=== mux_share_arbiter ===
Figure 1. Congestion heat map (mux_share_arbiter).
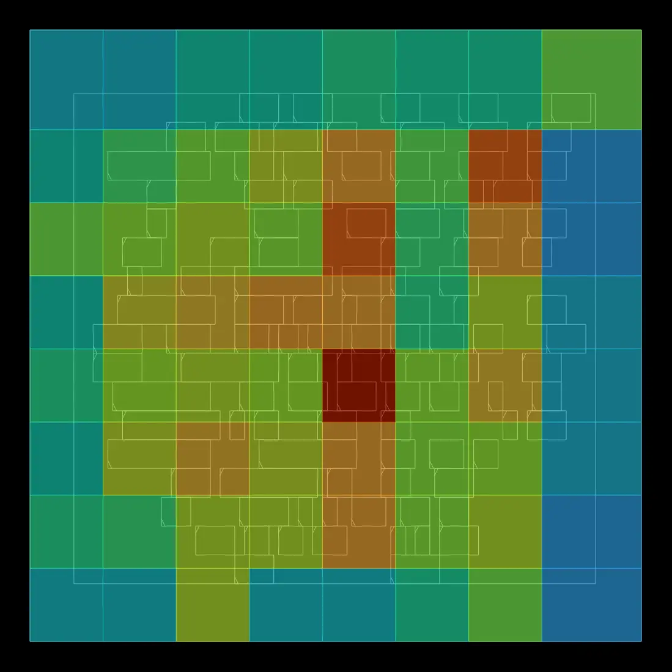

## src/rtl/mux_share_arbiter.sv

```systemverilog
// Round-robin arbiter owning the select of a shared 2:1 data mux, streaming the
// granted requester to one valid/ready consumer with a per-grant beat limit.
module mux_share_arbiter #(
    parameter int unsigned DATA_WIDTH = 8,
    parameter int unsigned MAX_HOLD   = 4
) (
    input  logic                  i_clk,
    input  logic                  i_rst_n,
    input  logic [1:0]            i_req,
    input  logic [DATA_WIDTH-1:0] i_data_0,
    input  logic [DATA_WIDTH-1:0] i_data_1,
    input  logic                  i_ready,
    output logic [1:0]            o_grant,
    output logic                  o_sel,
    output logic [DATA_WIDTH-1:0] o_data,
    output logic                  o_valid
);

    localparam int unsigned        CNT_W   = $clog2(MAX_HOLD + 1);
    localparam logic [CNT_W-1:0]   CNT_MAX = CNT_W'(MAX_HOLD);

    typedef enum logic [1:0] {
        IDLE = 2'd0,
        GNT0 = 2'd1,
        GNT1 = 2'd2
    } state_t;

    state_t           state;
    state_t           state_nxt;
    logic [CNT_W-1:0] cnt;
    logic [CNT_W-1:0] cnt_nxt;
    logic [CNT_W-1:0] cnt_inc;
    logic             last;
    logic             last_nxt;
    logic [1:0]       grant_nxt;
    logic             sel_nxt;
    logic             xfer;

    // Shared data path: the mux only steers, the arbiter owns the select
    assign o_data  = o_sel ? i_data_1 : i_data_0;
    assign o_valid = (o_grant != 2'b00) & i_req[o_sel];
    assign xfer    = o_valid & i_ready;

    // State register, with grant and select registered alongside the FSM
    always_ff @(posedge i_clk or negedge i_rst_n) begin
        if (!i_rst_n) begin
            state   <= IDLE;
            cnt     <= '0;
            last    <= 1'b1;
            o_grant <= 2'b00;
            o_sel   <= 1'b0;
        end else begin
            state   <= state_nxt;
            cnt     <= cnt_nxt;
            last    <= last_nxt;
            o_grant <= grant_nxt;
            o_sel   <= sel_nxt;
        end
    end

    // Next state: release on own request drop, preempt once the beat limit is hit
    always_comb begin
        state_nxt = state;
        last_nxt  = last;
        cnt_inc   = (xfer && (cnt != CNT_MAX)) ? cnt + CNT_W'(1) : cnt;
        cnt_nxt   = cnt_inc;

        case (state)
            IDLE: begin
                cnt_nxt = '0;
                if (i_req == 2'b11) begin
                    state_nxt = last ? GNT0 : GNT1;
                end else if (i_req[0]) begin
                    state_nxt = GNT0;
                end else if (i_req[1]) begin
                    state_nxt = GNT1;
                end
            end
            GNT0: begin
                if (!i_req[0]) begin
                    state_nxt = i_req[1] ? GNT1 : IDLE;
                end else if ((cnt_inc == CNT_MAX) && i_req[1]) begin
                    state_nxt = GNT1;
                end
            end
            GNT1: begin
                if (!i_req[1]) begin
                    state_nxt = i_req[0] ? GNT0 : IDLE;
                end else if ((cnt_inc == CNT_MAX) && i_req[0]) begin
                    state_nxt = GNT0;
                end
            end
            default: begin
                state_nxt = IDLE;
            end
        endcase

        if (state_nxt != state) begin
            cnt_nxt = '0;
            if (state_nxt == GNT0) begin
                last_nxt = 1'b0;
            end else if (state_nxt == GNT1) begin
                last_nxt = 1'b1;
            end
        end
    end

    // Registered outputs follow the next state; select parks while idle
    always_comb begin
        grant_nxt = 2'b00;
        sel_nxt   = o_sel;
        case (state_nxt)
            GNT0: begin
                grant_nxt = 2'b01;
                sel_nxt   = 1'b0;
            end
            GNT1: begin
                grant_nxt = 2'b10;
                sel_nxt   = 1'b1;
            end
            default: begin
                grant_nxt = 2'b00;
            end
        endcase
    end

endmodule

```

## config.mk

```make
export PLATFORM = sky130hd
export DESIGN_NAME = mux_share_arbiter
export DESIGN_NICKNAME = d
export VERILOG_FILES = /design/src/rtl/mux_share_arbiter.sv
export SDC_FILE = /design/constraint.sdc
export NUM_CORES = 1
export LEC_CHECK = 0
export CAP_MARGIN = 40
export CELL_PAD_IN_SITES_DETAIL_PLACEMENT = 1
export CELL_PAD_IN_SITES_GLOBAL_PLACEMENT = 1
export CORE_MARGIN = 4
export CORE_UTILIZATION = 30
export CTS_CLUSTER_DIAMETER = 40
export DETAILED_ROUTE_END_ITERATION = 16
export HOLD_SLACK_MARGIN = 0.05
export PLACE_DENSITY = 0.86
export SLEW_MARGIN = 20
export SYNTH_ARGS = -nofsm -noshare
export SYNTH_HDL_FRONTEND = slang
export SYNTH_SLANG_ARGS = --single-unit
```

## constraint.sdc

```tcl
create_clock -name i_clk -period 2.8 [get_ports i_clk]
set_input_delay 0.42 -clock i_clk [delete_from_list [all_inputs] [get_ports i_clk]]
set_output_delay 0.42 -clock i_clk [all_outputs]
set_load 0.02 [all_outputs]
```

=== inst_decode_stage_flat ===
$ cat src/rtl/inst_decode_stage_if.sv
// ---------------------------------------------------------------------------
// inst_decode_stage_if
// Handshake bundle between fetch, the decode stage and execute.
//   in_valid/in_ready/in_inst/in_pc   : upstream instruction handshake
//   out_valid/out_ready               : downstream bundle handshake
//   out_pc/out_rs1/out_rs2/out_rd     : decoded operands and address
//   out_imm/out_aluop/out_src2_imm    : ALU controls and immediate
//   out_wen/out_illegal/out_ebreak    : writeback enable and class flags
// Modports: slave = the decode stage, master = the surrounding pipeline.
// ---------------------------------------------------------------------------
interface inst_decode_stage_if #(
   parameter int XLEN = 32
);
   logic            in_valid;
   logic            in_ready;
   logic [31:0]     in_inst;
   logic [XLEN-1:0] in_pc;
   logic            out_valid;
   logic            out_ready;
   logic [XLEN-1:0] out_pc;
   logic [4:0]      out_rs1;
   logic [4:0]      out_rs2;
   logic [4:0]      out_rd;
   logic [XLEN-1:0] out_imm;
   logic [3:0]      out_aluop;
   logic            out_src2_imm;
   logic            out_wen;
   logic            out_illegal;
   logic            out_ebreak;

   modport slave (
      input  in_valid, in_inst, in_pc, out_ready,
      output in_ready, out_valid, out_pc, out_rs1, out_rs2, out_rd,
             out_imm, out_aluop, out_src2_imm, out_wen, out_illegal, out_ebreak
   );

   modport master (
      output in_valid, in_inst, in_pc, out_ready,
      input  in_ready, out_valid, out_pc, out_rs1, out_rs2, out_rd,
             out_imm, out_aluop, out_src2_imm, out_wen, out_illegal, out_ebreak
   );
endinterface

$ cat src/rtl/inst_decode_stage.sv
// ---------------------------------------------------------------------------
// inst_decode_stage
// One-register RV32I/RV64I subset decoder (OP-IMM, LUI, AUIPC, optional OP,
// EBREAK). Accepted instructions appear decoded one cycle later; the bundle
// is held while downstream stalls. Accepting EBREAK halts intake until reset.
//   clk    : clock, rising edge
//   rst_n  : asynchronous active-low reset
//   bus    : decode handshake bundle (slave side)
//   halted : sticky, set the cycle after an EBREAK is accepted
// ---------------------------------------------------------------------------
module inst_decode_stage #(
   parameter int XLEN      = 32,
   parameter int SUPPORT_R = 1
) (
   input  logic                      clk,
   input  logic                      rst_n,
   inst_decode_stage_if.slave        bus,
   output logic                      halted
);
   localparam logic [6:0]  OPC_OPIMM = 7'b0010011;
   localparam logic [6:0]  OPC_LUI   = 7'b0110111;
   localparam logic [6:0]  OPC_AUIPC = 7'b0010111;
   localparam logic [6:0]  OPC_OP    = 7'b0110011;
   localparam logic [31:0] INST_EBREAK = 32'h0010_0073;

   localparam logic [3:0] ALU_ADD = 4'd0,  ALU_SUB = 4'd1,  ALU_SLL = 4'd2,
                          ALU_SLT = 4'd3,  ALU_SLTU = 4'd4, ALU_XOR = 4'd5,
                          ALU_SRL = 4'd6,  ALU_SRA = 4'd7,  ALU_OR  = 4'd8,
                          ALU_AND = 4'd9,  ALU_LUI = 4'd10, ALU_AUIPC = 4'd11;

   function automatic logic signed [XLEN-1:0] sext_i(input logic [11:0] f);
      logic signed [11:0] s;
      s = signed'(f);
      return XLEN'(s);
   endfunction

   function automatic logic signed [XLEN-1:0] sext_u(input logic [19:0] f);
      logic signed [31:0] s;
      s = signed'({f, 12'b0});
      return XLEN'(s);
   endfunction

   logic [6:0] opcode;
   logic [2:0] funct3;
   logic [6:0] funct7;
   logic [5:0] shamt;
   logic       shamt_ok;

   logic                   legal_p0, ebreak_p0;
   logic [4:0]             rs1_p0, rs2_p0, rd_p0;
   logic signed [XLEN-1:0] imm_p0;
   logic [3:0]             aluop_p0;
   logic                   src2_imm_p0;

   logic                   vld_p1, legal_p1, ebreak_p1, wen_p1, src2_imm_p1;
   logic [XLEN-1:0]        pc_p1;
   logic [4:0]             rs1_p1, rs2_p1, rd_p1;
   logic signed [XLEN-1:0] imm_p1;
   logic [3:0]             aluop_p1;
   logic                   accept;

   assign opcode = bus.in_inst[6:0];
   assign funct3 = bus.in_inst[14:12];
   assign funct7 = bus.in_inst[31:25];
   // RV32 shifts only have a 5-bit shamt, so inst[25] must be clear there.
   assign shamt    = (XLEN == 64) ? bus.in_inst[25:20] : {1'b0, bus.in_inst[24:20]};
   assign shamt_ok = (XLEN == 64) || !bus.in_inst[25];

   // Stage p0: combinational decode of the offered instruction
   always_comb begin
      legal_p0    = 1'b0;
      ebreak_p0   = 1'b0;
      rs1_p0      = bus.in_inst[19:15];
      rs2_p0      = 5'd0;
      rd_p0       = bus.in_inst[11:7];
      imm_p0      = '0;
      aluop_p0    = ALU_ADD;
      src2_imm_p0 = 1'b1;
      if (bus.in_inst == INST_EBREAK) begin
         ebreak_p0 = 1'b1;
      end else begin
         unique case (opcode)
            OPC_OPIMM: begin
               imm_p0   = sext_i(bus.in_inst[31:20]);
               legal_p0 = 1'b1;
               unique case (funct3)
                  3'b000: aluop_p0 = ALU_ADD;
                  3'b010: aluop_p0 = ALU_SLT;
                  3'b011: aluop_p0 = ALU_SLTU;
                  3'b100: aluop_p0 = ALU_XOR;
                  3'b110: aluop_p0 = ALU_OR;
                  3'b111: aluop_p0 = ALU_AND;
                  3'b001: begin
                     aluop_p0 = ALU_SLL;
                     imm_p0   = $signed(XLEN'(shamt));
                     legal_p0 = shamt_ok && (bus.in_inst[31:26] == 6'b000000);
                  end
                  default: begin
                     imm_p0 = $signed(XLEN'(shamt));
                     if (bus.in_inst[31:26] == 6'b010000) aluop_p0 = ALU_SRA;
                     else                                 aluop_p0 = ALU_SRL;
                     legal_p0 = shamt_ok && ((bus.in_inst[31:26] == 6'b000000) ||
                                             (bus.in_inst[31:26] == 6'b010000));
                  end
               endcase
            end
            OPC_LUI, OPC_AUIPC: begin
               legal_p0 = 1'b1;
               rs1_p0   = 5'd0;
               imm_p0   = sext_u(bus.in_inst[31:12]);
               aluop_p0 = (opcode == OPC_LUI) ? ALU_LUI : ALU_AUIPC;
            end
            OPC_OP: begin
               src2_imm_p0 = 1'b0;
               rs2_p0      = bus.in_inst[24:20];
               if (SUPPORT_R != 0) begin
                  if (funct7 == 7'b0000000) begin
                     legal_p0 = 1'b1;
                     unique case (funct3)
                        3'b000:  aluop_p0 = ALU_ADD;
                        3'b001:  aluop_p0 = ALU_SLL;
                        3'b010:  aluop_p0 = ALU_SLT;
                        3'b011:  aluop_p0 = ALU_SLTU;
                        3'b100:  aluop_p0 = ALU_XOR;
                        3'b101:  aluop_p0 = ALU_SRL;
                        3'b110:  aluop_p0 = ALU_OR;
                        default: aluop_p0 = ALU_AND;
                     endcase
                  end else if (funct7 == 7'b0100000 && funct3 == 3'b000) begin
                     legal_p0 = 1'b1;
                     aluop_p0 = ALU_SUB;
                  end else if (funct7 == 7'b0100000 && funct3 == 3'b101) begin
                     legal_p0 = 1'b1;
                     aluop_p0 = ALU_SRA;
                  end
               end
            end
            default: legal_p0 = 1'b0;
         endcase
      end
      // Illegal and EBREAK bundles carry no operand information.
      if (!legal_p0) begin
         rs1_p0      = 5'd0;
         rs2_p0      = 5'd0;
         rd_p0       = 5'd0;
         imm_p0      = '0;
         aluop_p0    = ALU_ADD;
         src2_imm_p0 = 1'b0;
      end
   end

   assign bus.in_ready = !halted && (!vld_p1 || bus.out_ready);
   assign accept       = bus.in_valid && bus.in_ready;

   // Stage p1: output register, held while downstream stalls
   always_ff @(posedge clk or negedge rst_n) begin
      if (!rst_n) begin
         vld_p1      <= 1'b0;
         halted      <= 1'b0;
         pc_p1       <= '0;
         rs1_p1      <= 5'd0;
         rs2_p1      <= 5'd0;
         rd_p1       <= 5'd0;
         imm_p1      <= '0;
         aluop_p1    <= 4'd0;
         src2_imm_p1 <= 1'b0;
         wen_p1      <= 1'b0;
         legal_p1    <= 1'b0;
         ebreak_p1   <= 1'b0;
      end else begin
         if (accept) begin
            vld_p1      <= 1'b1;
            pc_p1       <= bus.in_pc;
            rs1_p1      <= rs1_p0;
            rs2_p1      <= rs2_p0;
            rd_p1       <= rd_p0;
            imm_p1      <= imm_p0;
            aluop_p1    <= aluop_p0;
            src2_imm_p1 <= src2_imm_p0;
            wen_p1      <= legal_p0 && (rd_p0 != 5'd0);
            legal_p1    <= legal_p0;
            ebreak_p1   <= ebreak_p0;
            if (ebreak_p0) halted <= 1'b1;
         end else if (bus.out_ready) begin
            vld_p1 <= 1'b0;
         end
      end
   end

   assign bus.out_valid    = vld_p1;
   assign bus.out_pc       = pc_p1;
   assign bus.out_rs1      = rs1_p1;
   assign bus.out_rs2      = rs2_p1;
   assign bus.out_rd       = rd_p1;
   assign bus.out_imm      = imm_p1;
   assign bus.out_aluop    = aluop_p1;
   assign bus.out_src2_imm = src2_imm_p1;
   assign bus.out_wen      = wen_p1;
   assign bus.out_illegal  = !legal_p1 && !ebreak_p1 && vld_p1;
   assign bus.out_ebreak   = ebreak_p1;
endmodule
$ cat src/flat_wrapper.sv
// flat-port wrapper written by rule: the top's interface ports become plain ports
module inst_decode_stage_flat 
#(
   parameter int XLEN      = 32,
   parameter int SUPPORT_R = 1
)
  (clk, rst_n, halted, bus_in_valid, bus_in_inst, bus_in_pc, bus_out_ready, bus_in_ready, bus_out_valid, bus_out_pc, bus_out_rs1, bus_out_rs2, bus_out_rd, bus_out_imm, bus_out_aluop, bus_out_src2_imm, bus_out_wen, bus_out_illegal, bus_out_ebreak);
  inst_decode_stage_if #(.XLEN(XLEN)) bus_i ();
  input  logic clk;
  input  logic rst_n;
  output logic halted;
  input wire logic [$bits(bus_i.in_valid)-1:0] bus_in_valid;
  input wire logic [$bits(bus_i.in_inst)-1:0] bus_in_inst;
  input wire logic [$bits(bus_i.in_pc)-1:0] bus_in_pc;
  input wire logic [$bits(bus_i.out_ready)-1:0] bus_out_ready;
  output wire logic [$bits(bus_i.in_ready)-1:0] bus_in_ready;
  output wire logic [$bits(bus_i.out_valid)-1:0] bus_out_valid;
  output wire logic [$bits(bus_i.out_pc)-1:0] bus_out_pc;
  output wire logic [$bits(bus_i.out_rs1)-1:0] bus_out_rs1;
  output wire logic [$bits(bus_i.out_rs2)-1:0] bus_out_rs2;
  output wire logic [$bits(bus_i.out_rd)-1:0] bus_out_rd;
  output wire logic [$bits(bus_i.out_imm)-1:0] bus_out_imm;
  output wire logic [$bits(bus_i.out_aluop)-1:0] bus_out_aluop;
  output wire logic [$bits(bus_i.out_src2_imm)-1:0] bus_out_src2_imm;
  output wire logic [$bits(bus_i.out_wen)-1:0] bus_out_wen;
  output wire logic [$bits(bus_i.out_illegal)-1:0] bus_out_illegal;
  output wire logic [$bits(bus_i.out_ebreak)-1:0] bus_out_ebreak;
  assign bus_i.in_valid = bus_in_valid;
  assign bus_i.in_inst = bus_in_inst;
  assign bus_i.in_pc = bus_in_pc;
  assign bus_i.out_ready = bus_out_ready;
  assign bus_in_ready = bus_i.in_ready;
  assign bus_out_valid = bus_i.out_valid;
  assign bus_out_pc = bus_i.out_pc;
  assign bus_out_rs1 = bus_i.out_rs1;
  assign bus_out_rs2 = bus_i.out_rs2;
  assign bus_out_rd = bus_i.out_rd;
  assign bus_out_imm = bus_i.out_imm;
  assign bus_out_aluop = bus_i.out_aluop;
  assign bus_out_src2_imm = bus_i.out_src2_imm;
  assign bus_out_wen = bus_i.out_wen;
  assign bus_out_illegal = bus_i.out_illegal;
  assign bus_out_ebreak = bus_i.out_ebreak;
  inst_decode_stage #(.XLEN(XLEN), .SUPPORT_R(SUPPORT_R)) u_core (.clk(clk), .rst_n(rst_n), .bus(bus_i), .halted(halted));
endmodule
$ cat config.mk
export PLATFORM = sky130hd
export DESIGN_NAME = inst_decode_stage_flat
export DESIGN_NICKNAME = d
export VERILOG_FILES = /design/src/rtl/inst_decode_stage_if.sv /design/src/rtl/inst_decode_stage.sv /design/src/flat_wrapper.sv
export SDC_FILE = /design/constraint.sdc
export NUM_CORES = 1
export LEC_CHECK = 0
export CAP_MARGIN = 40
export CORE_UTILIZATION = 30
export CTS_CLUSTER_DIAMETER = 150
export DETAILED_ROUTE_END_ITERATION = 10
export GPL_ROUTABILITY_DRIVEN = 0
export PLACE_DENSITY = 0.74
export SYNTH_ARGS = -nofsm -noshare
export SYNTH_HDL_FRONTEND = slang
export SYNTH_SLANG_ARGS = --single-unit
export TNS_END_PERCENT = 5
$ cat constraint.sdc
create_clock -name clk -period 1.6 [get_ports clk]
set_input_delay 0.32 -clock clk [delete_from_list [all_inputs] [get_ports clk]]
set_output_delay 0.32 -clock clk [all_outputs]
set_load 0.03 [all_outputs]
=== hazard_pipe_tracker ===
<file path="src/rtl/hazard_pipe_tracker.sv">
// -----------------------------------------------------------------------------
// hazard_pipe_tracker
//
// Purpose:
//   Tracks the register-usage fields of the instructions in the execute,
//   memory and writeback stages of a 5-stage pipeline, detects the
//   load-use hazard against the instruction in decode, and produces the
//   fetch/decode stall and decode/execute flush controls. The M and W
//   destination/write-enable pairs are the forwarding inputs of the
//   hazard unit. A saturating counter records how many load-use stall
//   cycles occurred since reset.
//
// Ports:
//   clk, rst_n                        clock, asynchronous active-low reset
//   RegSource1D/RegSource2D/RegDestinD decode-stage register numbers
//   RegWriteD, MemReadD               decode-stage writes-reg / is-load
//   PCSrcE                            branch/jump taken in execute
//   RegSource1E/RegSource2E/RegDestinE execute-stage register numbers
//   RegWriteE, MemReadE               execute-stage flags
//   RegDestinM/RegWriteM              memory-stage destination / write enable
//   RegDestinW/RegWriteW              writeback-stage destination / write enable
//   StallF, StallD, FlushD, FlushE    pipeline control (combinational)
//   StallCount                        load-use stall cycles, saturates at FFFF
// -----------------------------------------------------------------------------
module hazard_pipe_tracker (
    input  logic        clk,
    input  logic        rst_n,
    input  logic [4:0]  RegSource1D,
    input  logic [4:0]  RegSource2D,
    input  logic [4:0]  RegDestinD,
    input  logic        RegWriteD,
    input  logic        MemReadD,
    input  logic        PCSrcE,
    output logic [4:0]  RegSource1E,
    output logic [4:0]  RegSource2E,
    output logic [4:0]  RegDestinE,
    output logic        RegWriteE,
    output logic        MemReadE,
    output logic [4:0]  RegDestinM,
    output logic [4:0]  RegDestinW,
    output logic        RegWriteM,
    output logic        RegWriteW,
    output logic        StallF,
    output logic        StallD,
    output logic        FlushD,
    output logic        FlushE,
    output logic [15:0] StallCount
);

    localparam logic [15:0] StallCountMax = 16'hFFFF;

    logic lwStall;
    logic srcMatch;
    logic destNonZeroD;
    logic destNonZeroE;

    // ------------------------------------------------------------------
    // Load-use detection. A load to x0 never produces a usable value, so
    // it must not stall even if decode reads x0.
    // ------------------------------------------------------------------
    always_comb begin
        destNonZeroE = (RegDestinE != 5'd0);
        srcMatch     = (RegDestinE == RegSource1D) || (RegDestinE == RegSource2D);
        lwStall      = MemReadE && destNonZeroE && srcMatch;
    end

    always_comb begin
        StallF = lwStall;
        StallD = lwStall;
        FlushD = PCSrcE;
        FlushE = lwStall || PCSrcE;
    end

    // Write enable is qualified here so x0 can never be reported as a
    // pending write in any later stage.
    assign destNonZeroD = (RegDestinD != 5'd0);

    // ------------------------------------------------------------------
    // Decode -> execute register. A flush (stall bubble or taken branch)
    // inserts an all-zero entry; because the bubble clears MemReadE, a
    // load-use stall lasts exactly one cycle.
    // ------------------------------------------------------------------
    always_ff @(posedge clk or negedge rst_n) begin
        if (!rst_n) begin
            RegSource1E <= 5'd0;
            RegSource2E <= 5'd0;
            RegDestinE  <= 5'd0;
            RegWriteE   <= 1'b0;
            MemReadE    <= 1'b0;
        end else if (FlushE) begin
            RegSource1E <= 5'd0;
            RegSource2E <= 5'd0;
            RegDestinE  <= 5'd0;
            RegWriteE   <= 1'b0;
            MemReadE    <= 1'b0;
        end else begin
            RegSource1E <= RegSource1D;
            RegSource2E <= RegSource2D;
            RegDestinE  <= RegDestinD;
            RegWriteE   <= RegWriteD && destNonZeroD;
            MemReadE    <= MemReadD;
        end
    end

    // ------------------------------------------------------------------
    // Execute -> memory -> writeback. These stages never stall or flush.
    // ------------------------------------------------------------------
    always_ff @(posedge clk or negedge rst_n) begin
        if (!rst_n) begin
            RegDestinM <= 5'd0;
            RegWriteM  <= 1'b0;
            RegDestinW <= 5'd0;
            RegWriteW  <= 1'b0;
        end else begin
            RegDestinM <= RegDestinE;
            RegWriteM  <= RegWriteE;
            RegDestinW <= RegDestinM;
            RegWriteW  <= RegWriteM;
        end
    end

    // ------------------------------------------------------------------
    // Stall-cycle counter, saturating so long runs never read back small.
    // ------------------------------------------------------------------
    always_ff @(posedge clk or negedge rst_n) begin
        if (!rst_n) begin
            StallCount <= 16'd0;
        end else if (lwStall && (StallCount != StallCountMax)) begin
            StallCount <= StallCount + 16'd1;
        end
    end

endmodule

</file>
<file path="config.mk">
export PLATFORM = sky130hd
export DESIGN_NAME = hazard_pipe_tracker
export DESIGN_NICKNAME = d
export VERILOG_FILES = /design/src/rtl/hazard_pipe_tracker.sv
export SDC_FILE = /design/constraint.sdc
export NUM_CORES = 1
export LEC_CHECK = 0
export CORE_ASPECT_RATIO = 1.5
export CORE_MARGIN = 2
export CORE_UTILIZATION = 44
export DETAILED_ROUTE_END_ITERATION = 8
export PLACE_DENSITY = 0.82
export SYNTH_ARGS = -nofsm -noshare
export SYNTH_HDL_FRONTEND = slang
export SYNTH_SLANG_ARGS = --single-unit
</file>
<file path="constraint.sdc">
create_clock -name clk -period 2.7 [get_ports clk]
set_input_delay 0.675 -clock clk [delete_from_list [all_inputs] [get_ports clk]]
set_output_delay 0.675 -clock clk [all_outputs]
set_load 0.05 [all_outputs]
</file>
=== ntt_core_stage_seq ===
<file path="src/rtl/ntt_common_pkg.sv">
// Parameters shared by every block of the NTT core.
package ntt_common_pkg;

    localparam int PSI = 128;

endpackage

</file>
<file path="src/rtl/ntt_core_stage_seq_pkg.sv">
// Geometry and state encoding of the NTT stage sequencer.
package ntt_core_stage_seq_pkg;

    localparam int PSI   = ntt_common_pkg::PSI;
    localparam int N     = 2048;
    localparam int NB    = N / (2 * PSI);
    localparam int S     = $clog2(N);
    localparam int STG_W = $clog2(S);
    localparam int BLK_W = (NB > 1) ? $clog2(NB) : 1;
    localparam int TW_W  = $clog2(S * NB);

    typedef enum logic [1:0] {
        ST_IDLE = 2'd0,
        ST_RUN  = 2'd1,
        ST_GAP  = 2'd2,
        ST_FIN  = 2'd3
    } seq_state_e;

endpackage

</file>
<file path="src/rtl/ntt_core_seq_wrap_cnt.sv">
// Loadable up/down counter that wraps between 0 and a programmable bound.
module ntt_core_seq_wrap_cnt #(
    parameter int W = 4
) (
    input  logic         clk,
    input  logic         s_rst,
    input  logic         load_i,
    input  logic [W-1:0] load_val_i,
    input  logic         inc_i,
    input  logic         dec_i,
    input  logic [W-1:0] bound_i,
    output logic [W-1:0] cnt_o,
    output logic         wrap_o
);

    logic [W-1:0] cnt_q;
    logic [W-1:0] cnt_d;

    always_comb begin
        cnt_d  = cnt_q;
        wrap_o = (inc_i && (cnt_q == bound_i)) || (dec_i && (cnt_q == '0));
        if (load_i) begin
            cnt_d = load_val_i;
        end else if (inc_i) begin
            cnt_d = (cnt_q == bound_i) ? '0 : cnt_q + 1'b1;
        end else if (dec_i) begin
            cnt_d = (cnt_q == '0) ? bound_i : cnt_q - 1'b1;
        end
    end

    always_ff @(posedge clk) begin
        if (s_rst) begin
            cnt_q <= '0;
        end else begin
            cnt_q <= cnt_d;
        end
    end

    assign cnt_o = cnt_q;

endmodule

</file>
<file path="src/rtl/ntt_core_stage_seq.sv">
// Walks stage x polynomial x block for one NTT command, one control beat per cycle,
// with a fixed drain bubble between stages.
//
// state | meaning
// IDLE  | waiting for a command, cmd_rdy high
// RUN   | issuing control beats
// GAP   | inter-stage bubble, ctrl_avail low for STG_GAP cycles
// FIN   | one-cycle done pulse
module ntt_core_stage_seq
    import ntt_core_stage_seq_pkg::*;
#(
    parameter int PSI     = ntt_core_stage_seq_pkg::PSI,
    parameter int N       = ntt_core_stage_seq_pkg::N,
    parameter int STG_GAP = 4,
    parameter int POLY_W  = 8
) (
    input  logic              clk,
    input  logic              s_rst,
    input  logic              cmd_vld,
    output logic              cmd_rdy,
    input  logic              cmd_intt,
    input  logic [POLY_W-1:0] cmd_poly_nb,
    output logic              ctrl_avail,
    input  logic              ctrl_rdy,
    output logic [STG_W-1:0]  ctrl_stg,
    output logic [POLY_W-1:0] ctrl_poly,
    output logic [BLK_W-1:0]  ctrl_blk,
    output logic [TW_W-1:0]   ctrl_tw_addr,
    output logic              ctrl_intt,
    output logic              ctrl_sos,
    output logic              ctrl_eos,
    output logic              ctrl_eot,
    output logic              done,
    output logic              busy
);

    if (PSI != ntt_core_stage_seq_pkg::PSI || N != ntt_core_stage_seq_pkg::N) begin : g_cfg_check
        $error("ntt_core_stage_seq: PSI/N must match ntt_core_stage_seq_pkg");
    end

    localparam int GAP_W = (STG_GAP > 1) ? $clog2(STG_GAP) : 1;
    localparam logic [GAP_W-1:0] GAP_LOAD = GAP_W'((STG_GAP > 0) ? STG_GAP - 1 : 0);
    localparam logic [STG_W-1:0] STG_LAST = STG_W'(S - 1);
    localparam logic [BLK_W-1:0] BLK_LAST = BLK_W'(NB - 1);

    seq_state_e        state_q, state_d;
    logic              intt_q;
    logic [POLY_W-1:0] poly_nb_q;

    logic              cmd_hs, beat, stage_end;
    logic [STG_W-1:0]  stg_cnt;
    logic [POLY_W-1:0] poly_cnt;
    logic [BLK_W-1:0]  blk_cnt;
    logic [GAP_W-1:0]  gap_cnt_unused;
    logic              stg_wrap, poly_wrap, blk_wrap, gap_wrap;

    assign cmd_rdy   = (state_q == ST_IDLE) && !s_rst;
    assign cmd_hs    = cmd_vld && cmd_rdy;
    assign beat      = ctrl_avail && ctrl_rdy;
    assign stage_end = beat && blk_wrap && poly_wrap;

    always_ff @(posedge clk) begin
        if (s_rst) begin
            state_q   <= ST_IDLE;
            intt_q    <= 1'b0;
            poly_nb_q <= '0;
        end else begin
            state_q <= state_d;
            if (cmd_hs) begin
                intt_q    <= cmd_intt;
                poly_nb_q <= cmd_poly_nb;
            end
        end
    end

    always_comb begin
        state_d = state_q;
        case (state_q)
            ST_IDLE: if (cmd_hs) state_d = (cmd_poly_nb != '0) ? ST_RUN : ST_FIN;
            ST_RUN: begin
                if (stage_end) begin
                    if (stg_wrap)         state_d = ST_FIN;
                    else if (STG_GAP > 0) state_d = ST_GAP;
                end
            end
            ST_GAP:  if (gap_wrap) state_d = ST_RUN;
            ST_FIN:  state_d = ST_IDLE;
            default: state_d = ST_IDLE;
        endcase
    end

    ntt_core_seq_wrap_cnt #(.W(BLK_W)) u_blk_cnt (
        .clk(clk), .s_rst(s_rst),
        .load_i(cmd_hs), .load_val_i('0),
        .inc_i(beat), .dec_i(1'b0), .bound_i(BLK_LAST),
        .cnt_o(blk_cnt), .wrap_o(blk_wrap)
    );

    ntt_core_seq_wrap_cnt #(.W(POLY_W)) u_poly_cnt (
        .clk(clk), .s_rst(s_rst),
        .load_i(cmd_hs), .load_val_i('0),
        .inc_i(beat && blk_wrap), .dec_i(1'b0), .bound_i(poly_nb_q - 1'b1),
        .cnt_o(poly_cnt), .wrap_o(poly_wrap)
    );

    // Inverse transforms walk the stages downward; the wrap marks the final stage either way.
    ntt_core_seq_wrap_cnt #(.W(STG_W)) u_stg_cnt (
        .clk(clk), .s_rst(s_rst),
        .load_i(cmd_hs), .load_val_i(cmd_intt ? STG_LAST : '0),
        .inc_i(stage_end && !intt_q), .dec_i(stage_end && intt_q), .bound_i(STG_LAST),
        .cnt_o(stg_cnt), .wrap_o(stg_wrap)
    );

    ntt_core_seq_wrap_cnt #(.W(GAP_W)) u_gap_cnt (
        .clk(clk), .s_rst(s_rst),
        .load_i(stage_end && !stg_wrap), .load_val_i(GAP_LOAD),
        .inc_i(1'b0), .dec_i(state_q == ST_GAP), .bound_i(GAP_LOAD),
        .cnt_o(gap_cnt_unused), .wrap_o(gap_wrap)
    );

    assign ctrl_avail   = (state_q == ST_RUN);
    assign ctrl_stg     = stg_cnt;
    assign ctrl_poly    = poly_cnt;
    assign ctrl_blk     = blk_cnt;
    assign ctrl_tw_addr = TW_W'(stg_cnt) * TW_W'(NB) + TW_W'(blk_cnt);
    assign ctrl_intt    = intt_q;
    assign ctrl_sos     = ctrl_avail && (poly_cnt == '0) && (blk_cnt == '0);
    assign ctrl_eos     = ctrl_avail && (poly_cnt == poly_nb_q - 1'b1) && (blk_cnt == BLK_LAST);
    assign ctrl_eot     = ctrl_eos && (stg_cnt == (intt_q ? '0 : STG_LAST));
    assign done         = (state_q == ST_FIN);
    assign busy         = (state_q != ST_IDLE);

endmodule

</file>
<file path="config.mk">
export PLATFORM = sky130hd
export DESIGN_NAME = ntt_core_stage_seq
export DESIGN_NICKNAME = d
export VERILOG_FILES = /design/src/rtl/ntt_common_pkg.sv /design/src/rtl/ntt_core_stage_seq_pkg.sv /design/src/rtl/ntt_core_seq_wrap_cnt.sv /design/src/rtl/ntt_core_stage_seq.sv
export SDC_FILE = /design/constraint.sdc
export NUM_CORES = 1
export LEC_CHECK = 0
export CORE_MARGIN = 2
export CORE_UTILIZATION = 40
export DETAILED_ROUTE_END_ITERATION = 12
export PLACE_DENSITY = 0.68
export SLEW_MARGIN = 20
export SYNTH_ARGS = -nofsm -noshare
export SYNTH_HDL_FRONTEND = slang
export SYNTH_HIERARCHICAL = 1
export SYNTH_SLANG_ARGS = --single-unit
</file>
<file path="constraint.sdc">
create_clock -name clk -period 6.3 [get_ports clk]
set_input_delay 0.945 -clock clk [delete_from_list [all_inputs] [get_ports clk]]
set_output_delay 0.945 -clock clk [all_outputs]
set_load 0.005 [all_outputs]
</file>
Figure 2. Congestion heat map (ntt_core_stage_seq).
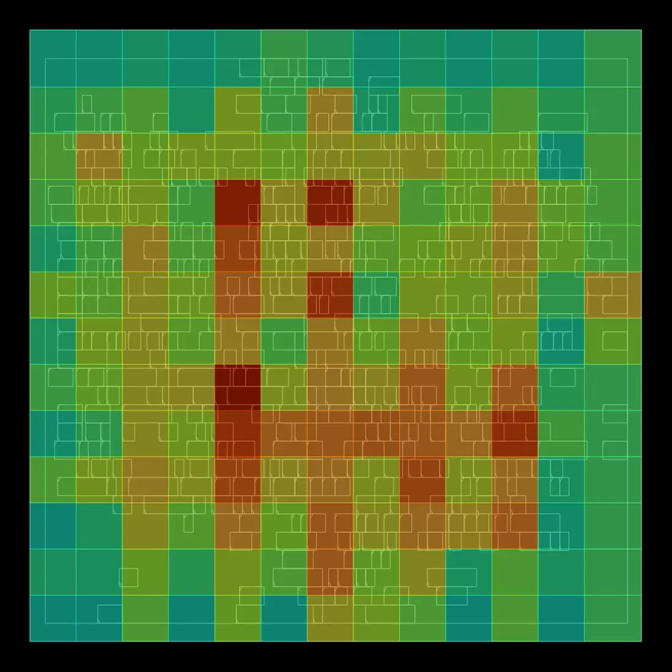
M3 GR Usage: 0.0207
global routing's busiest layer: met2
M2 GR Usage: 0.302

==> reports/qor.yml, ntt_core_stage_seq <==
pwr:
  powerComb_uw: 409
  p_total_uw: 811
  power.clock.fraction: 0.148
  power.group.top: "combinational cells"
logic_synthesis:
  yosys_most_used_dff: "dfxtp_1"
  ys_chip_area_um2: 3050
  ys_top_cells_by_count: "inv_1, dfxtp_1, nor2_1"
  synthTopLogicFamily: "simple AND/OR/NAND/NOR gates"
  avgSynthCellArea_um2: 7.53
worst_setup_path:
  rrSetupSlack_ps: 2100
  cp_max_fo: 16
  cp-end-kind: "flop"
  crit_type: "primary input to flop"
status:
  outcome: "finished, final reports clean"
routing:
  wl_met3_um: 411
  drt-met1-wl_mm: 3.70
final_layout:
  largest_class: "combinational gates"
  comb_area_frac: 0.649
  nClkBuffers: 4
  design.seq.count: 28
min_path:
  hold_depth: 2
  worstHoldStart: "poly_nb_q[1]"
clock_network:
  htree_levels: 1
  cts.clk_slew.worst_paths_ps: 110
sta:
  fin_skew_ps: 5.99
global_route:
  met1_usage: 0.271
  grt_start_max_net_pins: 62
floorplanning:
  tapCellCount: 99
  core_um2: 7330
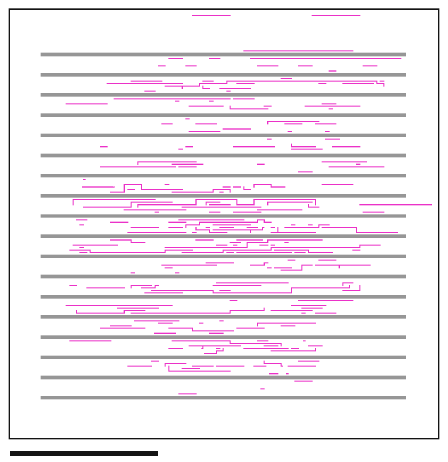
Figure 3: mux_share_arbiter, the metal 1 layer.
The bar under the picture is 20 um long. Supply wires on this layer in gray.
share of all routed wire: 42%
wire length on this layer: 912 um
nets with wire on the layer: 119

Notes on Figure 1 above:
Routed WL per cell: 16.0 um
fin util: 0.494
M2 GR Usage: 0.229
Global Route Usage Sum: 0.140

==> reports/qor.yml, mux_share_arbiter <==
sta:
  relSlewSlack: 0.691
  hold_viol: 0
  worst_pin_slew_ps: 457
floorplanning:
  dieArea_um2: 3330
  die_y_um: 57.7
  die_x_um: 57.7
worst_setup_path:
  slowest_delay_ps: 430
  cp_max_fo: 6
  cp-end-kind: "flop"
  reg2reg_from: "cnt[0]"
global_route:
  gr-usage-met3: 0.0290
  grt_start_max_net_pins: 11
final_layout:
  top_regs: "cnt: 3 flops, o_grant: 2 flops, state: 2 flops"
  n_fill_cell: 271
  design.seq.count: 9
  logic_gates: 55
  comb_area_frac: 0.413
  inverters: 5
  final-nonclk-buf-share: 0.312
  sh_seq_area: 0.203
  syn_to_final_growth_pct: 51.7
  largest_reg_flops: 3
  num_antenna_cells: 0
logic_synthesis:
  yosysSeqAreaShare: 0.306
  netlist_instances: 73
  top_cell_area_share: 0.270
  avgSynthCellArea_um2: 10.1
  yosysTopAreaCell: "dfrtp_1"
  numSynthFlops: 9
routing:
  wl_mm: 2.20
  met2_length_mm: 1.15
  top_layer_used: "met4"
  detail_route.vias_per_cell: 5.04
clock_network:
  cts_hold_buf: 0
  clkSinkCount: 9
  cts_tree: "done"
flow_run:
  max-cap-violations: 0
status:
  outcome: "finished, final reports clean"
pwr:
  pg_seq_uw: 194
  powerClk_uw: 103
  power_frac_comb: 0.569
min_path:
  hold_path.class: "primary input to asynchronous set/reset pin"
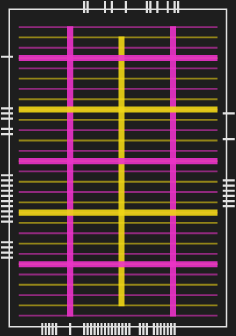
Figure 4: hazard_pipe_tracker, supply network.
Pins as bars on the die edge.
| net | color |
|---|---|
| VDD | yellow |
| VSS | magenta |
met4 straps: 3
met1 rails: 29
CORE AREA: 3990 um2
Die Wd: 56.9 um

==> reports/qor.yml, hazard_pipe_tracker <==
worst_setup_path:
  cp-startpoint: "RegDestinE[1]"
  slowest_delay_ps: 560
  crit_type: "flop to primary output"
  reg2reg_depth: 6
routing:
  met2_length_mm: 2.39
  vias: 1410
  drtPass1Iterations: 4
  drc: 0
logic_synthesis:
  ys_types: 27
  mux_share: 0.0237
  xor_share: 0.104
  yosys-stat-cells: 149
  synth-edff-count: 0
  yosysSeqAreaShare: 0.609
global_route:
  grt_pass1_vias: 1460
  antenna_found_initial: 0
clock_network:
  cts.clk_slew.worst_paths_ps: 80
  cts-root-buf: "clkbuf_8"
  cts_resized: 7
sta:
  setup_viol: 0
  fin_skew_ps: 6.72
  hold_viol: 0
pwr:
  power_leakage_nw: 1.19
  power_frac_comb: 0.235
  powerComb_uw: 351
  powerClk_uw: 396
final_layout:
  nNonClkBuffers: 72
  final_common_cell: "clkdlybuf4s50_1"
  num_antenna_cells: 0
  drive_above_1_share: 0.138
status:
  outcome: "finished, final reports clean"
floorplanning:
  rows: 28
  dieArea_um2: 4750
  tapCellCount: 45
min_path:
  hold_path.class: "primary input to asynchronous set/reset pin"
Figure 5. Congestion heat map (inst_decode_stage_flat).
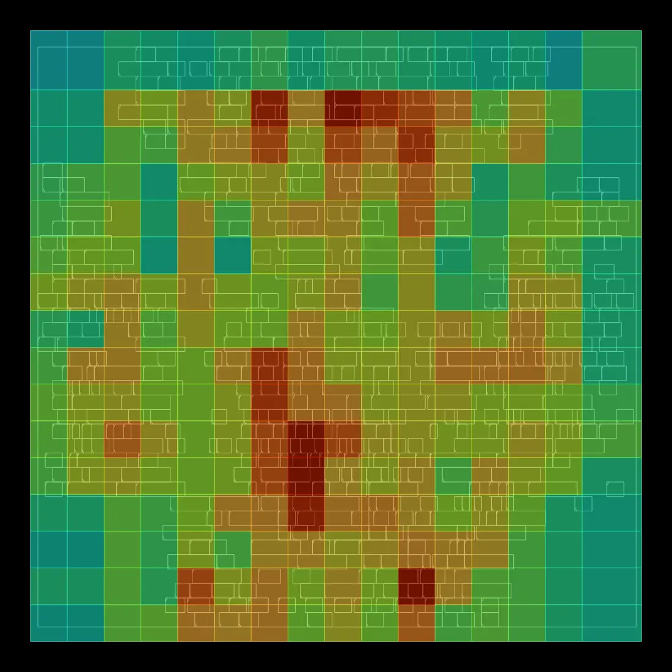
M2 GR Usage: 0.278
Routed WL per cell: 15.8 um
M3 GR Usage: 0.0286
grt met1 use: 0.224

Figure 6. Metal 3 (inst_decode_stage_flat).
The bar under the picture is 20 um long. Cells faint in the background.
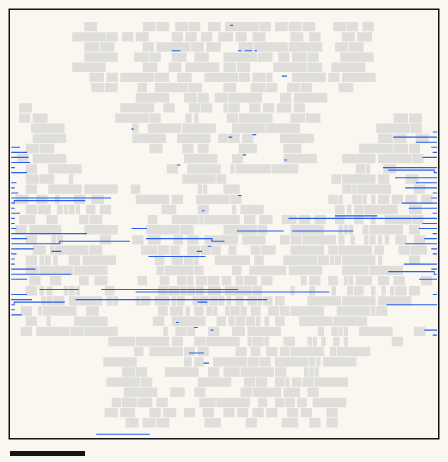
share of all routed wire: 6.0%
wire length on this layer: 660 um
via count: 3316
Routed WL: 11.1 mm

==> reports/qor.yml, inst_decode_stage_flat <==
clock_network:
  htree_levels: 3
  numCtsBuffers: 9
  insertion_delay_ps: 330
worst_setup_path:
  r2r-end: "u_core.bus.out_aluop[2]"
  slowest_delay_ps: 670
  crit_path_top_delay_cell: "or4b_2"
  crit_family: "simple AND/OR/NAND/NOR gates"
  reg2reg_depth: 7
floorplanning:
  die_x_um: 115
  die_y_um: 115
  tapCellCount: 168
  num_io_pins: 158
  dieArea_um2: 13100
sta:
  final.setup.tns_ps: 0
  max_freq_ghz: 0.640
  whs_ps: 345
  rsz0062_at_grt: "true"
  worst_pin_slew_ps: 416
  hold_viol: 0
final_layout:
  ff_latch_area_um2: 2230
  largest_class: "flip-flops and latches"
  drive_above_1_share: 0.267
  comb_area_frac: 0.239
  inverters: 8
  nets: 595
  lay_top_cells: "dlygate4sd2_1, dfrtp_1, nand2_1, buf_4, clkdlybuf4s50_1"
logic_synthesis:
  netlist_instances: 317
  yosysSeqAreaShare: 0.585
  avgSynthCellArea_um2: 12.0
  top_cell_area_share: 0.585
  yosys_most_used_dff: "dfrtp_1"
  numSynthFlops: 89
  synth.top_cells.by_area: "dfrtp_1, mux2_2, nand2_1, a22o_1, nand3_1"
  ys_top_cells_by_count: "dfrtp_1, nand2_1, mux2_2"
  ys_chip_area_um2: 3800
status:
  outcome: "finished, final reports clean"
global_route:
  grt_start_max_net_pins: 39
  grt_pass1_vias: 3414
min_path:
  holdPathEnd: "u_core.bus.out_imm[7]"
  hold_depth: 3
placed_design:
  dp_hpwl_mm: 8.51
pwr:
  power_frac_seq: 0.491
  power_frac_comb: 0.089
  ir_worst_vdd_uv: 418
  powerClk_mw: 1.92
  p_int_mw: 3.57
routing:
  dr.first_iter.drc_count: 171
  drtPass1Iterations: 4
  drtAntennaViolNets: 0
  met2_length_mm: 5.33
  wl_met3_um: 660

=== pre_i_mode_pingpong ===
### config.mk
export PLATFORM = sky130hd
export DESIGN_NAME = pre_i_mode_pingpong
export DESIGN_NICKNAME = d
export VERILOG_FILES = /design/src/rtl/pre_i_mode_pingpong_pkg.sv /design/src/rtl/pre_i_mode_pingpong_bank.sv /design/src/rtl/pre_i_mode_pingpong.sv
export SDC_FILE = /design/constraint.sdc
export NUM_CORES = 2
export LEC_CHECK = 0
export CAP_MARGIN = 25
export CORE_ASPECT_RATIO = 1.75
export CORE_MARGIN = 1.5
export CORE_UTILIZATION = 50
export DETAILED_ROUTE_END_ITERATION = 10
export PLACE_DENSITY = 0.68
export SYNTH_ARGS = -nofsm -noshare
export SYNTH_HDL_FRONTEND = slang
export SYNTH_SLANG_ARGS = --single-unit
### constraint.sdc
create_clock -name clk -period 2.6 [get_ports clk]
set_clock_uncertainty 0.2 [all_clocks]
set_input_delay 0.52 -clock clk [delete_from_list [all_inputs] [get_ports clk]]
set_output_delay 0.52 -clock clk [all_outputs]
set_load 0.03 [all_outputs]
### src/rtl/pre_i_mode_pingpong_pkg.sv
// Shared constants and small helpers for the pre-intra mode ping-pong buffer.
package pre_i_mode_pingpong_pkg;

   localparam int MODE_AW   = 7;
   localparam int MODE_DW   = 6;
   localparam int MODE_CNT  = 85;
   localparam int LCU_CNT_W = 16;
   localparam int WCNT_W    = 8;

   // Bit positions inside the sticky error vector
   localparam int ERR_WR  = 0;
   localparam int ERR_RD  = 1;
   localparam int ERR_CNT = 2;

   typedef enum logic {
      BANK0 = 1'b0,
      BANK1 = 1'b1
   } bank_e;

   // Write counter increment that sticks at all-ones instead of wrapping
   function automatic logic [WCNT_W-1:0] satInc(input logic [WCNT_W-1:0] v);
      return (v == {WCNT_W{1'b1}}) ? v : v + 1'b1;
   endfunction

endpackage

### src/rtl/pre_i_mode_pingpong_bank.sv
// One mode bank: simple dual-port RAM with synchronous write and registered read.
module pre_i_mode_bank
   import pre_i_mode_pingpong_pkg::*;
#(
   parameter int AW = MODE_AW,
   parameter int DW = MODE_DW
) (
   input  logic          clk,
   input  logic          rstn,
   input  logic          we_i,
   input  logic [AW-1:0] waddr_i,
   input  logic [DW-1:0] wdata_i,
   input  logic          re_i,
   input  logic [AW-1:0] raddr_i,
   output logic [DW-1:0] rdata_o
);

   logic [DW-1:0] mem_q [2**AW];
   logic [DW-1:0] rdata_q;

   // Storage array is never cleared; stale content is harmless because the
   // control side only exposes a bank after it has been refilled
   always_ff @(posedge clk) begin
      if (we_i) begin
         mem_q[waddr_i] <= wdata_i;
      end
   end

   // Read register updates only on a read strobe so the output holds otherwise
   always_ff @(posedge clk) begin
      if (!rstn) begin
         rdata_q <= '0;
      end else if (re_i) begin
         rdata_q <= mem_q[raddr_i];
      end
   end

   assign rdata_o = rdata_q;

endmodule

### src/rtl/pre_i_mode_pingpong.sv
// Ping-pong mode buffer between pre-intra mode decision and intra prediction.
module pre_i_mode_pingpong
   import pre_i_mode_pingpong_pkg::*;
#(
   parameter int AW       = MODE_AW,
   parameter int DW       = MODE_DW,
   parameter int MODE_CNT = pre_i_mode_pingpong_pkg::MODE_CNT
) (
   input  logic                 clk,
   input  logic                 rstn,
   input  logic                 md_we_i,
   input  logic [AW-1:0]        md_waddr_i,
   input  logic [DW-1:0]        md_wdata_i,
   input  logic                 md_finish_i,
   output logic                 wr_ready_o,
   output logic                 rd_valid_o,
   input  logic                 rd_ren_i,
   input  logic [AW-1:0]        rd_addr_i,
   output logic [DW-1:0]        rd_data_o,
   input  logic                 rd_done_i,
   output logic [LCU_CNT_W-1:0] lcu_cnt_o,
   output logic [2:0]           err_o
);

   bank_e                wSel_q,     wSel_d;
   bank_e                rSel_q,     rSel_d;
   bank_e                rdSel_q,    rdSel_d;
   logic [1:0]           bankFull_q, bankFull_d;
   logic [WCNT_W-1:0]    wCnt_q,     wCnt_d;
   logic [LCU_CNT_W-1:0] lcuCnt_q,   lcuCnt_d;
   logic [2:0]           err_q,      err_d;

   logic              wrReady;
   logic              rdValid;
   logic              wrEn;
   logic              finishOk;
   logic              doneOk;
   logic [WCNT_W-1:0] wCntNext;
   logic [DW-1:0]     bankRdata [2];

   assign wrReady  = ~bankFull_q[wSel_q];
   assign rdValid  = bankFull_q[rSel_q];
   assign wrEn     = md_we_i & wrReady;
   assign finishOk = md_finish_i & wrReady;
   assign doneOk   = rd_done_i & rdValid;
   assign wCntNext = wrEn ? satInc(wCnt_q) : wCnt_q;

   // Both banks always see every read strobe; the captured bank select picks
   // which registered output is visible, so a read in the done cycle still
   // returns the bank that was being released
   for (genvar b = 0; b < 2; b++) begin : gBank
      pre_i_mode_bank #(
         .AW(AW),
         .DW(DW)
      ) uBank (
         .clk    (clk),
         .rstn   (rstn),
         .we_i   (wrEn && (wSel_q == bank_e'(b))),
         .waddr_i(md_waddr_i),
         .wdata_i(md_wdata_i),
         .re_i   (rd_ren_i),
         .raddr_i(rd_addr_i),
         .rdata_o(bankRdata[b])
      );
   end

   // Next-state for bank ownership, the per-LCU write counter and sticky errors;
   // finish and done can never target the same bank so both may apply at once
   always_comb begin
      wSel_d     = wSel_q;
      rSel_d     = rSel_q;
      rdSel_d    = rd_ren_i ? rSel_q : rdSel_q;
      bankFull_d = bankFull_q;
      wCnt_d     = wCntNext;
      lcuCnt_d   = lcuCnt_q;
      err_d      = err_q;

      if ((md_we_i || md_finish_i) && !wrReady) begin
         err_d[ERR_WR] = 1'b1;
      end
      if (rd_done_i && !rdValid) begin
         err_d[ERR_RD] = 1'b1;
      end

      if (finishOk) begin
         bankFull_d[wSel_q] = 1'b1;
         wSel_d             = bank_e'(~wSel_q);
         wCnt_d             = '0;
         lcuCnt_d           = lcuCnt_q + 1'b1;
         if (wCntNext != WCNT_W'(MODE_CNT)) begin
            err_d[ERR_CNT] = 1'b1;
         end
      end

      if (doneOk) begin
         bankFull_d[rSel_q] = 1'b0;
         rSel_d             = bank_e'(~rSel_q);
      end
   end

   // Control state registers with synchronous active-low reset
   always_ff @(posedge clk) begin
      if (!rstn) begin
         wSel_q     <= BANK0;
         rSel_q     <= BANK0;
         rdSel_q    <= BANK0;
         bankFull_q <= '0;
         wCnt_q     <= '0;
         lcuCnt_q   <= '0;
         err_q      <= '0;
      end else begin
         wSel_q     <= wSel_d;
         rSel_q     <= rSel_d;
         rdSel_q    <= rdSel_d;
         bankFull_q <= bankFull_d;
         wCnt_q     <= wCnt_d;
         lcuCnt_q   <= lcuCnt_d;
         err_q      <= err_d;
      end
   end

   assign wr_ready_o = wrReady;
   assign rd_valid_o = rdValid;
   assign rd_data_o  = bankRdata[rdSel_q];
   assign lcu_cnt_o  = lcuCnt_q;
   assign err_o      = err_q;

endmodule

=== parity_frame_ctrl_flat ===
<file path="config.mk">
export PLATFORM = sky130hd
export DESIGN_NAME = parity_frame_ctrl_flat
export DESIGN_NICKNAME = d
export VERILOG_FILES = /design/src/rtl/parity_pkg.sv /design/src/rtl/parity_frame_ctrl_if.sv /design/src/rtl/serial_parity_acc.sv /design/src/rtl/parity_frame_ctrl.sv /design/src/flat_wrapper.sv
export SDC_FILE = /design/constraint.sdc
export NUM_CORES = 1
export LEC_CHECK = 0
export ABC_AREA = 1
export CAP_MARGIN = 20
export CORE_MARGIN = 2
export CORE_UTILIZATION = 50
export CTS_CLUSTER_SIZE = 10
export DETAILED_ROUTE_END_ITERATION = 6
export GPL_TIMING_DRIVEN = 1
export MAX_ROUTING_LAYER = met4
export PLACE_DENSITY_LB_ADDON = 0.12
export SYNTH_ARGS = -nofsm -noshare
export SYNTH_HDL_FRONTEND = slang
export SYNTH_SLANG_ARGS = --single-unit
export TNS_END_PERCENT = 5
</file>
<file path="constraint.sdc">
create_clock -name clk -period 1.63 [get_ports clk]
set_input_delay 0.326 -clock clk [delete_from_list [all_inputs] [get_ports clk]]
set_output_delay 0.326 -clock clk [all_outputs]
set_load 0.01 [all_outputs]
</file>
<file path="src/rtl/parity_pkg.sv">
// parity_pkg: shared FSM state encoding and parity mode constants
package parity_pkg;
  typedef enum logic [2:0] {IDLE, DATA, PAR, STOP, REPORT} state_t;
  localparam logic PARITY_EVEN = 1'b0;
  localparam logic PARITY_ODD = 1'b1;
endpackage

</file>
<file path="src/rtl/parity_frame_ctrl_if.sv">
// parity_frame_ctrl_if: serial bit input and frame result bundle
interface parity_frame_ctrl_if #(parameter int DATA_W = 8, parameter int CNT_W = 8);
  logic bit_in;
  logic bit_valid;
  logic odd_mode;
  logic abort;
  logic [DATA_W-1:0] word_out;
  logic word_valid;
  logic parity_err;
  logic frame_err;
  logic busy;
  logic [CNT_W-1:0] err_count;
  modport master (output bit_in, bit_valid, odd_mode, abort,
                  input word_out, word_valid, parity_err, frame_err, busy, err_count);
  modport slave (input bit_in, bit_valid, odd_mode, abort,
                 output word_out, word_valid, parity_err, frame_err, busy, err_count);
endinterface

</file>
<file path="src/rtl/serial_parity_acc.sv">
// serial_parity_acc: one-flop running parity, clear wins over enable
module serial_parity_acc (
  input  logic clk,
  input  logic reset,
  input  logic clr,
  input  logic en,
  input  logic bit_in,
  output logic parity
);
  always_ff @(posedge clk or negedge reset)
    if (!reset) parity <= 1'b0;
    else if (clr) parity <= 1'b0;
    else if (en && bit_in) parity <= ~parity;
endmodule

</file>
<file path="src/rtl/parity_frame_ctrl.sv">
// parity_frame_ctrl: framed serial receiver with parity/framing check and error count
module parity_frame_ctrl
  import parity_pkg::*;
#(
  parameter int DATA_W = 8,
  parameter int TIMEOUT = 64,
  parameter int CNT_W = 8
) (
  input logic clk,
  input logic reset,
  parity_frame_ctrl_if.slave bus
);
  localparam int CW = $clog2(DATA_W);
  localparam int TW = $clog2(TIMEOUT + 1);
  state_t state, nxt;
  logic [CW-1:0] cnt;
  logic [TW-1:0] tmo;
  logic [DATA_W-1:0] shreg, word_out;
  logic [CNT_W-1:0] err_count;
  logic odd_l, mismatch, parity, word_valid, parity_err, frame_err;
  logic v, bin, start, tout, fire, perr, ferr;
  assign v = bus.bit_valid;
  assign bin = bus.bit_in;
  assign bus.word_out = word_out;
  assign bus.word_valid = word_valid;
  assign bus.parity_err = parity_err;
  assign bus.frame_err = frame_err;
  assign bus.err_count = err_count;
  assign bus.busy = state != IDLE;
  serial_parity_acc u_acc (
    .clk(clk), .reset(reset), .clr(start), .en(state == DATA && v), .bit_in(bin), .parity(parity)
  );
  always_comb begin
    nxt = state;
    start = state == IDLE && v && !bin && !bus.abort;
    tout = (state == DATA || state == PAR || state == STOP) && !v && tmo == TW'(TIMEOUT - 1);
    case (state)
      IDLE: nxt = (v && !bin) ? DATA : IDLE;
      DATA: nxt = (v && cnt == CW'(DATA_W - 1)) ? PAR : DATA;
      PAR: nxt = v ? STOP : PAR;
      STOP: nxt = v ? REPORT : STOP;
      default: nxt = IDLE;
    endcase
    nxt = bus.abort ? IDLE : tout ? REPORT : nxt;
    fire = nxt == REPORT;
    perr = !tout && mismatch;
    ferr = tout || !bin;
  end
  always_ff @(posedge clk or negedge reset)
    if (!reset) state <= IDLE;
    else state <= nxt;
  always_ff @(posedge clk or negedge reset)
    if (!reset) begin
      cnt <= '0;
      tmo <= '0;
      shreg <= '0;
      odd_l <= 1'b0;
      mismatch <= 1'b0;
      word_out <= '0;
      word_valid <= 1'b0;
      parity_err <= 1'b0;
      frame_err <= 1'b0;
      err_count <= '0;
    end else begin
      tmo <= (v || state == IDLE || state == REPORT) ? '0 : tmo + TW'(1);
      if (start) begin
        cnt <= '0;
        shreg <= '0;
        odd_l <= bus.odd_mode;
      end
      if (state == DATA && v) begin
        shreg[cnt] <= bin;
        cnt <= cnt + CW'(1);
      end
      if (state == PAR && v) mismatch <= parity ^ bin ^ odd_l;
      word_valid <= fire;
      if (fire) begin
        word_out <= shreg;
        parity_err <= perr;
        frame_err <= ferr;
        if ((perr || ferr) && err_count != '1) err_count <= err_count + CNT_W'(1);
      end
    end
endmodule

</file>
<file path="src/flat_wrapper.sv">
// flat-port wrapper written by rule: the top's interface ports become plain ports
module parity_frame_ctrl_flat import parity_pkg::*;
#(
  parameter int DATA_W = 8,
  parameter int TIMEOUT = 64,
  parameter int CNT_W = 8
)
  (clk, reset, bus_bit_in, bus_bit_valid, bus_odd_mode, bus_abort, bus_word_out, bus_word_valid, bus_parity_err, bus_frame_err, bus_busy, bus_err_count);
  parity_frame_ctrl_if #(.DATA_W(DATA_W), .CNT_W(CNT_W)) bus_i ();
  input logic clk;
  input logic reset;
  input wire logic [$bits(bus_i.bit_in)-1:0] bus_bit_in;
  input wire logic [$bits(bus_i.bit_valid)-1:0] bus_bit_valid;
  input wire logic [$bits(bus_i.odd_mode)-1:0] bus_odd_mode;
  input wire logic [$bits(bus_i.abort)-1:0] bus_abort;
  output wire logic [$bits(bus_i.word_out)-1:0] bus_word_out;
  output wire logic [$bits(bus_i.word_valid)-1:0] bus_word_valid;
  output wire logic [$bits(bus_i.parity_err)-1:0] bus_parity_err;
  output wire logic [$bits(bus_i.frame_err)-1:0] bus_frame_err;
  output wire logic [$bits(bus_i.busy)-1:0] bus_busy;
  output wire logic [$bits(bus_i.err_count)-1:0] bus_err_count;
  assign bus_i.bit_in = bus_bit_in;
  assign bus_i.bit_valid = bus_bit_valid;
  assign bus_i.odd_mode = bus_odd_mode;
  assign bus_i.abort = bus_abort;
  assign bus_word_out = bus_i.word_out;
  assign bus_word_valid = bus_i.word_valid;
  assign bus_parity_err = bus_i.parity_err;
  assign bus_frame_err = bus_i.frame_err;
  assign bus_busy = bus_i.busy;
  assign bus_err_count = bus_i.err_count;
  parity_frame_ctrl #(.DATA_W(DATA_W), .TIMEOUT(TIMEOUT), .CNT_W(CNT_W)) u_core (.clk(clk), .reset(reset), .bus(bus_i));
endmodule
</file>

## Gallery

Logic cells by family.
image #1
The bar under the picture is 100 um long.
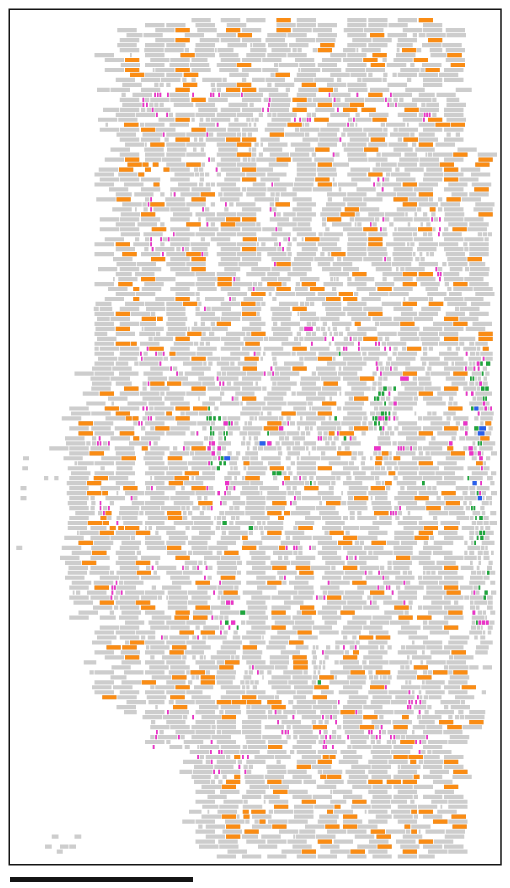
image #2
The bar under the picture is 20 um long.
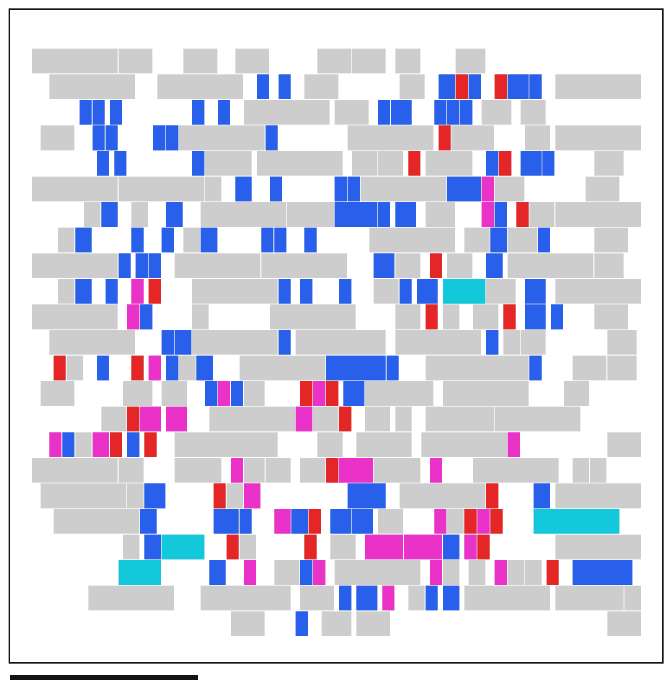
pre_i_mode_pingpong -> image #1
parity_frame_ctrl_flat -> image #2
Of these, largest die: image #1

Figure 7. The metal 1 layer (parity_frame_ctrl_flat).
The bar under the picture is 20 um long. Supply wires on this layer in gray.
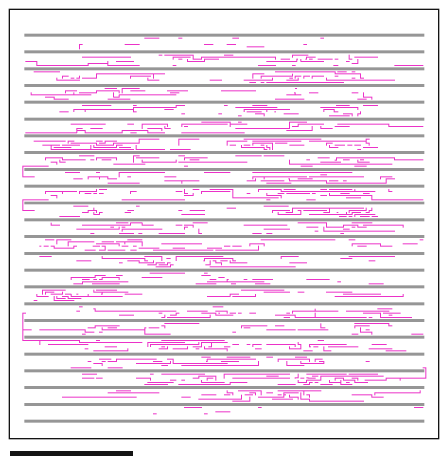
wire length on this layer: 2020 um
nets with wire on the layer: 272
longest straight run: 16.6 um
Routed WL: 4.25 mm
via count: 1753
grt met1 use: 0.241

==> reports/qor.yml, parity_frame_ctrl_flat <==
status:
  outcome: "finished, final reports clean"
final_layout:
  top_regs: "u_core.bus.err_count: 8 flops, u_core.bus.word_out: 8 flops, u_core.shreg: 8 flops"
  design.seq.count: 43
  logic_gates: 172
  inverters: 28
  logic_area_um2: 946
  syn_to_final_growth_pct: 29.2
  lay_top_cells: "nand2_1, dfrtp_1, inv_1, nor2_1, nand3_1"
global_route:
  track_usage: 0.190
  grt_pass1_vias: 1624
  gr-total-overflow: 0
  use_met2: 0.310
clock_network:
  cts-root-buf: "clkbuf_8"
  insertion_delay_ps: 300
  cts_tree: "done"
  post_cts.repair.setup_buffers: 2
  clkSinkCount: 43
flow_run:
  max-cap-violations: 0
  warning_count: 26
pwr:
  p_sw_uw: 612
  pg_seq_mw: 1.20
  power_frac_seq: 0.484
  ir_worst_vdd_uv: 937
worst_setup_path:
  cp.required_ps: 1300
  rrSetupSlack_ps: 60
  crit_path_top_delay_cell: "clkdlybuf4s50_1"
  worstSetupStartpointType: "flop"
  reg2reg_from: "u_core.tmo[0]"
  slowest_delay_ps: 550
  crit_end: "bus_err_count[4]"
  crit_path_cell_trace: "clkdlybuf4s50_1"
  cp-startpoint: "u_core.bus.err_count[4]"
logic_synthesis:
  synthTopLogicFamily: "simple AND/OR/NAND/NOR gates"
  ys_chip_area_um2: 2140
  yosys-stat-cells: 249
  avgSynthCellArea_um2: 8.58
  synth-async-reset-ratio: 1.00
  ys.warnings.count: 0
  numSynthFlops: 43
min_path:
  worstHoldStart: "u_core.shreg[6]"
  hold_path.class: "flop to flop"
sta:
  setup_slack_ps: 58.2
  max_freq_ghz: 0.636
  fin_crit_sh: 0.964
  final.setup.tns_ps: 0
routing:
  met2_length_mm: 2.05
  top_layer_used: "met4"
placed_design:
  dp_hpwl_mm: 2.95
  io_buffers: 25
  dp.cells: 334
floorplanning:
  die_y_um: 69.4
  rows: 23
Figure 8. Metal 3 (pre_i_mode_pingpong).
The bar under the picture is 100 um long. Cells faint in the background.
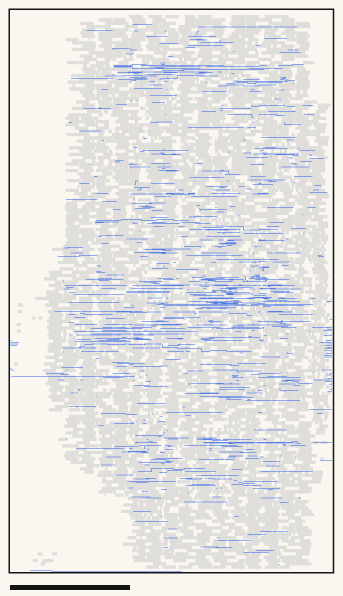
share of all routed wire: 6.6%
main direction: horizontal
longest straight run: 108 um
wire length on this layer: 10400 um

==> reports/qor.yml, pre_i_mode_pingpong <==
pwr:
  power.group.top: "registers"
  power_frac_seq: 0.555
  power_leakage_nw: 23.8
  cellPowerDensity_nw_per_um2: 692
  power_frac_comb: 0.061
  powerClk_mw: 19.4
final_layout:
  sh_seq_area: 0.645
  final-nonclk-buf-share: 0.0837
  clk_share: 0.0570
  top_register: "gBank.uBank.mem_q"
  design.seq.count: 1580
  final_common_cell: "edfxtp_1"
  comb_area_frac: 0.186
  num_antenna_cells: 2
routing:
  dr.first_iter.drc_count: 3303
  detail_route.vias_per_cell: 6.06
  vias: 32258
  drc: 0
  wl_mm: 157
  drt-met1-wl_mm: 52.8
  drtAntennaViolNets: 0
worst_setup_path:
  r2r-end: "gBank[1].uBank.rdata_o[5]"
  worstSetupStartpointType: "primary input"
  crit_family: "AND-OR/OR-AND gates"
  path_buffers: 4
  reg2reg_depth: 6
  rrSetupSlack_ps: 80
  path_common_cell: "buf_4"
  path_depth: 9
  critical_path_arrival_ps: 2980
clock_network:
  cts-root-buf: "clkbuf_16"
  insertion_delay_ps: 750
  post_cts.repair.setup_buffers: 0
  cts.clk_slew.worst_paths_ps: 70
  htree_levels: 4
floorplanning:
  core_um2: 122000
  rows: 169
  dieArea_um2: 125000
  die_x_um: 268
logic_synthesis:
  yosysSeqAreaShare: 0.765
  ys_top_cells_by_count: "edfxtp_1, mux4_2, nor2_1"
  syn_area_um2: 61400
  netlist_instances: 2974
  top_cell_area_share: 0.751
  numSynthFlops: 1580
  ys_chip_area_um2: 61400
  synth.top_cells.by_area: "edfxtp_1, mux4_2, nor2_1, dfxtp_1, a22oi_1"
  xor_share: 0.00214
  aoi_share: 0.0342
sta:
  whs_ps: 56.7
  relSlewSlack: 0.471
  max_freq_ghz: 0.389
  fin_crit_sh: 0.988
  rsz0062_at_grt: "false"
flow_run:
  warning_count: 27
status:
  outcome: "finished, final reports clean"
placed_design:
  dp.cells: 5085
  dp_hpwl_mm: 107
  gp_congestion: 0.915
  dp_slack_ps: -1080
global_route:
  grt_pass1_wl_mm: 229
  antenna_found_initial: 3
  met1_usage: 0.291
  top_usage_layer: "met2"
min_path:
  hold_path.class: "primary input to flop"

=== soqpsk_lut_addr_gen ===
**src/rtl/soqpsk_pkg.sv**
```systemverilog
// Shared types and constants for the SOQPSK lookup-ROM address generator.
package soqpsk_pkg;

    localparam logic [1:0] ALPHA_ZERO = 2'b00;
    localparam logic [1:0] ALPHA_POS  = 2'b01;
    localparam logic [1:0] ALPHA_NEG  = 2'b11;

    localparam int DEF_SPS      = 32;
    localparam int DEF_SAMPLE_W = 5;

    typedef enum logic [1:0] {
        IDLE  = 2'b00,
        PRIME = 2'b01,
        RUN   = 2'b10
    } state_t;

    // Alpha codes are two's-complement, so a plain 2-bit add is quadrant + alpha mod 4.
    function automatic logic [1:0] quad_add(input logic [1:0] quad, input logic [1:0] alpha_code);
        return quad + alpha_code;
    endfunction

endpackage

```
**src/rtl/soqpsk_precoder.sv**
```systemverilog
// IRIG-106 SOQPSK ternary precoder: maps the last three payload bits and
// the bit-index parity to the alpha code for the bit currently being shaped.
module soqpsk_precoder
    import soqpsk_pkg::*;
(
    input  logic       i_a_k,
    input  logic       i_a_km1,
    input  logic       i_a_km2,
    input  logic       i_k_odd,
    output logic [1:0] o_alpha_code
);

    logic w_neg;

    // Sign is the product of three +/-1 factors; it is negative when an odd number of them is -1.
    assign w_neg = (~i_k_odd) ^ (~i_a_km1) ^ (~i_a_k);

    // Alpha selection
    always_comb begin
        o_alpha_code = ALPHA_ZERO;
        if (i_a_k == i_a_km2) begin
            o_alpha_code = ALPHA_ZERO;
        end else if (w_neg) begin
            o_alpha_code = ALPHA_NEG;
        end else begin
            o_alpha_code = ALPHA_POS;
        end
    end

endmodule

```
**src/rtl/soqpsk_lut_addr_gen.sv**
```systemverilog
// SOQPSK waveform-ROM address generator: primes the bit history, then emits
// {quadrant, alpha, sample index} per sample strobe with a ROM-aligned valid.
module soqpsk_lut_addr_gen
    import soqpsk_pkg::*;
#(
    parameter int   SPS      = DEF_SPS,
    parameter int   SAMPLE_W = DEF_SAMPLE_W,
    parameter int   ROM_LAT  = 2,
    parameter logic FILL_BIT = 1'b0
) (
    input  logic                  clock,
    input  logic                  reset,
    input  logic                  enable,
    input  logic                  sample_en,
    input  logic                  bit_data,
    input  logic                  bit_valid,
    output logic                  bit_ready,
    output logic [SAMPLE_W+3:0]   address,
    output logic                  addr_valid,
    output logic                  q_valid,
    output logic                  underrun
);

    state_t                r_state;
    logic [1:0]            r_prime_cnt;
    logic                  r_a_k;
    logic                  r_a_km1;
    logic                  r_a_km2;
    logic                  r_k_odd;
    logic [1:0]            r_quad;
    logic [SAMPLE_W-1:0]   r_idx;
    logic [SAMPLE_W+3:0]   r_addr;
    logic                  r_addr_valid;
    logic [ROM_LAT-1:0]    r_qv_dly;
    logic                  r_underrun;

    logic                  w_last_sample;
    logic                  w_next_bit;
    logic [1:0]            w_alpha_code;

    soqpsk_precoder u_precoder (
        .i_a_k        (r_a_k),
        .i_a_km1      (r_a_km1),
        .i_a_km2      (r_a_km2),
        .i_k_odd      (r_k_odd),
        .o_alpha_code (w_alpha_code)
    );

    assign w_last_sample = (r_idx == SAMPLE_W'(SPS - 1));
    assign w_next_bit    = bit_valid ? bit_data : FILL_BIT;
    // Gated by enable so a bit is never taken on the clock that aborts to IDLE.
    assign bit_ready     = enable && ((r_state == PRIME) ||
                                      ((r_state == RUN) && sample_en && w_last_sample));

    assign address    = r_addr;
    assign addr_valid = r_addr_valid;
    assign q_valid    = r_qv_dly[ROM_LAT-1];
    assign underrun   = r_underrun;

    // Sequencer, history, quadrant accumulator, sample counter and valid delay line
    always_ff @(posedge clock) begin
        if (reset || !enable) begin
            r_state      <= IDLE;
            r_prime_cnt  <= 2'd0;
            r_a_k        <= 1'b0;
            r_a_km1      <= 1'b0;
            r_a_km2      <= 1'b0;
            r_k_odd      <= 1'b0;
            r_quad       <= 2'd0;
            r_idx        <= '0;
            r_addr       <= '0;
            r_addr_valid <= 1'b0;
            r_qv_dly     <= '0;
            r_underrun   <= 1'b0;
        end else begin
            r_addr_valid <= 1'b0;
            r_underrun   <= 1'b0;
            r_qv_dly[0]  <= r_addr_valid;
            for (int i = 1; i < ROM_LAT; i++) begin
                r_qv_dly[i] <= r_qv_dly[i-1];
            end
            case (r_state)
                IDLE: begin
                    r_state     <= PRIME;
                    r_prime_cnt <= 2'd0;
                end
                PRIME: begin
                    if (bit_valid) begin
                        r_a_km2 <= r_a_km1;
                        r_a_km1 <= r_a_k;
                        r_a_k   <= bit_data;
                        if (r_prime_cnt == 2'd2) begin
                            r_state     <= RUN;
                            r_prime_cnt <= 2'd0;
                        end else begin
                            r_prime_cnt <= r_prime_cnt + 2'd1;
                        end
                    end
                end
                RUN: begin
                    if (sample_en) begin
                        r_addr       <= {r_quad, w_alpha_code, r_idx};
                        r_addr_valid <= 1'b1;
                        if (w_last_sample) begin
                            r_idx      <= '0;
                            r_quad     <= quad_add(r_quad, w_alpha_code);
                            r_a_km2    <= r_a_km1;
                            r_a_km1    <= r_a_k;
                            r_a_k      <= w_next_bit;
                            r_k_odd    <= ~r_k_odd;
                            r_underrun <= ~bit_valid;
                        end else begin
                            r_idx <= r_idx + SAMPLE_W'(1);
                        end
                    end
                end
                default: begin
                    r_state <= IDLE;
                end
            endcase
        end
    end

endmodule

```
**config.mk**
```make
export PLATFORM = sky130hd
export DESIGN_NAME = soqpsk_lut_addr_gen
export DESIGN_NICKNAME = d
export VERILOG_FILES = /design/src/rtl/soqpsk_pkg.sv /design/src/rtl/soqpsk_precoder.sv /design/src/rtl/soqpsk_lut_addr_gen.sv
export SDC_FILE = /design/constraint.sdc
export NUM_CORES = 1
export LEC_CHECK = 0
export ABC_AREA = 1
export CORE_UTILIZATION = 55
export DETAILED_ROUTE_END_ITERATION = 16
export PLACE_DENSITY = 0.81
export SLEW_MARGIN = 20
export SYNTH_ARGS = -nofsm -noshare
export SYNTH_HDL_FRONTEND = slang
export SYNTH_HIERARCHICAL = 1
export SYNTH_SLANG_ARGS = --single-unit
export TNS_END_PERCENT = 30
```
**constraint.sdc**
```tcl
create_clock -name clock -period 3.6 [get_ports clock]
set_input_delay 0.9 -clock clock [delete_from_list [all_inputs] [get_ports clock]]
set_output_delay 0.9 -clock clock [all_outputs]
set_load 0.01 [all_outputs]
```
=== piso_serial_tx ===
<file path="config.mk">
export PLATFORM = sky130hd
export DESIGN_NAME = piso_serial_tx
export DESIGN_NICKNAME = d
export VERILOG_FILES = /design/src/rtl/piso_serial_tx.sv
export SDC_FILE = /design/constraint.sdc
export NUM_CORES = 1
export LEC_CHECK = 0
export ABC_CLOCK_PERIOD_IN_PS = 2300
export CORE_MARGIN = 2
export CORE_UTILIZATION = 38
export CTS_CLUSTER_DIAMETER = 150
export DETAILED_ROUTE_END_ITERATION = 6
export GPL_ROUTABILITY_DRIVEN = 0
export PLACE_DENSITY = 0.67
export SETUP_SLACK_MARGIN = 0.05
export SYNTH_ARGS = -nofsm -noshare
export SYNTH_HDL_FRONTEND = slang
export SYNTH_SLANG_ARGS = --single-unit
export TNS_END_PERCENT = 10
</file>
<file path="constraint.sdc">
create_clock -name Clk -period 2.3 [get_ports Clk]
set_clock_uncertainty 0.05 [all_clocks]
set_input_delay 0.345 -clock Clk [delete_from_list [all_inputs] [get_ports Clk]]
set_output_delay 0.345 -clock Clk [all_outputs]
set_load 0.01 [all_outputs]
</file>
<file path="src/rtl/piso_serial_tx.sv">
// rtl/piso_serial_tx.sv - framed parallel-in serial-out transmitter (start 0, LSB-first data, stop 1)
//
// Ports:
//   Clk         system clock, rising edge
//   Rst         asynchronous active-high reset
//   Din         WIDTH-bit word, captured on a Load_valid && Load_ready edge
//   Load_valid  Din is valid and requests transmission
//   Load_ready  high only in IDLE
//   SerOut      registered serial line, idles high
//   Busy        a frame is in progress (START/DATA/PARITY/STOP)
//   Done        one-cycle pulse in the first IDLE cycle after STOP
//
// Optional: define PISO_PARITY_EN to insert an even-parity bit between DATA and STOP.

module piso_serial_tx #(
    parameter int WIDTH      = 8,
    parameter int BIT_CYCLES = 1
) (
    input  logic             Clk,
    input  logic             Rst,
    input  logic [WIDTH-1:0] Din,
    input  logic             Load_valid,
    output logic             Load_ready,
    output logic             SerOut,
    output logic             Busy,
    output logic             Done
);

    localparam int CW = (BIT_CYCLES > 1) ? $clog2(BIT_CYCLES) : 1;
    localparam int BW = (WIDTH > 1) ? $clog2(WIDTH) : 1;
    localparam logic [CW-1:0] CYC_LAST = CW'(BIT_CYCLES - 1);
    localparam logic [BW-1:0] BIT_LAST = BW'(WIDTH - 1);

    typedef enum logic [2:0] {
        S_IDLE,
        S_START,
        S_DATA,
`ifdef PISO_PARITY_EN
        S_PARITY,
`endif
        S_STOP
    } state_t;

    state_t           state_q, state_d;
    logic [WIDTH-1:0] shift_q, shift_d;
    logic [BW-1:0]    bit_q, bit_d;
    logic [CW-1:0]    cyc_q, cyc_d;
    logic             ser_q, ser_d;
    logic             done_q, done_d;
`ifdef PISO_PARITY_EN
    logic             parity_q, parity_d;
`endif

    logic             bit_end;
    logic [WIDTH-1:0] shifted;

    assign bit_end = (cyc_q == CYC_LAST);
    assign shifted = shift_q >> 1;

    always_ff @(posedge Clk or posedge Rst) begin
        if (Rst) begin
            state_q  <= S_IDLE;
            shift_q  <= '0;
            bit_q    <= '0;
            cyc_q    <= '0;
            ser_q    <= 1'b1;
            done_q   <= 1'b0;
`ifdef PISO_PARITY_EN
            parity_q <= 1'b0;
`endif
        end else begin
            state_q  <= state_d;
            shift_q  <= shift_d;
            bit_q    <= bit_d;
            cyc_q    <= cyc_d;
            ser_q    <= ser_d;
            done_q   <= done_d;
`ifdef PISO_PARITY_EN
            parity_q <= parity_d;
`endif
        end
    end

    // ser_d is the level the line takes in the state being entered, so SerOut
    // comes straight from a flop and changes exactly at bit boundaries.
    always_comb begin
        state_d  = state_q;
        shift_d  = shift_q;
        bit_d    = bit_q;
        cyc_d    = cyc_q;
        ser_d    = ser_q;
        done_d   = 1'b0;
`ifdef PISO_PARITY_EN
        parity_d = parity_q;
`endif

        if (state_q != S_IDLE) begin
            cyc_d = bit_end ? '0 : cyc_q + CW'(1);
        end

        case (state_q)
            S_IDLE: begin
                ser_d = 1'b1;
                cyc_d = '0;
                bit_d = '0;
                if (Load_valid) begin
                    shift_d  = Din;
`ifdef PISO_PARITY_EN
                    parity_d = ^Din;
`endif
                    state_d  = S_START;
                    ser_d    = 1'b0;
                end
            end
            S_START: begin
                if (bit_end) begin
                    state_d = S_DATA;
                    ser_d   = shift_q[0];
                end
            end
            S_DATA: begin
                if (bit_end) begin
                    shift_d = shifted;
                    if (bit_q == BIT_LAST) begin
                        bit_d   = '0;
`ifdef PISO_PARITY_EN
                        state_d = S_PARITY;
                        ser_d   = parity_q;
`else
                        state_d = S_STOP;
                        ser_d   = 1'b1;
`endif
                    end else begin
                        bit_d = bit_q + BW'(1);
                        ser_d = shifted[0];
                    end
                end
            end
`ifdef PISO_PARITY_EN
            S_PARITY: begin
                if (bit_end) begin
                    state_d = S_STOP;
                    ser_d   = 1'b1;
                end
            end
`endif
            S_STOP: begin
                if (bit_end) begin
                    state_d = S_IDLE;
                    ser_d   = 1'b1;
                    done_d  = 1'b1;
                end
            end
            default: begin
                state_d = S_IDLE;
                ser_d   = 1'b1;
            end
        endcase
    end

    assign SerOut     = ser_q;
    assign Done       = done_q;
    assign Busy       = (state_q != S_IDLE);
    assign Load_ready = (state_q == S_IDLE);

endmodule

</file>
=== control_sequencer ===
==> config.mk <==
export PLATFORM = sky130hd
export DESIGN_NAME = control_sequencer
export DESIGN_NICKNAME = d
export VERILOG_FILES = /design/src/rtl/cpu_pkg.sv /design/src/rtl/instr_decode.sv /design/src/rtl/control_sequencer.sv
export SDC_FILE = /design/constraint.sdc
export NUM_CORES = 1
export LEC_CHECK = 0
export CORE_AREA = 3 3 58 71
export CTS_CLUSTER_SIZE = 30
export DETAILED_ROUTE_END_ITERATION = 8
export DIE_AREA = 0 0 61 74
export PLACE_DENSITY = 0.71
export SLEW_MARGIN = 20
export SYNTH_ARGS = -nofsm -noshare
export SYNTH_HDL_FRONTEND = slang
export SYNTH_SLANG_ARGS = --single-unit
==> constraint.sdc <==
create_clock -name clk -period 2.7 [get_ports clk]
set_input_delay 0.54 -clock clk [delete_from_list [all_inputs] [get_ports clk]]
set_output_delay 0.54 -clock clk [all_outputs]
set_load 0.01 [all_outputs]
==> src/rtl/cpu_pkg.sv <==
// Shared encodings for the accumulator-machine control path: opcodes, ALU
// function selects, sequencer states and ring-counter phase bit positions.
package cpu_pkg;

  localparam logic [3:0] OP_NOP = 4'h0;
  localparam logic [3:0] OP_LDA = 4'h1;
  localparam logic [3:0] OP_ADD = 4'h2;
  localparam logic [3:0] OP_SUB = 4'h3;
  localparam logic [3:0] OP_AND = 4'h4;
  localparam logic [3:0] OP_OR  = 4'h5;
  localparam logic [3:0] OP_XOR = 4'h6;
  localparam logic [3:0] OP_STA = 4'h7;
  localparam logic [3:0] OP_JMP = 4'h8;
  localparam logic [3:0] OP_JZ  = 4'h9;
  localparam logic [3:0] OP_JC  = 4'hA;
  localparam logic [3:0] OP_OUT = 4'hE;
  localparam logic [3:0] OP_HLT = 4'hF;

  localparam logic [2:0] ALU_PASS_B = 3'd0;
  localparam logic [2:0] ALU_ADD    = 3'd1;
  localparam logic [2:0] ALU_SUB    = 3'd2;
  localparam logic [2:0] ALU_AND    = 3'd3;
  localparam logic [2:0] ALU_OR     = 3'd4;
  localparam logic [2:0] ALU_XOR    = 3'd5;

  localparam int T0_B = 3;
  localparam int T1_B = 2;
  localparam int T2_B = 1;
  localparam int T3_B = 0;

  typedef enum logic [1:0] {
    S_RUN    = 2'd0,
    S_HALTED = 2'd1,
    S_FAULT  = 2'd2
  } seq_state_e;

  typedef struct packed {
    logic b_load;
    logic acc_load;
    logic mem_we;
    logic out_load;
    logic is_jump;
    logic is_halt;
  } ctl_t;

  function automatic logic is_onehot4(input logic [3:0] v);
    return (v != 4'd0) && ((v & (v - 4'd1)) == 4'd0);
  endfunction

endpackage

==> src/rtl/instr_decode.sv <==
// Combinational opcode/phase decode into datapath strobes, ALU select and
// branch resolution. Everything is gated by en, so idle cycles decode to zero.
module instr_decode
  import cpu_pkg::*;
(
  input  logic       en,
  input  logic       is_t1,
  input  logic       is_t2,
  input  logic [3:0] opcode,
  input  logic       z,
  input  logic       c,
  output ctl_t       ctl,
  output logic [2:0] alu_op
);

  logic uses_b;

  always_comb begin
    uses_b = (opcode >= OP_LDA) && (opcode <= OP_XOR);
    ctl    = '0;
    alu_op = ALU_PASS_B;
    if (en && is_t1) begin
      ctl.b_load = uses_b;
    end else if (en && is_t2) begin
      ctl.acc_load = uses_b;
      unique case (opcode)
        OP_ADD:  alu_op = ALU_ADD;
        OP_SUB:  alu_op = ALU_SUB;
        OP_AND:  alu_op = ALU_AND;
        OP_OR:   alu_op = ALU_OR;
        OP_XOR:  alu_op = ALU_XOR;
        OP_STA:  ctl.mem_we   = 1'b1;
        OP_JMP:  ctl.is_jump  = 1'b1;
        OP_JZ:   ctl.is_jump  = z;
        OP_JC:   ctl.is_jump  = c;
        OP_OUT:  ctl.out_load = 1'b1;
        OP_HLT:  ctl.is_halt  = 1'b1;
        default: ;
      endcase
    end
  end

endmodule

==> src/rtl/control_sequencer.sv <==
// Instruction sequencer driven by the ring counter's one-hot phase vector.
// Owns PC, IR, Z/C flags and the RUN/HALTED/FAULT state machine.
module control_sequencer
  import cpu_pkg::*;
#(
  parameter int ADDR_W = 4
) (
  input  logic              clk,
  input  logic              clr_n,
  input  logic [3:0]        t,
  input  logic [ADDR_W+3:0] instr,
  input  logic              alu_z,
  input  logic              alu_c,
  output logic [ADDR_W-1:0] mem_addr,
  output logic [2:0]        alu_op,
  output logic              b_load,
  output logic              acc_load,
  output logic              mem_we,
  output logic              out_load,
  output logic [ADDR_W-1:0] pc,
  output logic [ADDR_W+3:0] ir,
  output logic              calc_done,
  output logic              fault
);

  seq_state_e state, state_d;
  logic [3:0] t_q;
  logic       z_q, c_q;
  logic       onehot, illegal, step, active;
  logic [3:0] opcode;
  ctl_t       ctl;

  assign opcode  = ir[ADDR_W+3:ADDR_W];
  assign onehot  = is_onehot4(t);
  assign illegal = !onehot && (t != 4'd0);
  // A phase acts only on the cycle it changes, so a parked ring is inert.
  assign step    = onehot && (t != t_q);
  assign active  = step && (state == S_RUN);

  instr_decode u_dec (
    .en     (active),
    .is_t1  (t[T1_B]),
    .is_t2  (t[T2_B]),
    .opcode (opcode),
    .z      (z_q),
    .c      (c_q),
    .ctl    (ctl),
    .alu_op (alu_op)
  );

  assign b_load   = ctl.b_load;
  assign acc_load = ctl.acc_load;
  assign mem_we   = ctl.mem_we;
  assign out_load = ctl.out_load;
  assign mem_addr = t[T0_B] ? pc : ir[ADDR_W-1:0];

  always_ff @(posedge clk or negedge clr_n) begin
    if (!clr_n) state <= S_RUN;
    else        state <= state_d;
  end

  always_comb begin
    state_d = state;
    unique case (state)
      S_RUN: begin
        if (illegal)          state_d = S_FAULT;
        else if (ctl.is_halt) state_d = S_HALTED;
      end
      default: ;
    endcase
  end

  always_ff @(posedge clk or negedge clr_n) begin
    if (!clr_n) begin
      t_q       <= 4'd0;
      pc        <= '0;
      ir        <= '0;
      z_q       <= 1'b0;
      c_q       <= 1'b0;
      calc_done <= 1'b0;
      fault     <= 1'b0;
    end else begin
      t_q       <= t;
      calc_done <= calc_done | (state_d != S_RUN);
      fault     <= fault | (state_d == S_FAULT);
      if (active && t[T0_B]) begin
        ir <= instr;
        pc <= pc + ADDR_W'(1);
      end
      // Jump target overwrites the PC already advanced at T0.
      if (ctl.is_jump) pc <= ir[ADDR_W-1:0];
      if (ctl.acc_load) begin
        z_q <= alu_z;
        c_q <= ((opcode == OP_ADD) || (opcode == OP_SUB)) ? alu_c : 1'b0;
      end
    end
  end

endmodule

=== axi_lite_ipreg_slave ===
## src/rtl/custom_axi_ip_pkg.sv

```systemverilog
// Shared types and constants for the custom_axi_ip register front-end:
// IP status encoding, AXI response codes, register offsets and CTRL/STATUS bit positions.
package custom_axi_ip_pkg;

    typedef enum logic [1:0] {
        IDLE  = 2'b00,
        BUSY  = 2'b01,
        DONE  = 2'b10,
        ERROR = 2'b11
    } status_e;

    typedef enum logic [1:0] {
        OKAY   = 2'b00,
        SLVERR = 2'b10
    } resp_e;

    // Byte offsets of the four 32-bit registers
    localparam logic [3:0] CTRL_OFS     = 4'h0;
    localparam logic [3:0] DATA_IN_OFS  = 4'h4;
    localparam logic [3:0] DATA_OUT_OFS = 4'h8;
    localparam logic [3:0] STATUS_OFS   = 4'hC;

    // CTRL register bits
    localparam int CTRL_START_BIT   = 0;
    localparam int CTRL_IE_BIT      = 1;
    localparam int CTRL_IRQ_CLR_BIT = 2;

    // STATUS register bits ([1:0] carry status_e)
    localparam int STATUS_EN_BIT   = 2;
    localparam int STATUS_PEND_BIT = 8;

endpackage

```

## src/rtl/axi_lite_wr_join.sv

```systemverilog
// Joins the AXI4-Lite AW and W channels: each is captured independently and a
// single commit strobe is produced once both halves are available. The commit
// happens on the edge where the second half arrives (or both arrive together),
// and address/data/strobe are presented from the held copy or the live channel.
module axi_lite_wr_join
    import custom_axi_ip_pkg::*;
#(
    parameter int ADDR_WIDTH = 4,
    parameter int DATA_WIDTH = 32
) (
    input  logic                    clk_i,
    input  logic                    rst_ni,
    input  logic                    busy_i,
    input  logic [ADDR_WIDTH-1:0]   awaddr_i,
    input  logic                    awvalid_i,
    output logic                    awready_o,
    input  logic [DATA_WIDTH-1:0]   wdata_i,
    input  logic [DATA_WIDTH/8-1:0] wstrb_i,
    input  logic                    wvalid_i,
    output logic                    wready_o,
    output logic                    commit_o,
    output logic [ADDR_WIDTH-1:0]   addr_o,
    output logic [DATA_WIDTH-1:0]   data_o,
    output logic [DATA_WIDTH/8-1:0] strb_o
);

    logic                    aw_held_q, aw_held_d;
    logic                    w_held_q,  w_held_d;
    logic [ADDR_WIDTH-1:0]   addr_q,    addr_d;
    logic [DATA_WIDTH-1:0]   data_q,    data_d;
    logic [DATA_WIDTH/8-1:0] strb_q,    strb_d;
    logic                    aw_hs;
    logic                    w_hs;

    // A channel stops accepting once captured, and both stop while the response is pending
    assign awready_o = ~aw_held_q & ~busy_i;
    assign wready_o  = ~w_held_q  & ~busy_i;
    assign aw_hs     = awvalid_i & awready_o;
    assign w_hs      = wvalid_i  & wready_o;

    assign commit_o = (aw_held_q | aw_hs) & (w_held_q | w_hs);
    assign addr_o   = aw_held_q ? addr_q : awaddr_i;
    assign data_o   = w_held_q  ? data_q : wdata_i;
    assign strb_o   = w_held_q  ? strb_q : wstrb_i;

    // Capture each channel on its handshake; release both holds on commit
    always_comb begin
        aw_held_d = aw_held_q;
        w_held_d  = w_held_q;
        addr_d    = addr_q;
        data_d    = data_q;
        strb_d    = strb_q;
        if (aw_hs) begin
            aw_held_d = 1'b1;
            addr_d    = awaddr_i;
        end
        if (w_hs) begin
            w_held_d = 1'b1;
            data_d   = wdata_i;
            strb_d   = wstrb_i;
        end
        if (commit_o) begin
            aw_held_d = 1'b0;
            w_held_d  = 1'b0;
        end
    end

    // Capture state registers
    always_ff @(posedge clk_i or negedge rst_ni) begin
        if (!rst_ni) begin
            aw_held_q <= 1'b0;
            w_held_q  <= 1'b0;
            addr_q    <= '0;
            data_q    <= '0;
            strb_q    <= '0;
        end else begin
            aw_held_q <= aw_held_d;
            w_held_q  <= w_held_d;
            addr_q    <= addr_d;
            data_q    <= data_d;
            strb_q    <= strb_d;
        end
    end

endmodule

```

## src/rtl/axi_lite_ipreg_slave.sv

```systemverilog
// AXI4-Lite register front-end for custom_axi_ip: holds DATA_IN, pulses the
// IP enable on START, and reads back the IP data, enable and status.
// Optional interrupt logic (irq_o, CTRL.IE, CTRL.IRQ_CLR, STATUS.PEND) is
// built when CUSTOM_AXI_IP_IRQ_EN is defined.
module axi_lite_ipreg_slave
    import custom_axi_ip_pkg::*;
#(
    parameter int ADDR_WIDTH = 4,
    parameter int DATA_WIDTH = 32
) (
    input  logic                    clk_i,
    input  logic                    rst_ni,
    input  logic [ADDR_WIDTH-1:0]   s_awaddr_i,
    input  logic                    s_awvalid_i,
    output logic                    s_awready_o,
    input  logic [DATA_WIDTH-1:0]   s_wdata_i,
    input  logic [DATA_WIDTH/8-1:0] s_wstrb_i,
    input  logic                    s_wvalid_i,
    output logic                    s_wready_o,
    output logic [1:0]              s_bresp_o,
    output logic                    s_bvalid_o,
    input  logic                    s_bready_i,
    input  logic [ADDR_WIDTH-1:0]   s_araddr_i,
    input  logic                    s_arvalid_i,
    output logic                    s_arready_o,
    output logic [DATA_WIDTH-1:0]   s_rdata_o,
    output logic [1:0]              s_rresp_o,
    output logic                    s_rvalid_o,
    input  logic                    s_rready_i,
    output logic [DATA_WIDTH-1:0]   ipreg_data_o,
    output logic                    enable_o,
    input  logic [DATA_WIDTH-1:0]   ipreg_data_i,
    input  logic                    enable_i,
`ifdef CUSTOM_AXI_IP_IRQ_EN
    output logic                    irq_o,
`endif
    input  status_e                 status_i
);

    if (DATA_WIDTH != 32) begin : g_bad_width
        $error("axi_lite_ipreg_slave: DATA_WIDTH must be 32");
    end

    typedef enum logic {W_IDLE, W_RESP} wstate_e;
    typedef enum logic {R_IDLE, R_DATA} rstate_e;

    // ---------------- write path ----------------
    wstate_e                 wstate_q, wstate_d;
    logic                    bvalid_q, bvalid_d;
    resp_e                   bresp_q,  bresp_d;
    logic [DATA_WIDTH-1:0]   data_in_q, data_in_d;
    logic                    enable_q, enable_d;
    logic                    wr_commit;
    logic [ADDR_WIDTH-1:0]   wr_addr;
    logic [DATA_WIDTH-1:0]   wr_data;
    logic [DATA_WIDTH/8-1:0] wr_strb;
    logic [DATA_WIDTH-1:0]   byte_mask;
    logic                    wr_start;
    logic                    wr_err;

`ifdef CUSTOM_AXI_IP_IRQ_EN
    logic    ie_q, ie_d;
    logic    pending_q, pending_d;
    logic    irq_q, irq_d;
    status_e status_prev_q;
    logic    irq_set;
    logic    irq_clr;
`endif

    axi_lite_wr_join #(
        .ADDR_WIDTH (ADDR_WIDTH),
        .DATA_WIDTH (DATA_WIDTH)
    ) u_wr_join (
        .clk_i     (clk_i),
        .rst_ni    (rst_ni),
        .busy_i    (wstate_q == W_RESP),
        .awaddr_i  (s_awaddr_i),
        .awvalid_i (s_awvalid_i),
        .awready_o (s_awready_o),
        .wdata_i   (s_wdata_i),
        .wstrb_i   (s_wstrb_i),
        .wvalid_i  (s_wvalid_i),
        .wready_o  (s_wready_o),
        .commit_o  (wr_commit),
        .addr_o    (wr_addr),
        .data_o    (wr_data),
        .strb_o    (wr_strb)
    );

    // Expand write strobes into a per-bit mask for DATA_IN
    for (genvar gi = 0; gi < DATA_WIDTH / 8; gi++) begin : g_byte_mask
        assign byte_mask[gi*8 +: 8] = {8{wr_strb[gi]}};
    end

    // START is only meaningful when its byte lane is enabled
    assign wr_start = wr_data[CTRL_START_BIT] & wr_strb[0];

    // Write commit decode, response generation and B-channel handshake
    always_comb begin
        wstate_d  = wstate_q;
        bvalid_d  = bvalid_q;
        bresp_d   = bresp_q;
        data_in_d = data_in_q;
        enable_d  = 1'b0;
        wr_err    = 1'b0;
`ifdef CUSTOM_AXI_IP_IRQ_EN
        ie_d      = ie_q;
        irq_clr   = 1'b0;
`endif
        case (wstate_q)
            W_IDLE: begin
                if (wr_commit) begin
                    wstate_d = W_RESP;
                    bvalid_d = 1'b1;
                    // Full-address compare also rejects unaligned and unmapped offsets
                    if (wr_addr == ADDR_WIDTH'(CTRL_OFS)) begin
                        if (wr_start && (status_i != IDLE)) begin
                            wr_err = 1'b1;
                        end else begin
                            enable_d = wr_start;
`ifdef CUSTOM_AXI_IP_IRQ_EN
                            if (wr_strb[0]) begin
                                ie_d    = wr_data[CTRL_IE_BIT];
                                irq_clr = wr_data[CTRL_IRQ_CLR_BIT];
                            end
`endif
                        end
                    end else if (wr_addr == ADDR_WIDTH'(DATA_IN_OFS)) begin
                        data_in_d = (data_in_q & ~byte_mask) | (wr_data & byte_mask);
                    end else begin
                        wr_err = 1'b1;
                    end
                    bresp_d = wr_err ? SLVERR : OKAY;
                end
            end
            W_RESP: begin
                if (s_bready_i) begin
                    wstate_d = W_IDLE;
                    bvalid_d = 1'b0;
                end
            end
            default: wstate_d = W_IDLE;
        endcase
    end

    // Write-side state registers
    always_ff @(posedge clk_i or negedge rst_ni) begin
        if (!rst_ni) begin
            wstate_q  <= W_IDLE;
            bvalid_q  <= 1'b0;
            bresp_q   <= OKAY;
            data_in_q <= '0;
            enable_q  <= 1'b0;
        end else begin
            wstate_q  <= wstate_d;
            bvalid_q  <= bvalid_d;
            bresp_q   <= bresp_d;
            data_in_q <= data_in_d;
            enable_q  <= enable_d;
        end
    end

    assign s_bvalid_o   = bvalid_q;
    assign s_bresp_o    = bresp_q;
    assign ipreg_data_o = data_in_q;
    assign enable_o     = enable_q;

`ifdef CUSTOM_AXI_IP_IRQ_EN
    // Pending flag: set on entry into DONE, cleared by CTRL.IRQ_CLR; set wins
    always_comb begin
        irq_set   = (status_i == DONE) && (status_prev_q != DONE);
        pending_d = irq_set | (pending_q & ~irq_clr);
        irq_d     = pending_d & ie_d;
    end

    // Interrupt state registers
    always_ff @(posedge clk_i or negedge rst_ni) begin
        if (!rst_ni) begin
            ie_q          <= 1'b0;
            pending_q     <= 1'b0;
            irq_q         <= 1'b0;
            status_prev_q <= IDLE;
        end else begin
            ie_q          <= ie_d;
            pending_q     <= pending_d;
            irq_q         <= irq_d;
            status_prev_q <= status_i;
        end
    end

    assign irq_o = irq_q;
`endif

    // ---------------- read path ----------------
    rstate_e               rstate_q, rstate_d;
    logic                  rvalid_q, rvalid_d;
    resp_e                 rresp_q,  rresp_d;
    logic [DATA_WIDTH-1:0] rdata_q,  rdata_d;
    logic [DATA_WIDTH-1:0] ctrl_word;
    logic [DATA_WIDTH-1:0] status_word;

    // Readback images of CTRL and STATUS
    always_comb begin
        ctrl_word   = '0;
        status_word = '0;
        status_word[1:0]           = status_i;
        status_word[STATUS_EN_BIT] = enable_i;
`ifdef CUSTOM_AXI_IP_IRQ_EN
        ctrl_word[CTRL_IE_BIT]       = ie_q;
        status_word[STATUS_PEND_BIT] = pending_q;
`endif
    end

    // AR decode sampled at the handshake edge; R held until rready
    always_comb begin
        rstate_d = rstate_q;
        rvalid_d = rvalid_q;
        rresp_d  = rresp_q;
        rdata_d  = rdata_q;
        case (rstate_q)
            R_IDLE: begin
                if (s_arvalid_i) begin
                    rstate_d = R_DATA;
                    rvalid_d = 1'b1;
                    rresp_d  = OKAY;
                    rdata_d  = '0;
                    if (s_araddr_i == ADDR_WIDTH'(CTRL_OFS)) begin
                        rdata_d = ctrl_word;
                    end else if (s_araddr_i == ADDR_WIDTH'(DATA_IN_OFS)) begin
                        rdata_d = data_in_q;
                    end else if (s_araddr_i == ADDR_WIDTH'(DATA_OUT_OFS)) begin
                        rdata_d = ipreg_data_i;
                    end else if (s_araddr_i == ADDR_WIDTH'(STATUS_OFS)) begin
                        rdata_d = status_word;
                    end else begin
                        rresp_d = SLVERR;
                    end
                end
            end
            R_DATA: begin
                if (s_rready_i) begin
                    rstate_d = R_IDLE;
                    rvalid_d = 1'b0;
                end
            end
            default: rstate_d = R_IDLE;
        endcase
    end

    // Read-side state registers
    always_ff @(posedge clk_i or negedge rst_ni) begin
        if (!rst_ni) begin
            rstate_q <= R_IDLE;
            rvalid_q <= 1'b0;
            rresp_q  <= OKAY;
            rdata_q  <= '0;
        end else begin
            rstate_q <= rstate_d;
            rvalid_q <= rvalid_d;
            rresp_q  <= rresp_d;
            rdata_q  <= rdata_d;
        end
    end

    assign s_arready_o = (rstate_q == R_IDLE);
    assign s_rvalid_o  = rvalid_q;
    assign s_rresp_o   = rresp_q;
    assign s_rdata_o   = rdata_q;

endmodule
```

## config.mk

```make
export PLATFORM = sky130hd
export DESIGN_NAME = axi_lite_ipreg_slave
export DESIGN_NICKNAME = d
export VERILOG_FILES = /design/src/rtl/custom_axi_ip_pkg.sv /design/src/rtl/axi_lite_wr_join.sv /design/src/rtl/axi_lite_ipreg_slave.sv
export SDC_FILE = /design/constraint.sdc
export NUM_CORES = 1
export LEC_CHECK = 0
export ABC_AREA = 1
export CAP_MARGIN = 15
export CORE_MARGIN = 2
export CORE_UTILIZATION = 35
export DETAILED_ROUTE_END_ITERATION = 7
export PLACE_DENSITY = 0.64
export SLEW_MARGIN = 20
export SYNTH_ARGS = -nofsm -noshare
export SYNTH_HDL_FRONTEND = slang
export SYNTH_HIERARCHICAL = 1
export SYNTH_SLANG_ARGS = --single-unit
```

## constraint.sdc

```tcl
create_clock -name clk_i -period 2.7 [get_ports clk_i]
set_input_delay 0.675 -clock clk_i [delete_from_list [all_inputs] [get_ports clk_i]]
set_output_delay 0.675 -clock clk_i [all_outputs]
set_load 0.05 [all_outputs]
```

Figure 9. The metal 1 layer (soqpsk_lut_addr_gen).
The bar under the picture is 10 um long. Supply wires on this layer in gray.
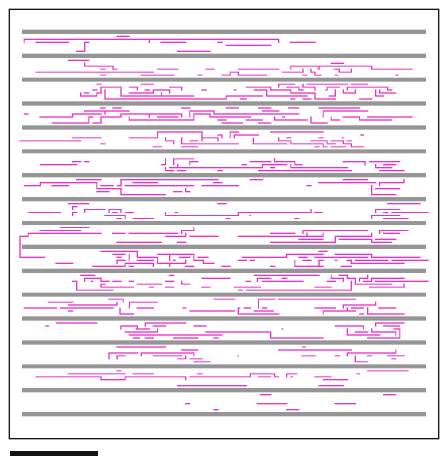
longest straight run: 29.0 um
main direction: horizontal
share of all routed wire: 49%
via count: 1056
grt met1 use: 0.273
Routed WL: 2.30 mm

==> reports/qor.yml, soqpsk_lut_addr_gen <==
worst_setup_path:
  rrSetupSlack_ps: 2010
  crit_path_top_delay_cell: "clkdlybuf4s50_1"
  r2r-end: "r_idx[0]"
  cp.required_ps: 2700
  slowest_delay_ps: 560
  worstSetupStartpointType: "primary input"
  crit_family: "buffers and inverters"
  cp_max_fo: 2
  crit_type: "primary input to primary output"
  critical_path_arrival_ps: 2360
logic_synthesis:
  avgSynthCellArea_um2: 7.24
  synth.top_cells.by_area: "dfxtp_1, nor2_1, nand2_1, inv_1, o21ai_0"
  synth-edff-count: 0
  mux_share: 0
  yosysTopAreaCell: "dfxtp_1"
final_layout:
  clk_share: 0.0158
  final-nonclk-buf-share: 0.131
pwr:
  power.group.top: "registers"
  p_total_uw: 464
  ir_worst_vdd_uv: 225
  power_frac_comb: 0.063
floorplanning:
  tapCellCount: 27
  num_io_pins: 19
placed_design:
  postPlaceCellArea_um2: 1410
  io_buffers: 18
global_route:
  antenna_found_initial: 0
min_path:
  worstHoldStart: "addr_valid"
status:
  outcome: "finished, final reports clean"
routing:
  drtAntennaViolNets: 0
sta:
  max_freq_ghz: 0.307
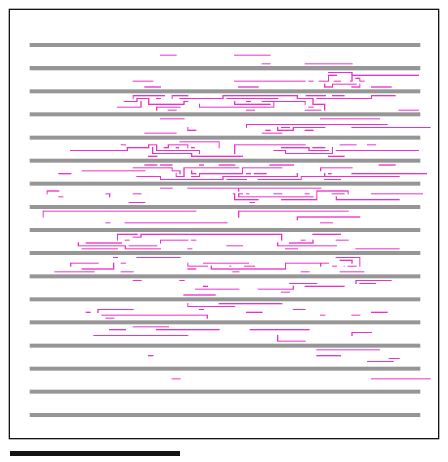
Figure 10: piso_serial_tx, the metal 1 layer.
The bar under the picture is 20 um long. Supply wires on this layer in gray.
share of all routed wire: 46%
longest straight run: 17.9 um
nets with wire on the layer: 87
wire length on this layer: 743 um
Routed WL: 1.61 mm
grt met1 use: 0.172
via count: 579

==> reports/qor.yml, piso_serial_tx <==
clock_network:
  post_cts.repair.setup_buffers: 0
  cts_tree: "done"
  cts_resized: 0
  cts_hold_buf: 0
  numCtsBuffers: 3
  insertion_delay_ps: 280
  htree_levels: 1
  clkSinkCount: 15
  cts-root-buf: "clkbuf_4"
global_route:
  gr-usage-met3: 0.0625
  top_usage_layer: "met2"
  track_usage: 0.144
  use_met2: 0.243
  grt_pass1_vias: 577
logic_synthesis:
  ys.warnings.count: 0
  synthAdderAreaFrac: 0.0919
  netlist_instances: 70
  synthTopLogicFamily: "simple AND/OR/NAND/NOR gates"
  xor_share: 0
  syn_area_um2: 817
  mux_share: 0.0398
  yosysSeqAreaShare: 0.461
  yosys_most_used_dff: "dfrtp_1"
floorplanning:
  num_io_pins: 15
  fp_util: 0.408
  core_um2: 2000
  rows: 16
routing:
  met2_length_um: 793
  dr.first_iter.drc_count: 15
  wl_met3_um: 56
  top_layer_used: "met4"
  drt-met1-wl_um: 742
  drc: 0
worst_setup_path:
  cp_max_fo: 7
  critical_path_arrival_ps: 1660
  crit_family: "buffers and inverters"
  slowest_delay_ps: 580
  cp-startpoint: "state_q[0]"
  r2r-end: "shift_q[4]"
  cp-end-kind: "primary output"
final_layout:
  logic_gates: 48
  nNonClkBuffers: 15
  final_util: 0.495
  syn_to_final_growth_pct: 21.3
  design_area_um2: 991
  final_cells: 113
  n_fill_cell: 201
flow_run:
  warning_count: 29
sta:
  min_period_ps: 2050
  whs_ps: 361
  relSlewSlack: 0.626
  setup_viol: 0
  hold_viol: 0
pwr:
  power_frac_comb: 0.528
  powerClk_uw: 148
  ir_worst_vdd_uv: 589
  p_int_uw: 831
  power.clock.fraction: 0.113
  pg_seq_uw: 472
status:
  outcome: "finished, final reports clean"
placed_design:
  dp_slack_ps: 349
  dp_hpwl_mm: 1.22
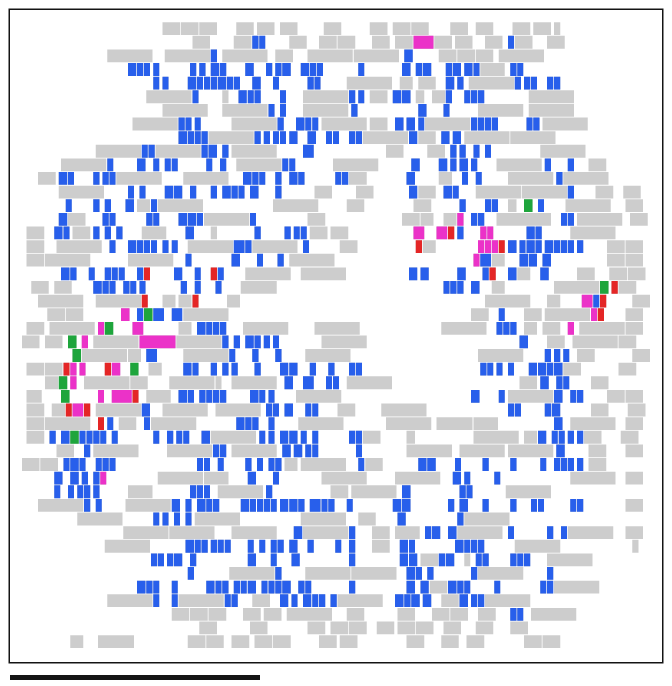
Figure 11: axi_lite_ipreg_slave, logic cells by family.
The bar under the picture is 50 um long.
| family | color | cells |
|---|---|---|
| inv cells | red | 17 |
| aoi and oai cells | green | 10 |
| nand cells | blue | 545 |
| nor cells | magenta | 26 |

==> reports/qor.yml, axi_lite_ipreg_slave <==
logic_synthesis:
  ys.warnings.count: 6
  synthTopLogicFamily: "simple AND/OR/NAND/NOR gates"
  numSynthFlops: 113
  netlist_instances: 758
clock_network:
  post_cts.repair.setup_buffers: 0
  htree_levels: 4
pwr:
  ir_worst_vdd_uv: 534
  cellPowerDensity_nw_per_um2: 911
  p_sw_frac: 0.387
  power_frac_comb: 0.357
final_layout:
  drive_above_1_share: 0.0778
  nClkBuffers: 28
  inverters: 17
  n_fill_cell: 1556
  lay_top_cells: "nand2_1, clkdlybuf4s50_1, nand3_1, dfrtp_1, buf_4"
  sh_seq_area: 0.355
  clk_share: 0.0730
flow_run:
  warning_count: 28
routing:
  top_layer_used: "met4"
  wl_met3_um: 723
  drc: 0
  detail_route.vias_per_cell: 4.57
  met2_length_mm: 7.18
  dr.first_iter.drc_count: 348
  wl_per_cell_um: 13.9
sta:
  setup_viol: 0
  min_period_ps: 2410
  worst_pin_slew_ps: 628
  rsz0062_at_grt: "false"
worst_setup_path:
  crit_end: "s_awready_o"
  cp.required_ps: 2030
  crit_type: "flop to primary output"
  cp-end-kind: "primary output"
  path_buffers: 1
floorplanning:
  fp_util: 0.355
  num_io_pins: 160
  dieArea_um2: 17000
status:
  outcome: "finished, final reports clean"
placed_design:
  dp.cells: 1110
global_route:
  top_usage_layer: "met2"
  met1_usage: 0.282
Figure 12. Layout detail (control_sequencer).
The bar under the picture is 10 um long. Region (21, 0) to (61, 40) um. Cells in gray, sequential cells in the stronger gray; small squares are vias.
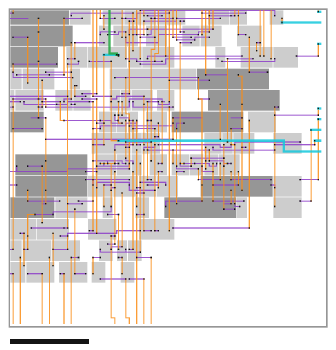
| layer | color |
|---|---|
| metal 4 | green |
| metal 3 | cyan |
| metal 1 | purple |
| metal 2 | orange |
most frequent: dfrtp_1 (11), buf_4 (10), clkdlybuf4s50_1 (9)
cells with their middle in the window: 86
netlist names of flops here include: ir (3), state (2)
sequential cells in the window: 11

==> reports/qor.yml, control_sequencer <==
routing:
  vias: 1043
  top_layer_used: "met4"
  drtAntennaViolNets: 0
  wl_met3_um: 89
  wl_mm: 2.75
  drc: 0
  met2_length_mm: 1.54
pwr:
  power.clock.fraction: 0.438
  power.group.top: "registers"
  p_int_uw: 563
  pg_seq_uw: 333
  powerClk_uw: 305
  cellPowerDensity_nw_per_um2: 391
logic_synthesis:
  yosys-stat-cells: 115
  yosysSeqAreaShare: 0.458
  netlist_instances: 115
  synthAdderAreaFrac: 0.0187
  mux_share: 0.130
  synth-simple-area-share: 0.195
  synth-edff-count: 0
  yosysTopAreaCell: "dfrtp_1"
  xor_share: 0.0510
  ys_chip_area_um2: 1200
  top_cell_area_share: 0.458
  ys_types: 42
  ys.warnings.count: 0
  numSynthFlops: 22
  yosys_most_used_dff: "dfrtp_1"
worst_setup_path:
  crit_path_cell_trace: "dlygate4sd2_1 -> or2_1 -> nor3b_2 -> nand2_2 -> buf_4 -> nor4_2 -> clkdlybuf4s15_1"
  cp.required_ps: 2160
  cp-startpoint: "t[2]"
  rrSetupSlack_ps: 830
  reg2reg_from: "t_q[1]"
  crit_family: "simple AND/OR/NAND/NOR gates"
  reg2reg_depth: 6
min_path:
  holdPathEnd: "calc_done"
  worstHoldStart: "calc_done"
  hold_path.class: "flop to flop"
  hold_depth: 1
final_layout:
  n_fill_cell: 316
  logic_gates: 79
  final_cells: 207
  num_antenna_cells: 0
  final-nonclk-buf-share: 0.281
  design.seq.count: 22
  final_util: 0.498
  design_area_um2: 1780
  logic_area_um2: 584
  nClkBuffers: 3
sta:
  fin_skew_ps: 4.67
  setup_viol: 0
placed_design:
  io_buffers: 40
  gp_congestion: 0.812
global_route:
  use_met2: 0.240
  top_usage_layer: "met2"
  met1_usage: 0.141
  antenna_found_initial: 0
  grt_pass1_wl_mm: 4.38
floorplanning:
  dieArea_um2: 4510
  tapCellCount: 39
clock_network:
  clkSinkCount: 22
  cts_hold_buf: 0
  cts-root-buf: "clkbuf_8"
  cts_tree: "done"
  cts_resized: 23
status:
  outcome: "finished, final reports clean"

==> layout pictures side by side <==
Metal 3.
picture 1
The bar under the picture is 20 um long. Cells faint in the background.
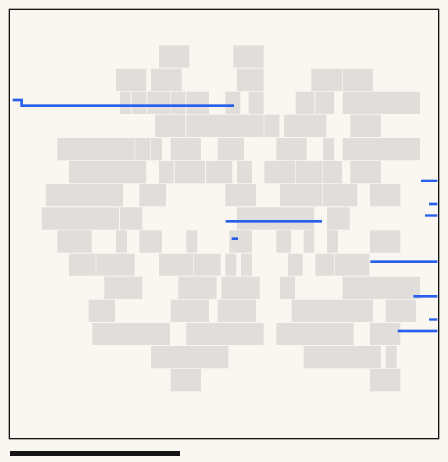
picture 2
The bar under the picture is 20 um long. Cells faint in the background.
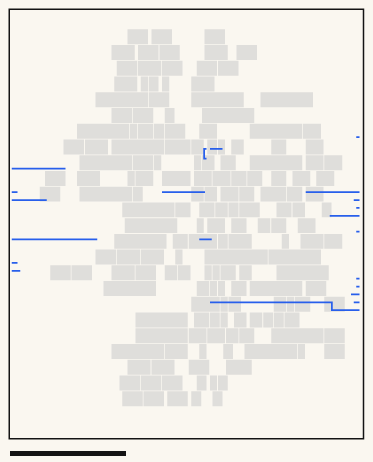
picture 3
The bar under the picture is 50 um long. Cells faint in the background.
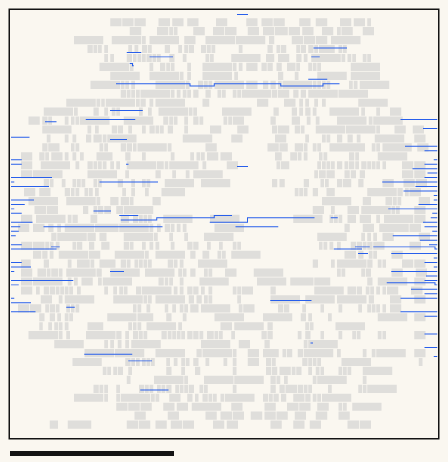
picture 4
The bar under the picture is 10 um long. Cells faint in the background.
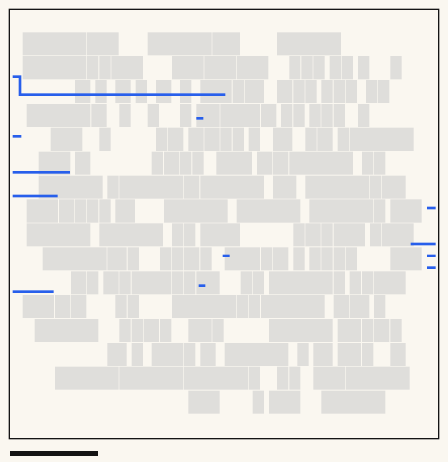
| picture | from |
|---|---|
| picture 2 | control_sequencer |
| picture 4 | soqpsk_lut_addr_gen |
| picture 3 | axi_lite_ipreg_slave |
| picture 1 | piso_serial_tx |
The one with the largest die is picture 3.


=== csr_uart_tx ===
Figure 13. The metal 1 layer (csr_uart_tx).
The bar under the picture is 50 um long. Supply wires on this layer in gray.
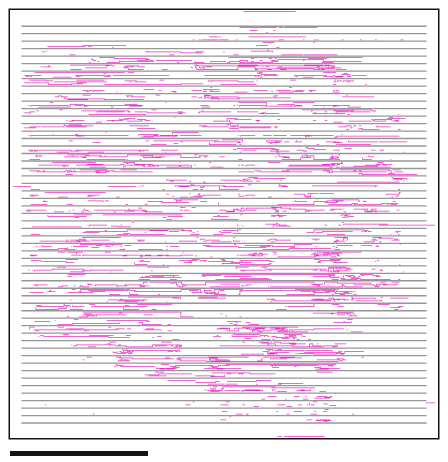
Figure 14. Logic cells by family (csr_uart_tx).
The bar under the picture is 50 um long.
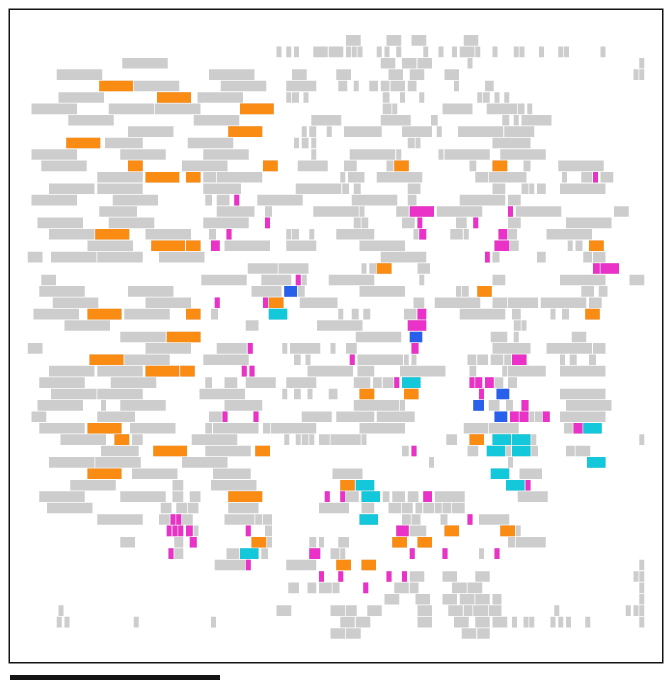
## config.mk

```make
export PLATFORM = sky130hd
export DESIGN_NAME = csr_uart_tx
export DESIGN_NICKNAME = d
export VERILOG_FILES = /design/src/rtl/csr_uart_tx.sv
export SDC_FILE = /design/constraint.sdc
export NUM_CORES = 1
export LEC_CHECK = 0
export CAP_MARGIN = 20
export CELL_PAD_IN_SITES_DETAIL_PLACEMENT = 0
export CELL_PAD_IN_SITES_GLOBAL_PLACEMENT = 1
export CORE_MARGIN = 4
export CORE_UTILIZATION = 30
export CTS_CLUSTER_DIAMETER = 100
export DETAILED_ROUTE_END_ITERATION = 6
export PLACE_DENSITY_LB_ADDON = 0.1
export SKIP_CTS_REPAIR_TIMING = 1
export SLEW_MARGIN = 20
export SYNTH_ARGS = -nofsm -noshare
export SYNTH_HDL_FRONTEND = slang
export SYNTH_SLANG_ARGS = --single-unit
export TNS_END_PERCENT = 30
```

## constraint.sdc

```tcl
create_clock -name clk_i -period 4.4 [get_ports clk_i]
set_input_delay 0.44 -clock clk_i [delete_from_list [all_inputs] [get_ports clk_i]]
set_output_delay 0.44 -clock clk_i [all_outputs]
set_load 0.02 [all_outputs]
```

## src/rtl/csr_uart_tx.sv

```systemverilog
// CSR-mapped 8N1 serial transmitter: DATA pushes bytes into a FIFO, CTRL holds the
// bit-period divisor and status; a four-state serializer drains the FIFO onto txd_o.
module csr_uart_tx #(
  parameter logic [11:0] ADDR_DATA  = 12'h0FC,
  parameter logic [11:0] ADDR_CTRL  = 12'h0FD,
  parameter int          FIFO_DEPTH = 8,
  parameter logic [15:0] DIV_RESET  = 16'd867
) (
  input  logic        clk_i,
  input  logic        reset_i,
  input  logic [11:0] cadr_i,
  output logic        cvalid_o,
  output logic [63:0] cdat_o,
  input  logic [63:0] cdat_i,
  input  logic        coe_i,
  input  logic        cwe_i,
  output logic        txd_o,
  output logic        busy_o
);
  localparam int AW = $clog2(FIFO_DEPTH);
  localparam int CW = AW + 1;

  typedef enum logic [1:0] {S_IDLE, S_START, S_DATA, S_STOP} state_t;

  state_t        r_state, w_state_nxt;
  logic [7:0]    r_mem [FIFO_DEPTH];
  logic [AW-1:0] r_wptr, r_rptr;
  logic [CW-1:0] r_count;
  logic          r_overflow;
  logic [15:0]   r_divisor, r_bitdiv, r_timer;
  logic [7:0]    r_shift;
  logic [2:0]    r_bitidx;

  logic          w_sel_data, w_sel_ctrl, w_empty, w_full;
  logic          w_push_req, w_push, w_pop, w_load, w_txd, w_ctrl_wr;
  logic [15:0]   w_bitdiv_nxt, w_timer_nxt;
  logic [7:0]    w_shift_nxt;
  logic [2:0]    w_bitidx_nxt;
  logic [63:0]   w_rdata;
  logic          w_unused;

  assign w_sel_data = (cadr_i == ADDR_DATA);
  assign w_sel_ctrl = (cadr_i == ADDR_CTRL);
  assign w_empty    = (r_count == '0);
  assign w_full     = (r_count == CW'(FIFO_DEPTH));
  assign w_push_req = cwe_i & w_sel_data;
  assign w_push     = w_push_req & ~w_full;
  assign w_ctrl_wr  = cwe_i & w_sel_ctrl;
  assign w_unused   = ^{coe_i, cdat_i[63:17]};

  assign cvalid_o = w_sel_data | w_sel_ctrl;
  assign cdat_o   = w_rdata;
  assign txd_o    = w_txd;
  assign busy_o   = (r_state != S_IDLE) | ~w_empty;

  always_comb begin
    w_rdata = '0;
    if (w_sel_data)
      w_rdata = {48'd0, 8'(r_count), 5'd0, r_overflow, w_empty, w_full};
    else if (w_sel_ctrl)
      w_rdata = {46'd0, busy_o, 1'b0, r_divisor};
  end

  // Serializer: bit timer counts bitdiv..0, each bit ends when it reads 0
  always_comb begin
    w_state_nxt  = r_state;
    w_timer_nxt  = r_timer;
    w_shift_nxt  = r_shift;
    w_bitdiv_nxt = r_bitdiv;
    w_bitidx_nxt = r_bitidx;
    w_load       = 1'b0;
    w_pop        = 1'b0;
    w_txd        = 1'b1;
    case (r_state)
      S_IDLE: w_load = ~w_empty;
      S_START: begin
        w_txd = 1'b0;
        if (r_timer == 16'd0) begin
          w_state_nxt  = S_DATA;
          w_bitidx_nxt = 3'd0;
          w_timer_nxt  = r_bitdiv;
        end else begin
          w_timer_nxt = r_timer - 16'd1;
        end
      end
      S_DATA: begin
        w_txd = r_shift[0];
        if (r_timer == 16'd0) begin
          w_timer_nxt = r_bitdiv;
          w_shift_nxt = {1'b0, r_shift[7:1]};
          if (r_bitidx == 3'd7) w_state_nxt = S_STOP;
          else                  w_bitidx_nxt = r_bitidx + 3'd1;
        end else begin
          w_timer_nxt = r_timer - 16'd1;
        end
      end
      S_STOP: begin
        if (r_timer == 16'd0) begin
          if (w_empty) w_state_nxt = S_IDLE;
          else         w_load      = 1'b1;
        end else begin
          w_timer_nxt = r_timer - 16'd1;
        end
      end
      default: w_state_nxt = S_IDLE;
    endcase
    // The divisor is sampled only here, so mid-frame CTRL writes wait for the next frame
    if (w_load) begin
      w_pop        = 1'b1;
      w_shift_nxt  = r_mem[r_rptr];
      w_bitdiv_nxt = r_divisor;
      w_timer_nxt  = r_divisor;
      w_state_nxt  = S_START;
    end
  end

  always_ff @(posedge clk_i) begin
    if (reset_i) r_state <= S_IDLE;
    else         r_state <= w_state_nxt;
  end

  always_ff @(posedge clk_i) begin
    r_timer  <= w_timer_nxt;
    r_shift  <= w_shift_nxt;
    r_bitdiv <= w_bitdiv_nxt;
    r_bitidx <= w_bitidx_nxt;
    if (w_push) r_mem[r_wptr] <= cdat_i[7:0];
  end

  always_ff @(posedge clk_i) begin
    if (reset_i) begin
      r_wptr     <= '0;
      r_rptr     <= '0;
      r_count    <= '0;
      r_overflow <= 1'b0;
      r_divisor  <= DIV_RESET;
    end else begin
      if (w_push) r_wptr <= r_wptr + AW'(1);
      if (w_pop)  r_rptr <= r_rptr + AW'(1);
      case ({w_push, w_pop})
        2'b10:   r_count <= r_count + CW'(1);
        2'b01:   r_count <= r_count - CW'(1);
        default: r_count <= r_count;
      endcase
      // Full is judged at the start of the cycle, so a same-cycle pop does not save the byte
      if (w_push_req & w_full)          r_overflow <= 1'b1;
      else if (w_ctrl_wr & cdat_i[16])  r_overflow <= 1'b0;
      if (w_ctrl_wr) r_divisor <= cdat_i[15:0];
    end
  end
endmodule
```

==> reports/qor.yml <==
status:
  outcome: "finished, final reports clean"
routing:
  wl_per_cell_um: 17.2
  wl_met3_um: 510
  drc: 0
logic_synthesis:
  synth-edff-count: 107
  mux_share: 0.0951
  ys.warnings.count: 0
  netlist_instances: 525
  xor_share: 0.0255
  synthTopLogicFamily: "simple AND/OR/NAND/NOR gates"
  top_cell_area_share: 0.492
  synth-async-reset-ratio: 0
worst_setup_path:
  cp-end-kind: "primary output"
  crit_type: "primary input to primary output"
  crit_family: "buffers and inverters"
placed_design:
  dp.cells: 840
  io_buffers: 51
  dp_hpwl_mm: 10.3
pwr:
  p_int_mw: 2.37
  p_total_mw: 3.11
  powerClk_mw: 1.45
  powerComb_uw: 203
  pg_seq_mw: 1.46
  power_frac_seq: 0.469
  p_sw_frac: 0.237
clock_network:
  numCtsBuffers: 17
final_layout:
  top_register: "r_mem"
  design_area_um2: 7810
  num_antenna_cells: 0
  final_cells: 872
  n_fill_cell: 2112
  final-nonclk-buf-share: 0.0798
  sh_seq_area: 0.493
min_path:
  hold_path.class: "flop to flop"
floorplanning:
  fp_util: 0.308
  die_y_um: 155
sta:
  min_period_ps: 3280
  setup_viol: 0
  worst_pin_slew_ps: 885
  rsz0062_at_grt: "false"
global_route:
  grt_pass1_wl_mm: 23.7
  met1_usage: 0.159
flow_run:
  max-cap-violations: 0
About Figure 13:
longest straight run: 50.1 um
main direction: horizontal
wire length on this layer: 6460 um
nets with wire on the layer: 564
share of all routed wire: 43%

About Figure 14:
| family | color | cells |
|---|---|---|
| nor cells | magenta | 64 |
| fa/ha/maj cells | cyan | 14 |
| mux cells | orange | 42 |
| non-inverting ao/oa cells | blue | 5 |
Top cell excl fill/tap: edfxtp_1
combinational share of cell area: 0.302



==> screenshots <==
The metal 1 layer.
shot_01.png
The bar under the picture is 20 um long. Supply wires on this layer in gray.
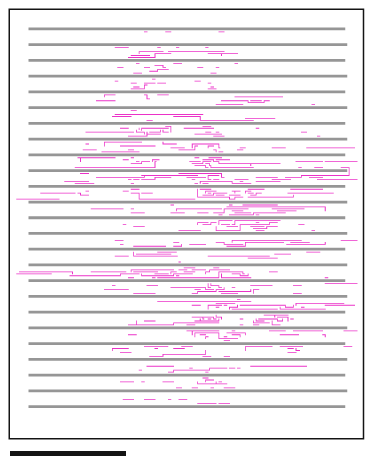
shot_02.png
The bar under the picture is 100 um long. Supply wires on this layer in gray.
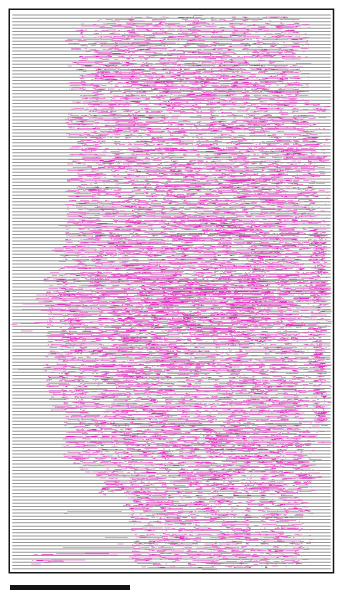
shot_03.png
The bar under the picture is 20 um long. Supply wires on this layer in gray.
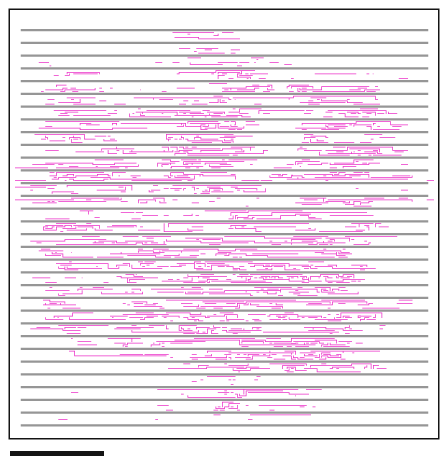
shot_04.png
The bar under the picture is 50 um long. Supply wires on this layer in gray.
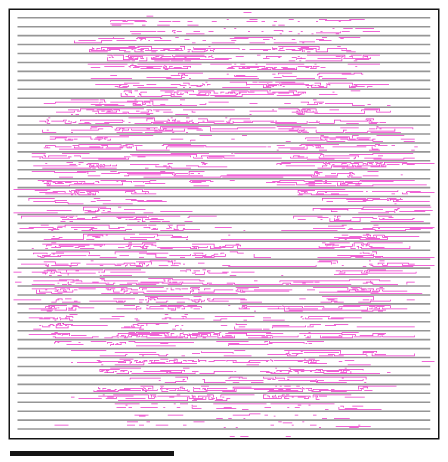
shot_05.png
The bar under the picture is 20 um long. Supply wires on this layer in gray.
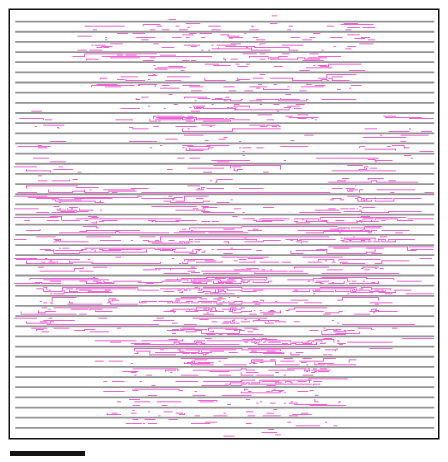
shot_06.png
The bar under the picture is 20 um long. Supply wires on this layer in gray.
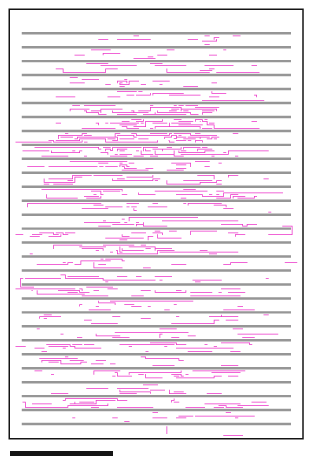
- control_sequencer = shot_01.png
- hazard_pipe_tracker = shot_06.png
- inst_decode_stage_flat = shot_05.png
- ntt_core_stage_seq = shot_03.png
- pre_i_mode_pingpong = shot_02.png
- axi_lite_ipreg_slave = shot_04.png
Of these, largest die: shot_02.png


==> gallery <==
Supply network.
Pins as bars on the die edge.
Plate I
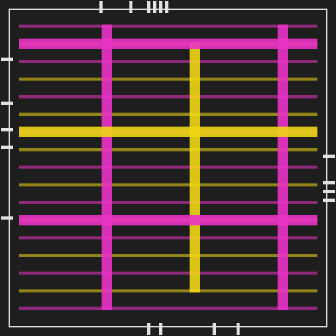
Plate II
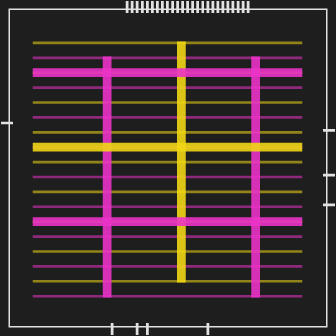
Plate III
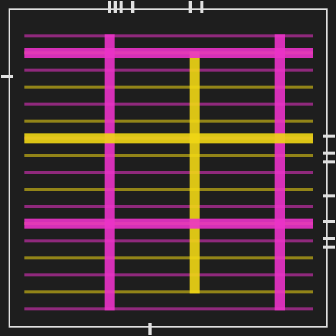
Plate I comes from soqpsk_lut_addr_gen.
Plate III comes from piso_serial_tx.
Plate II comes from mux_share_arbiter.

No activity file was given, so power comes from the tool's default toggle rates.
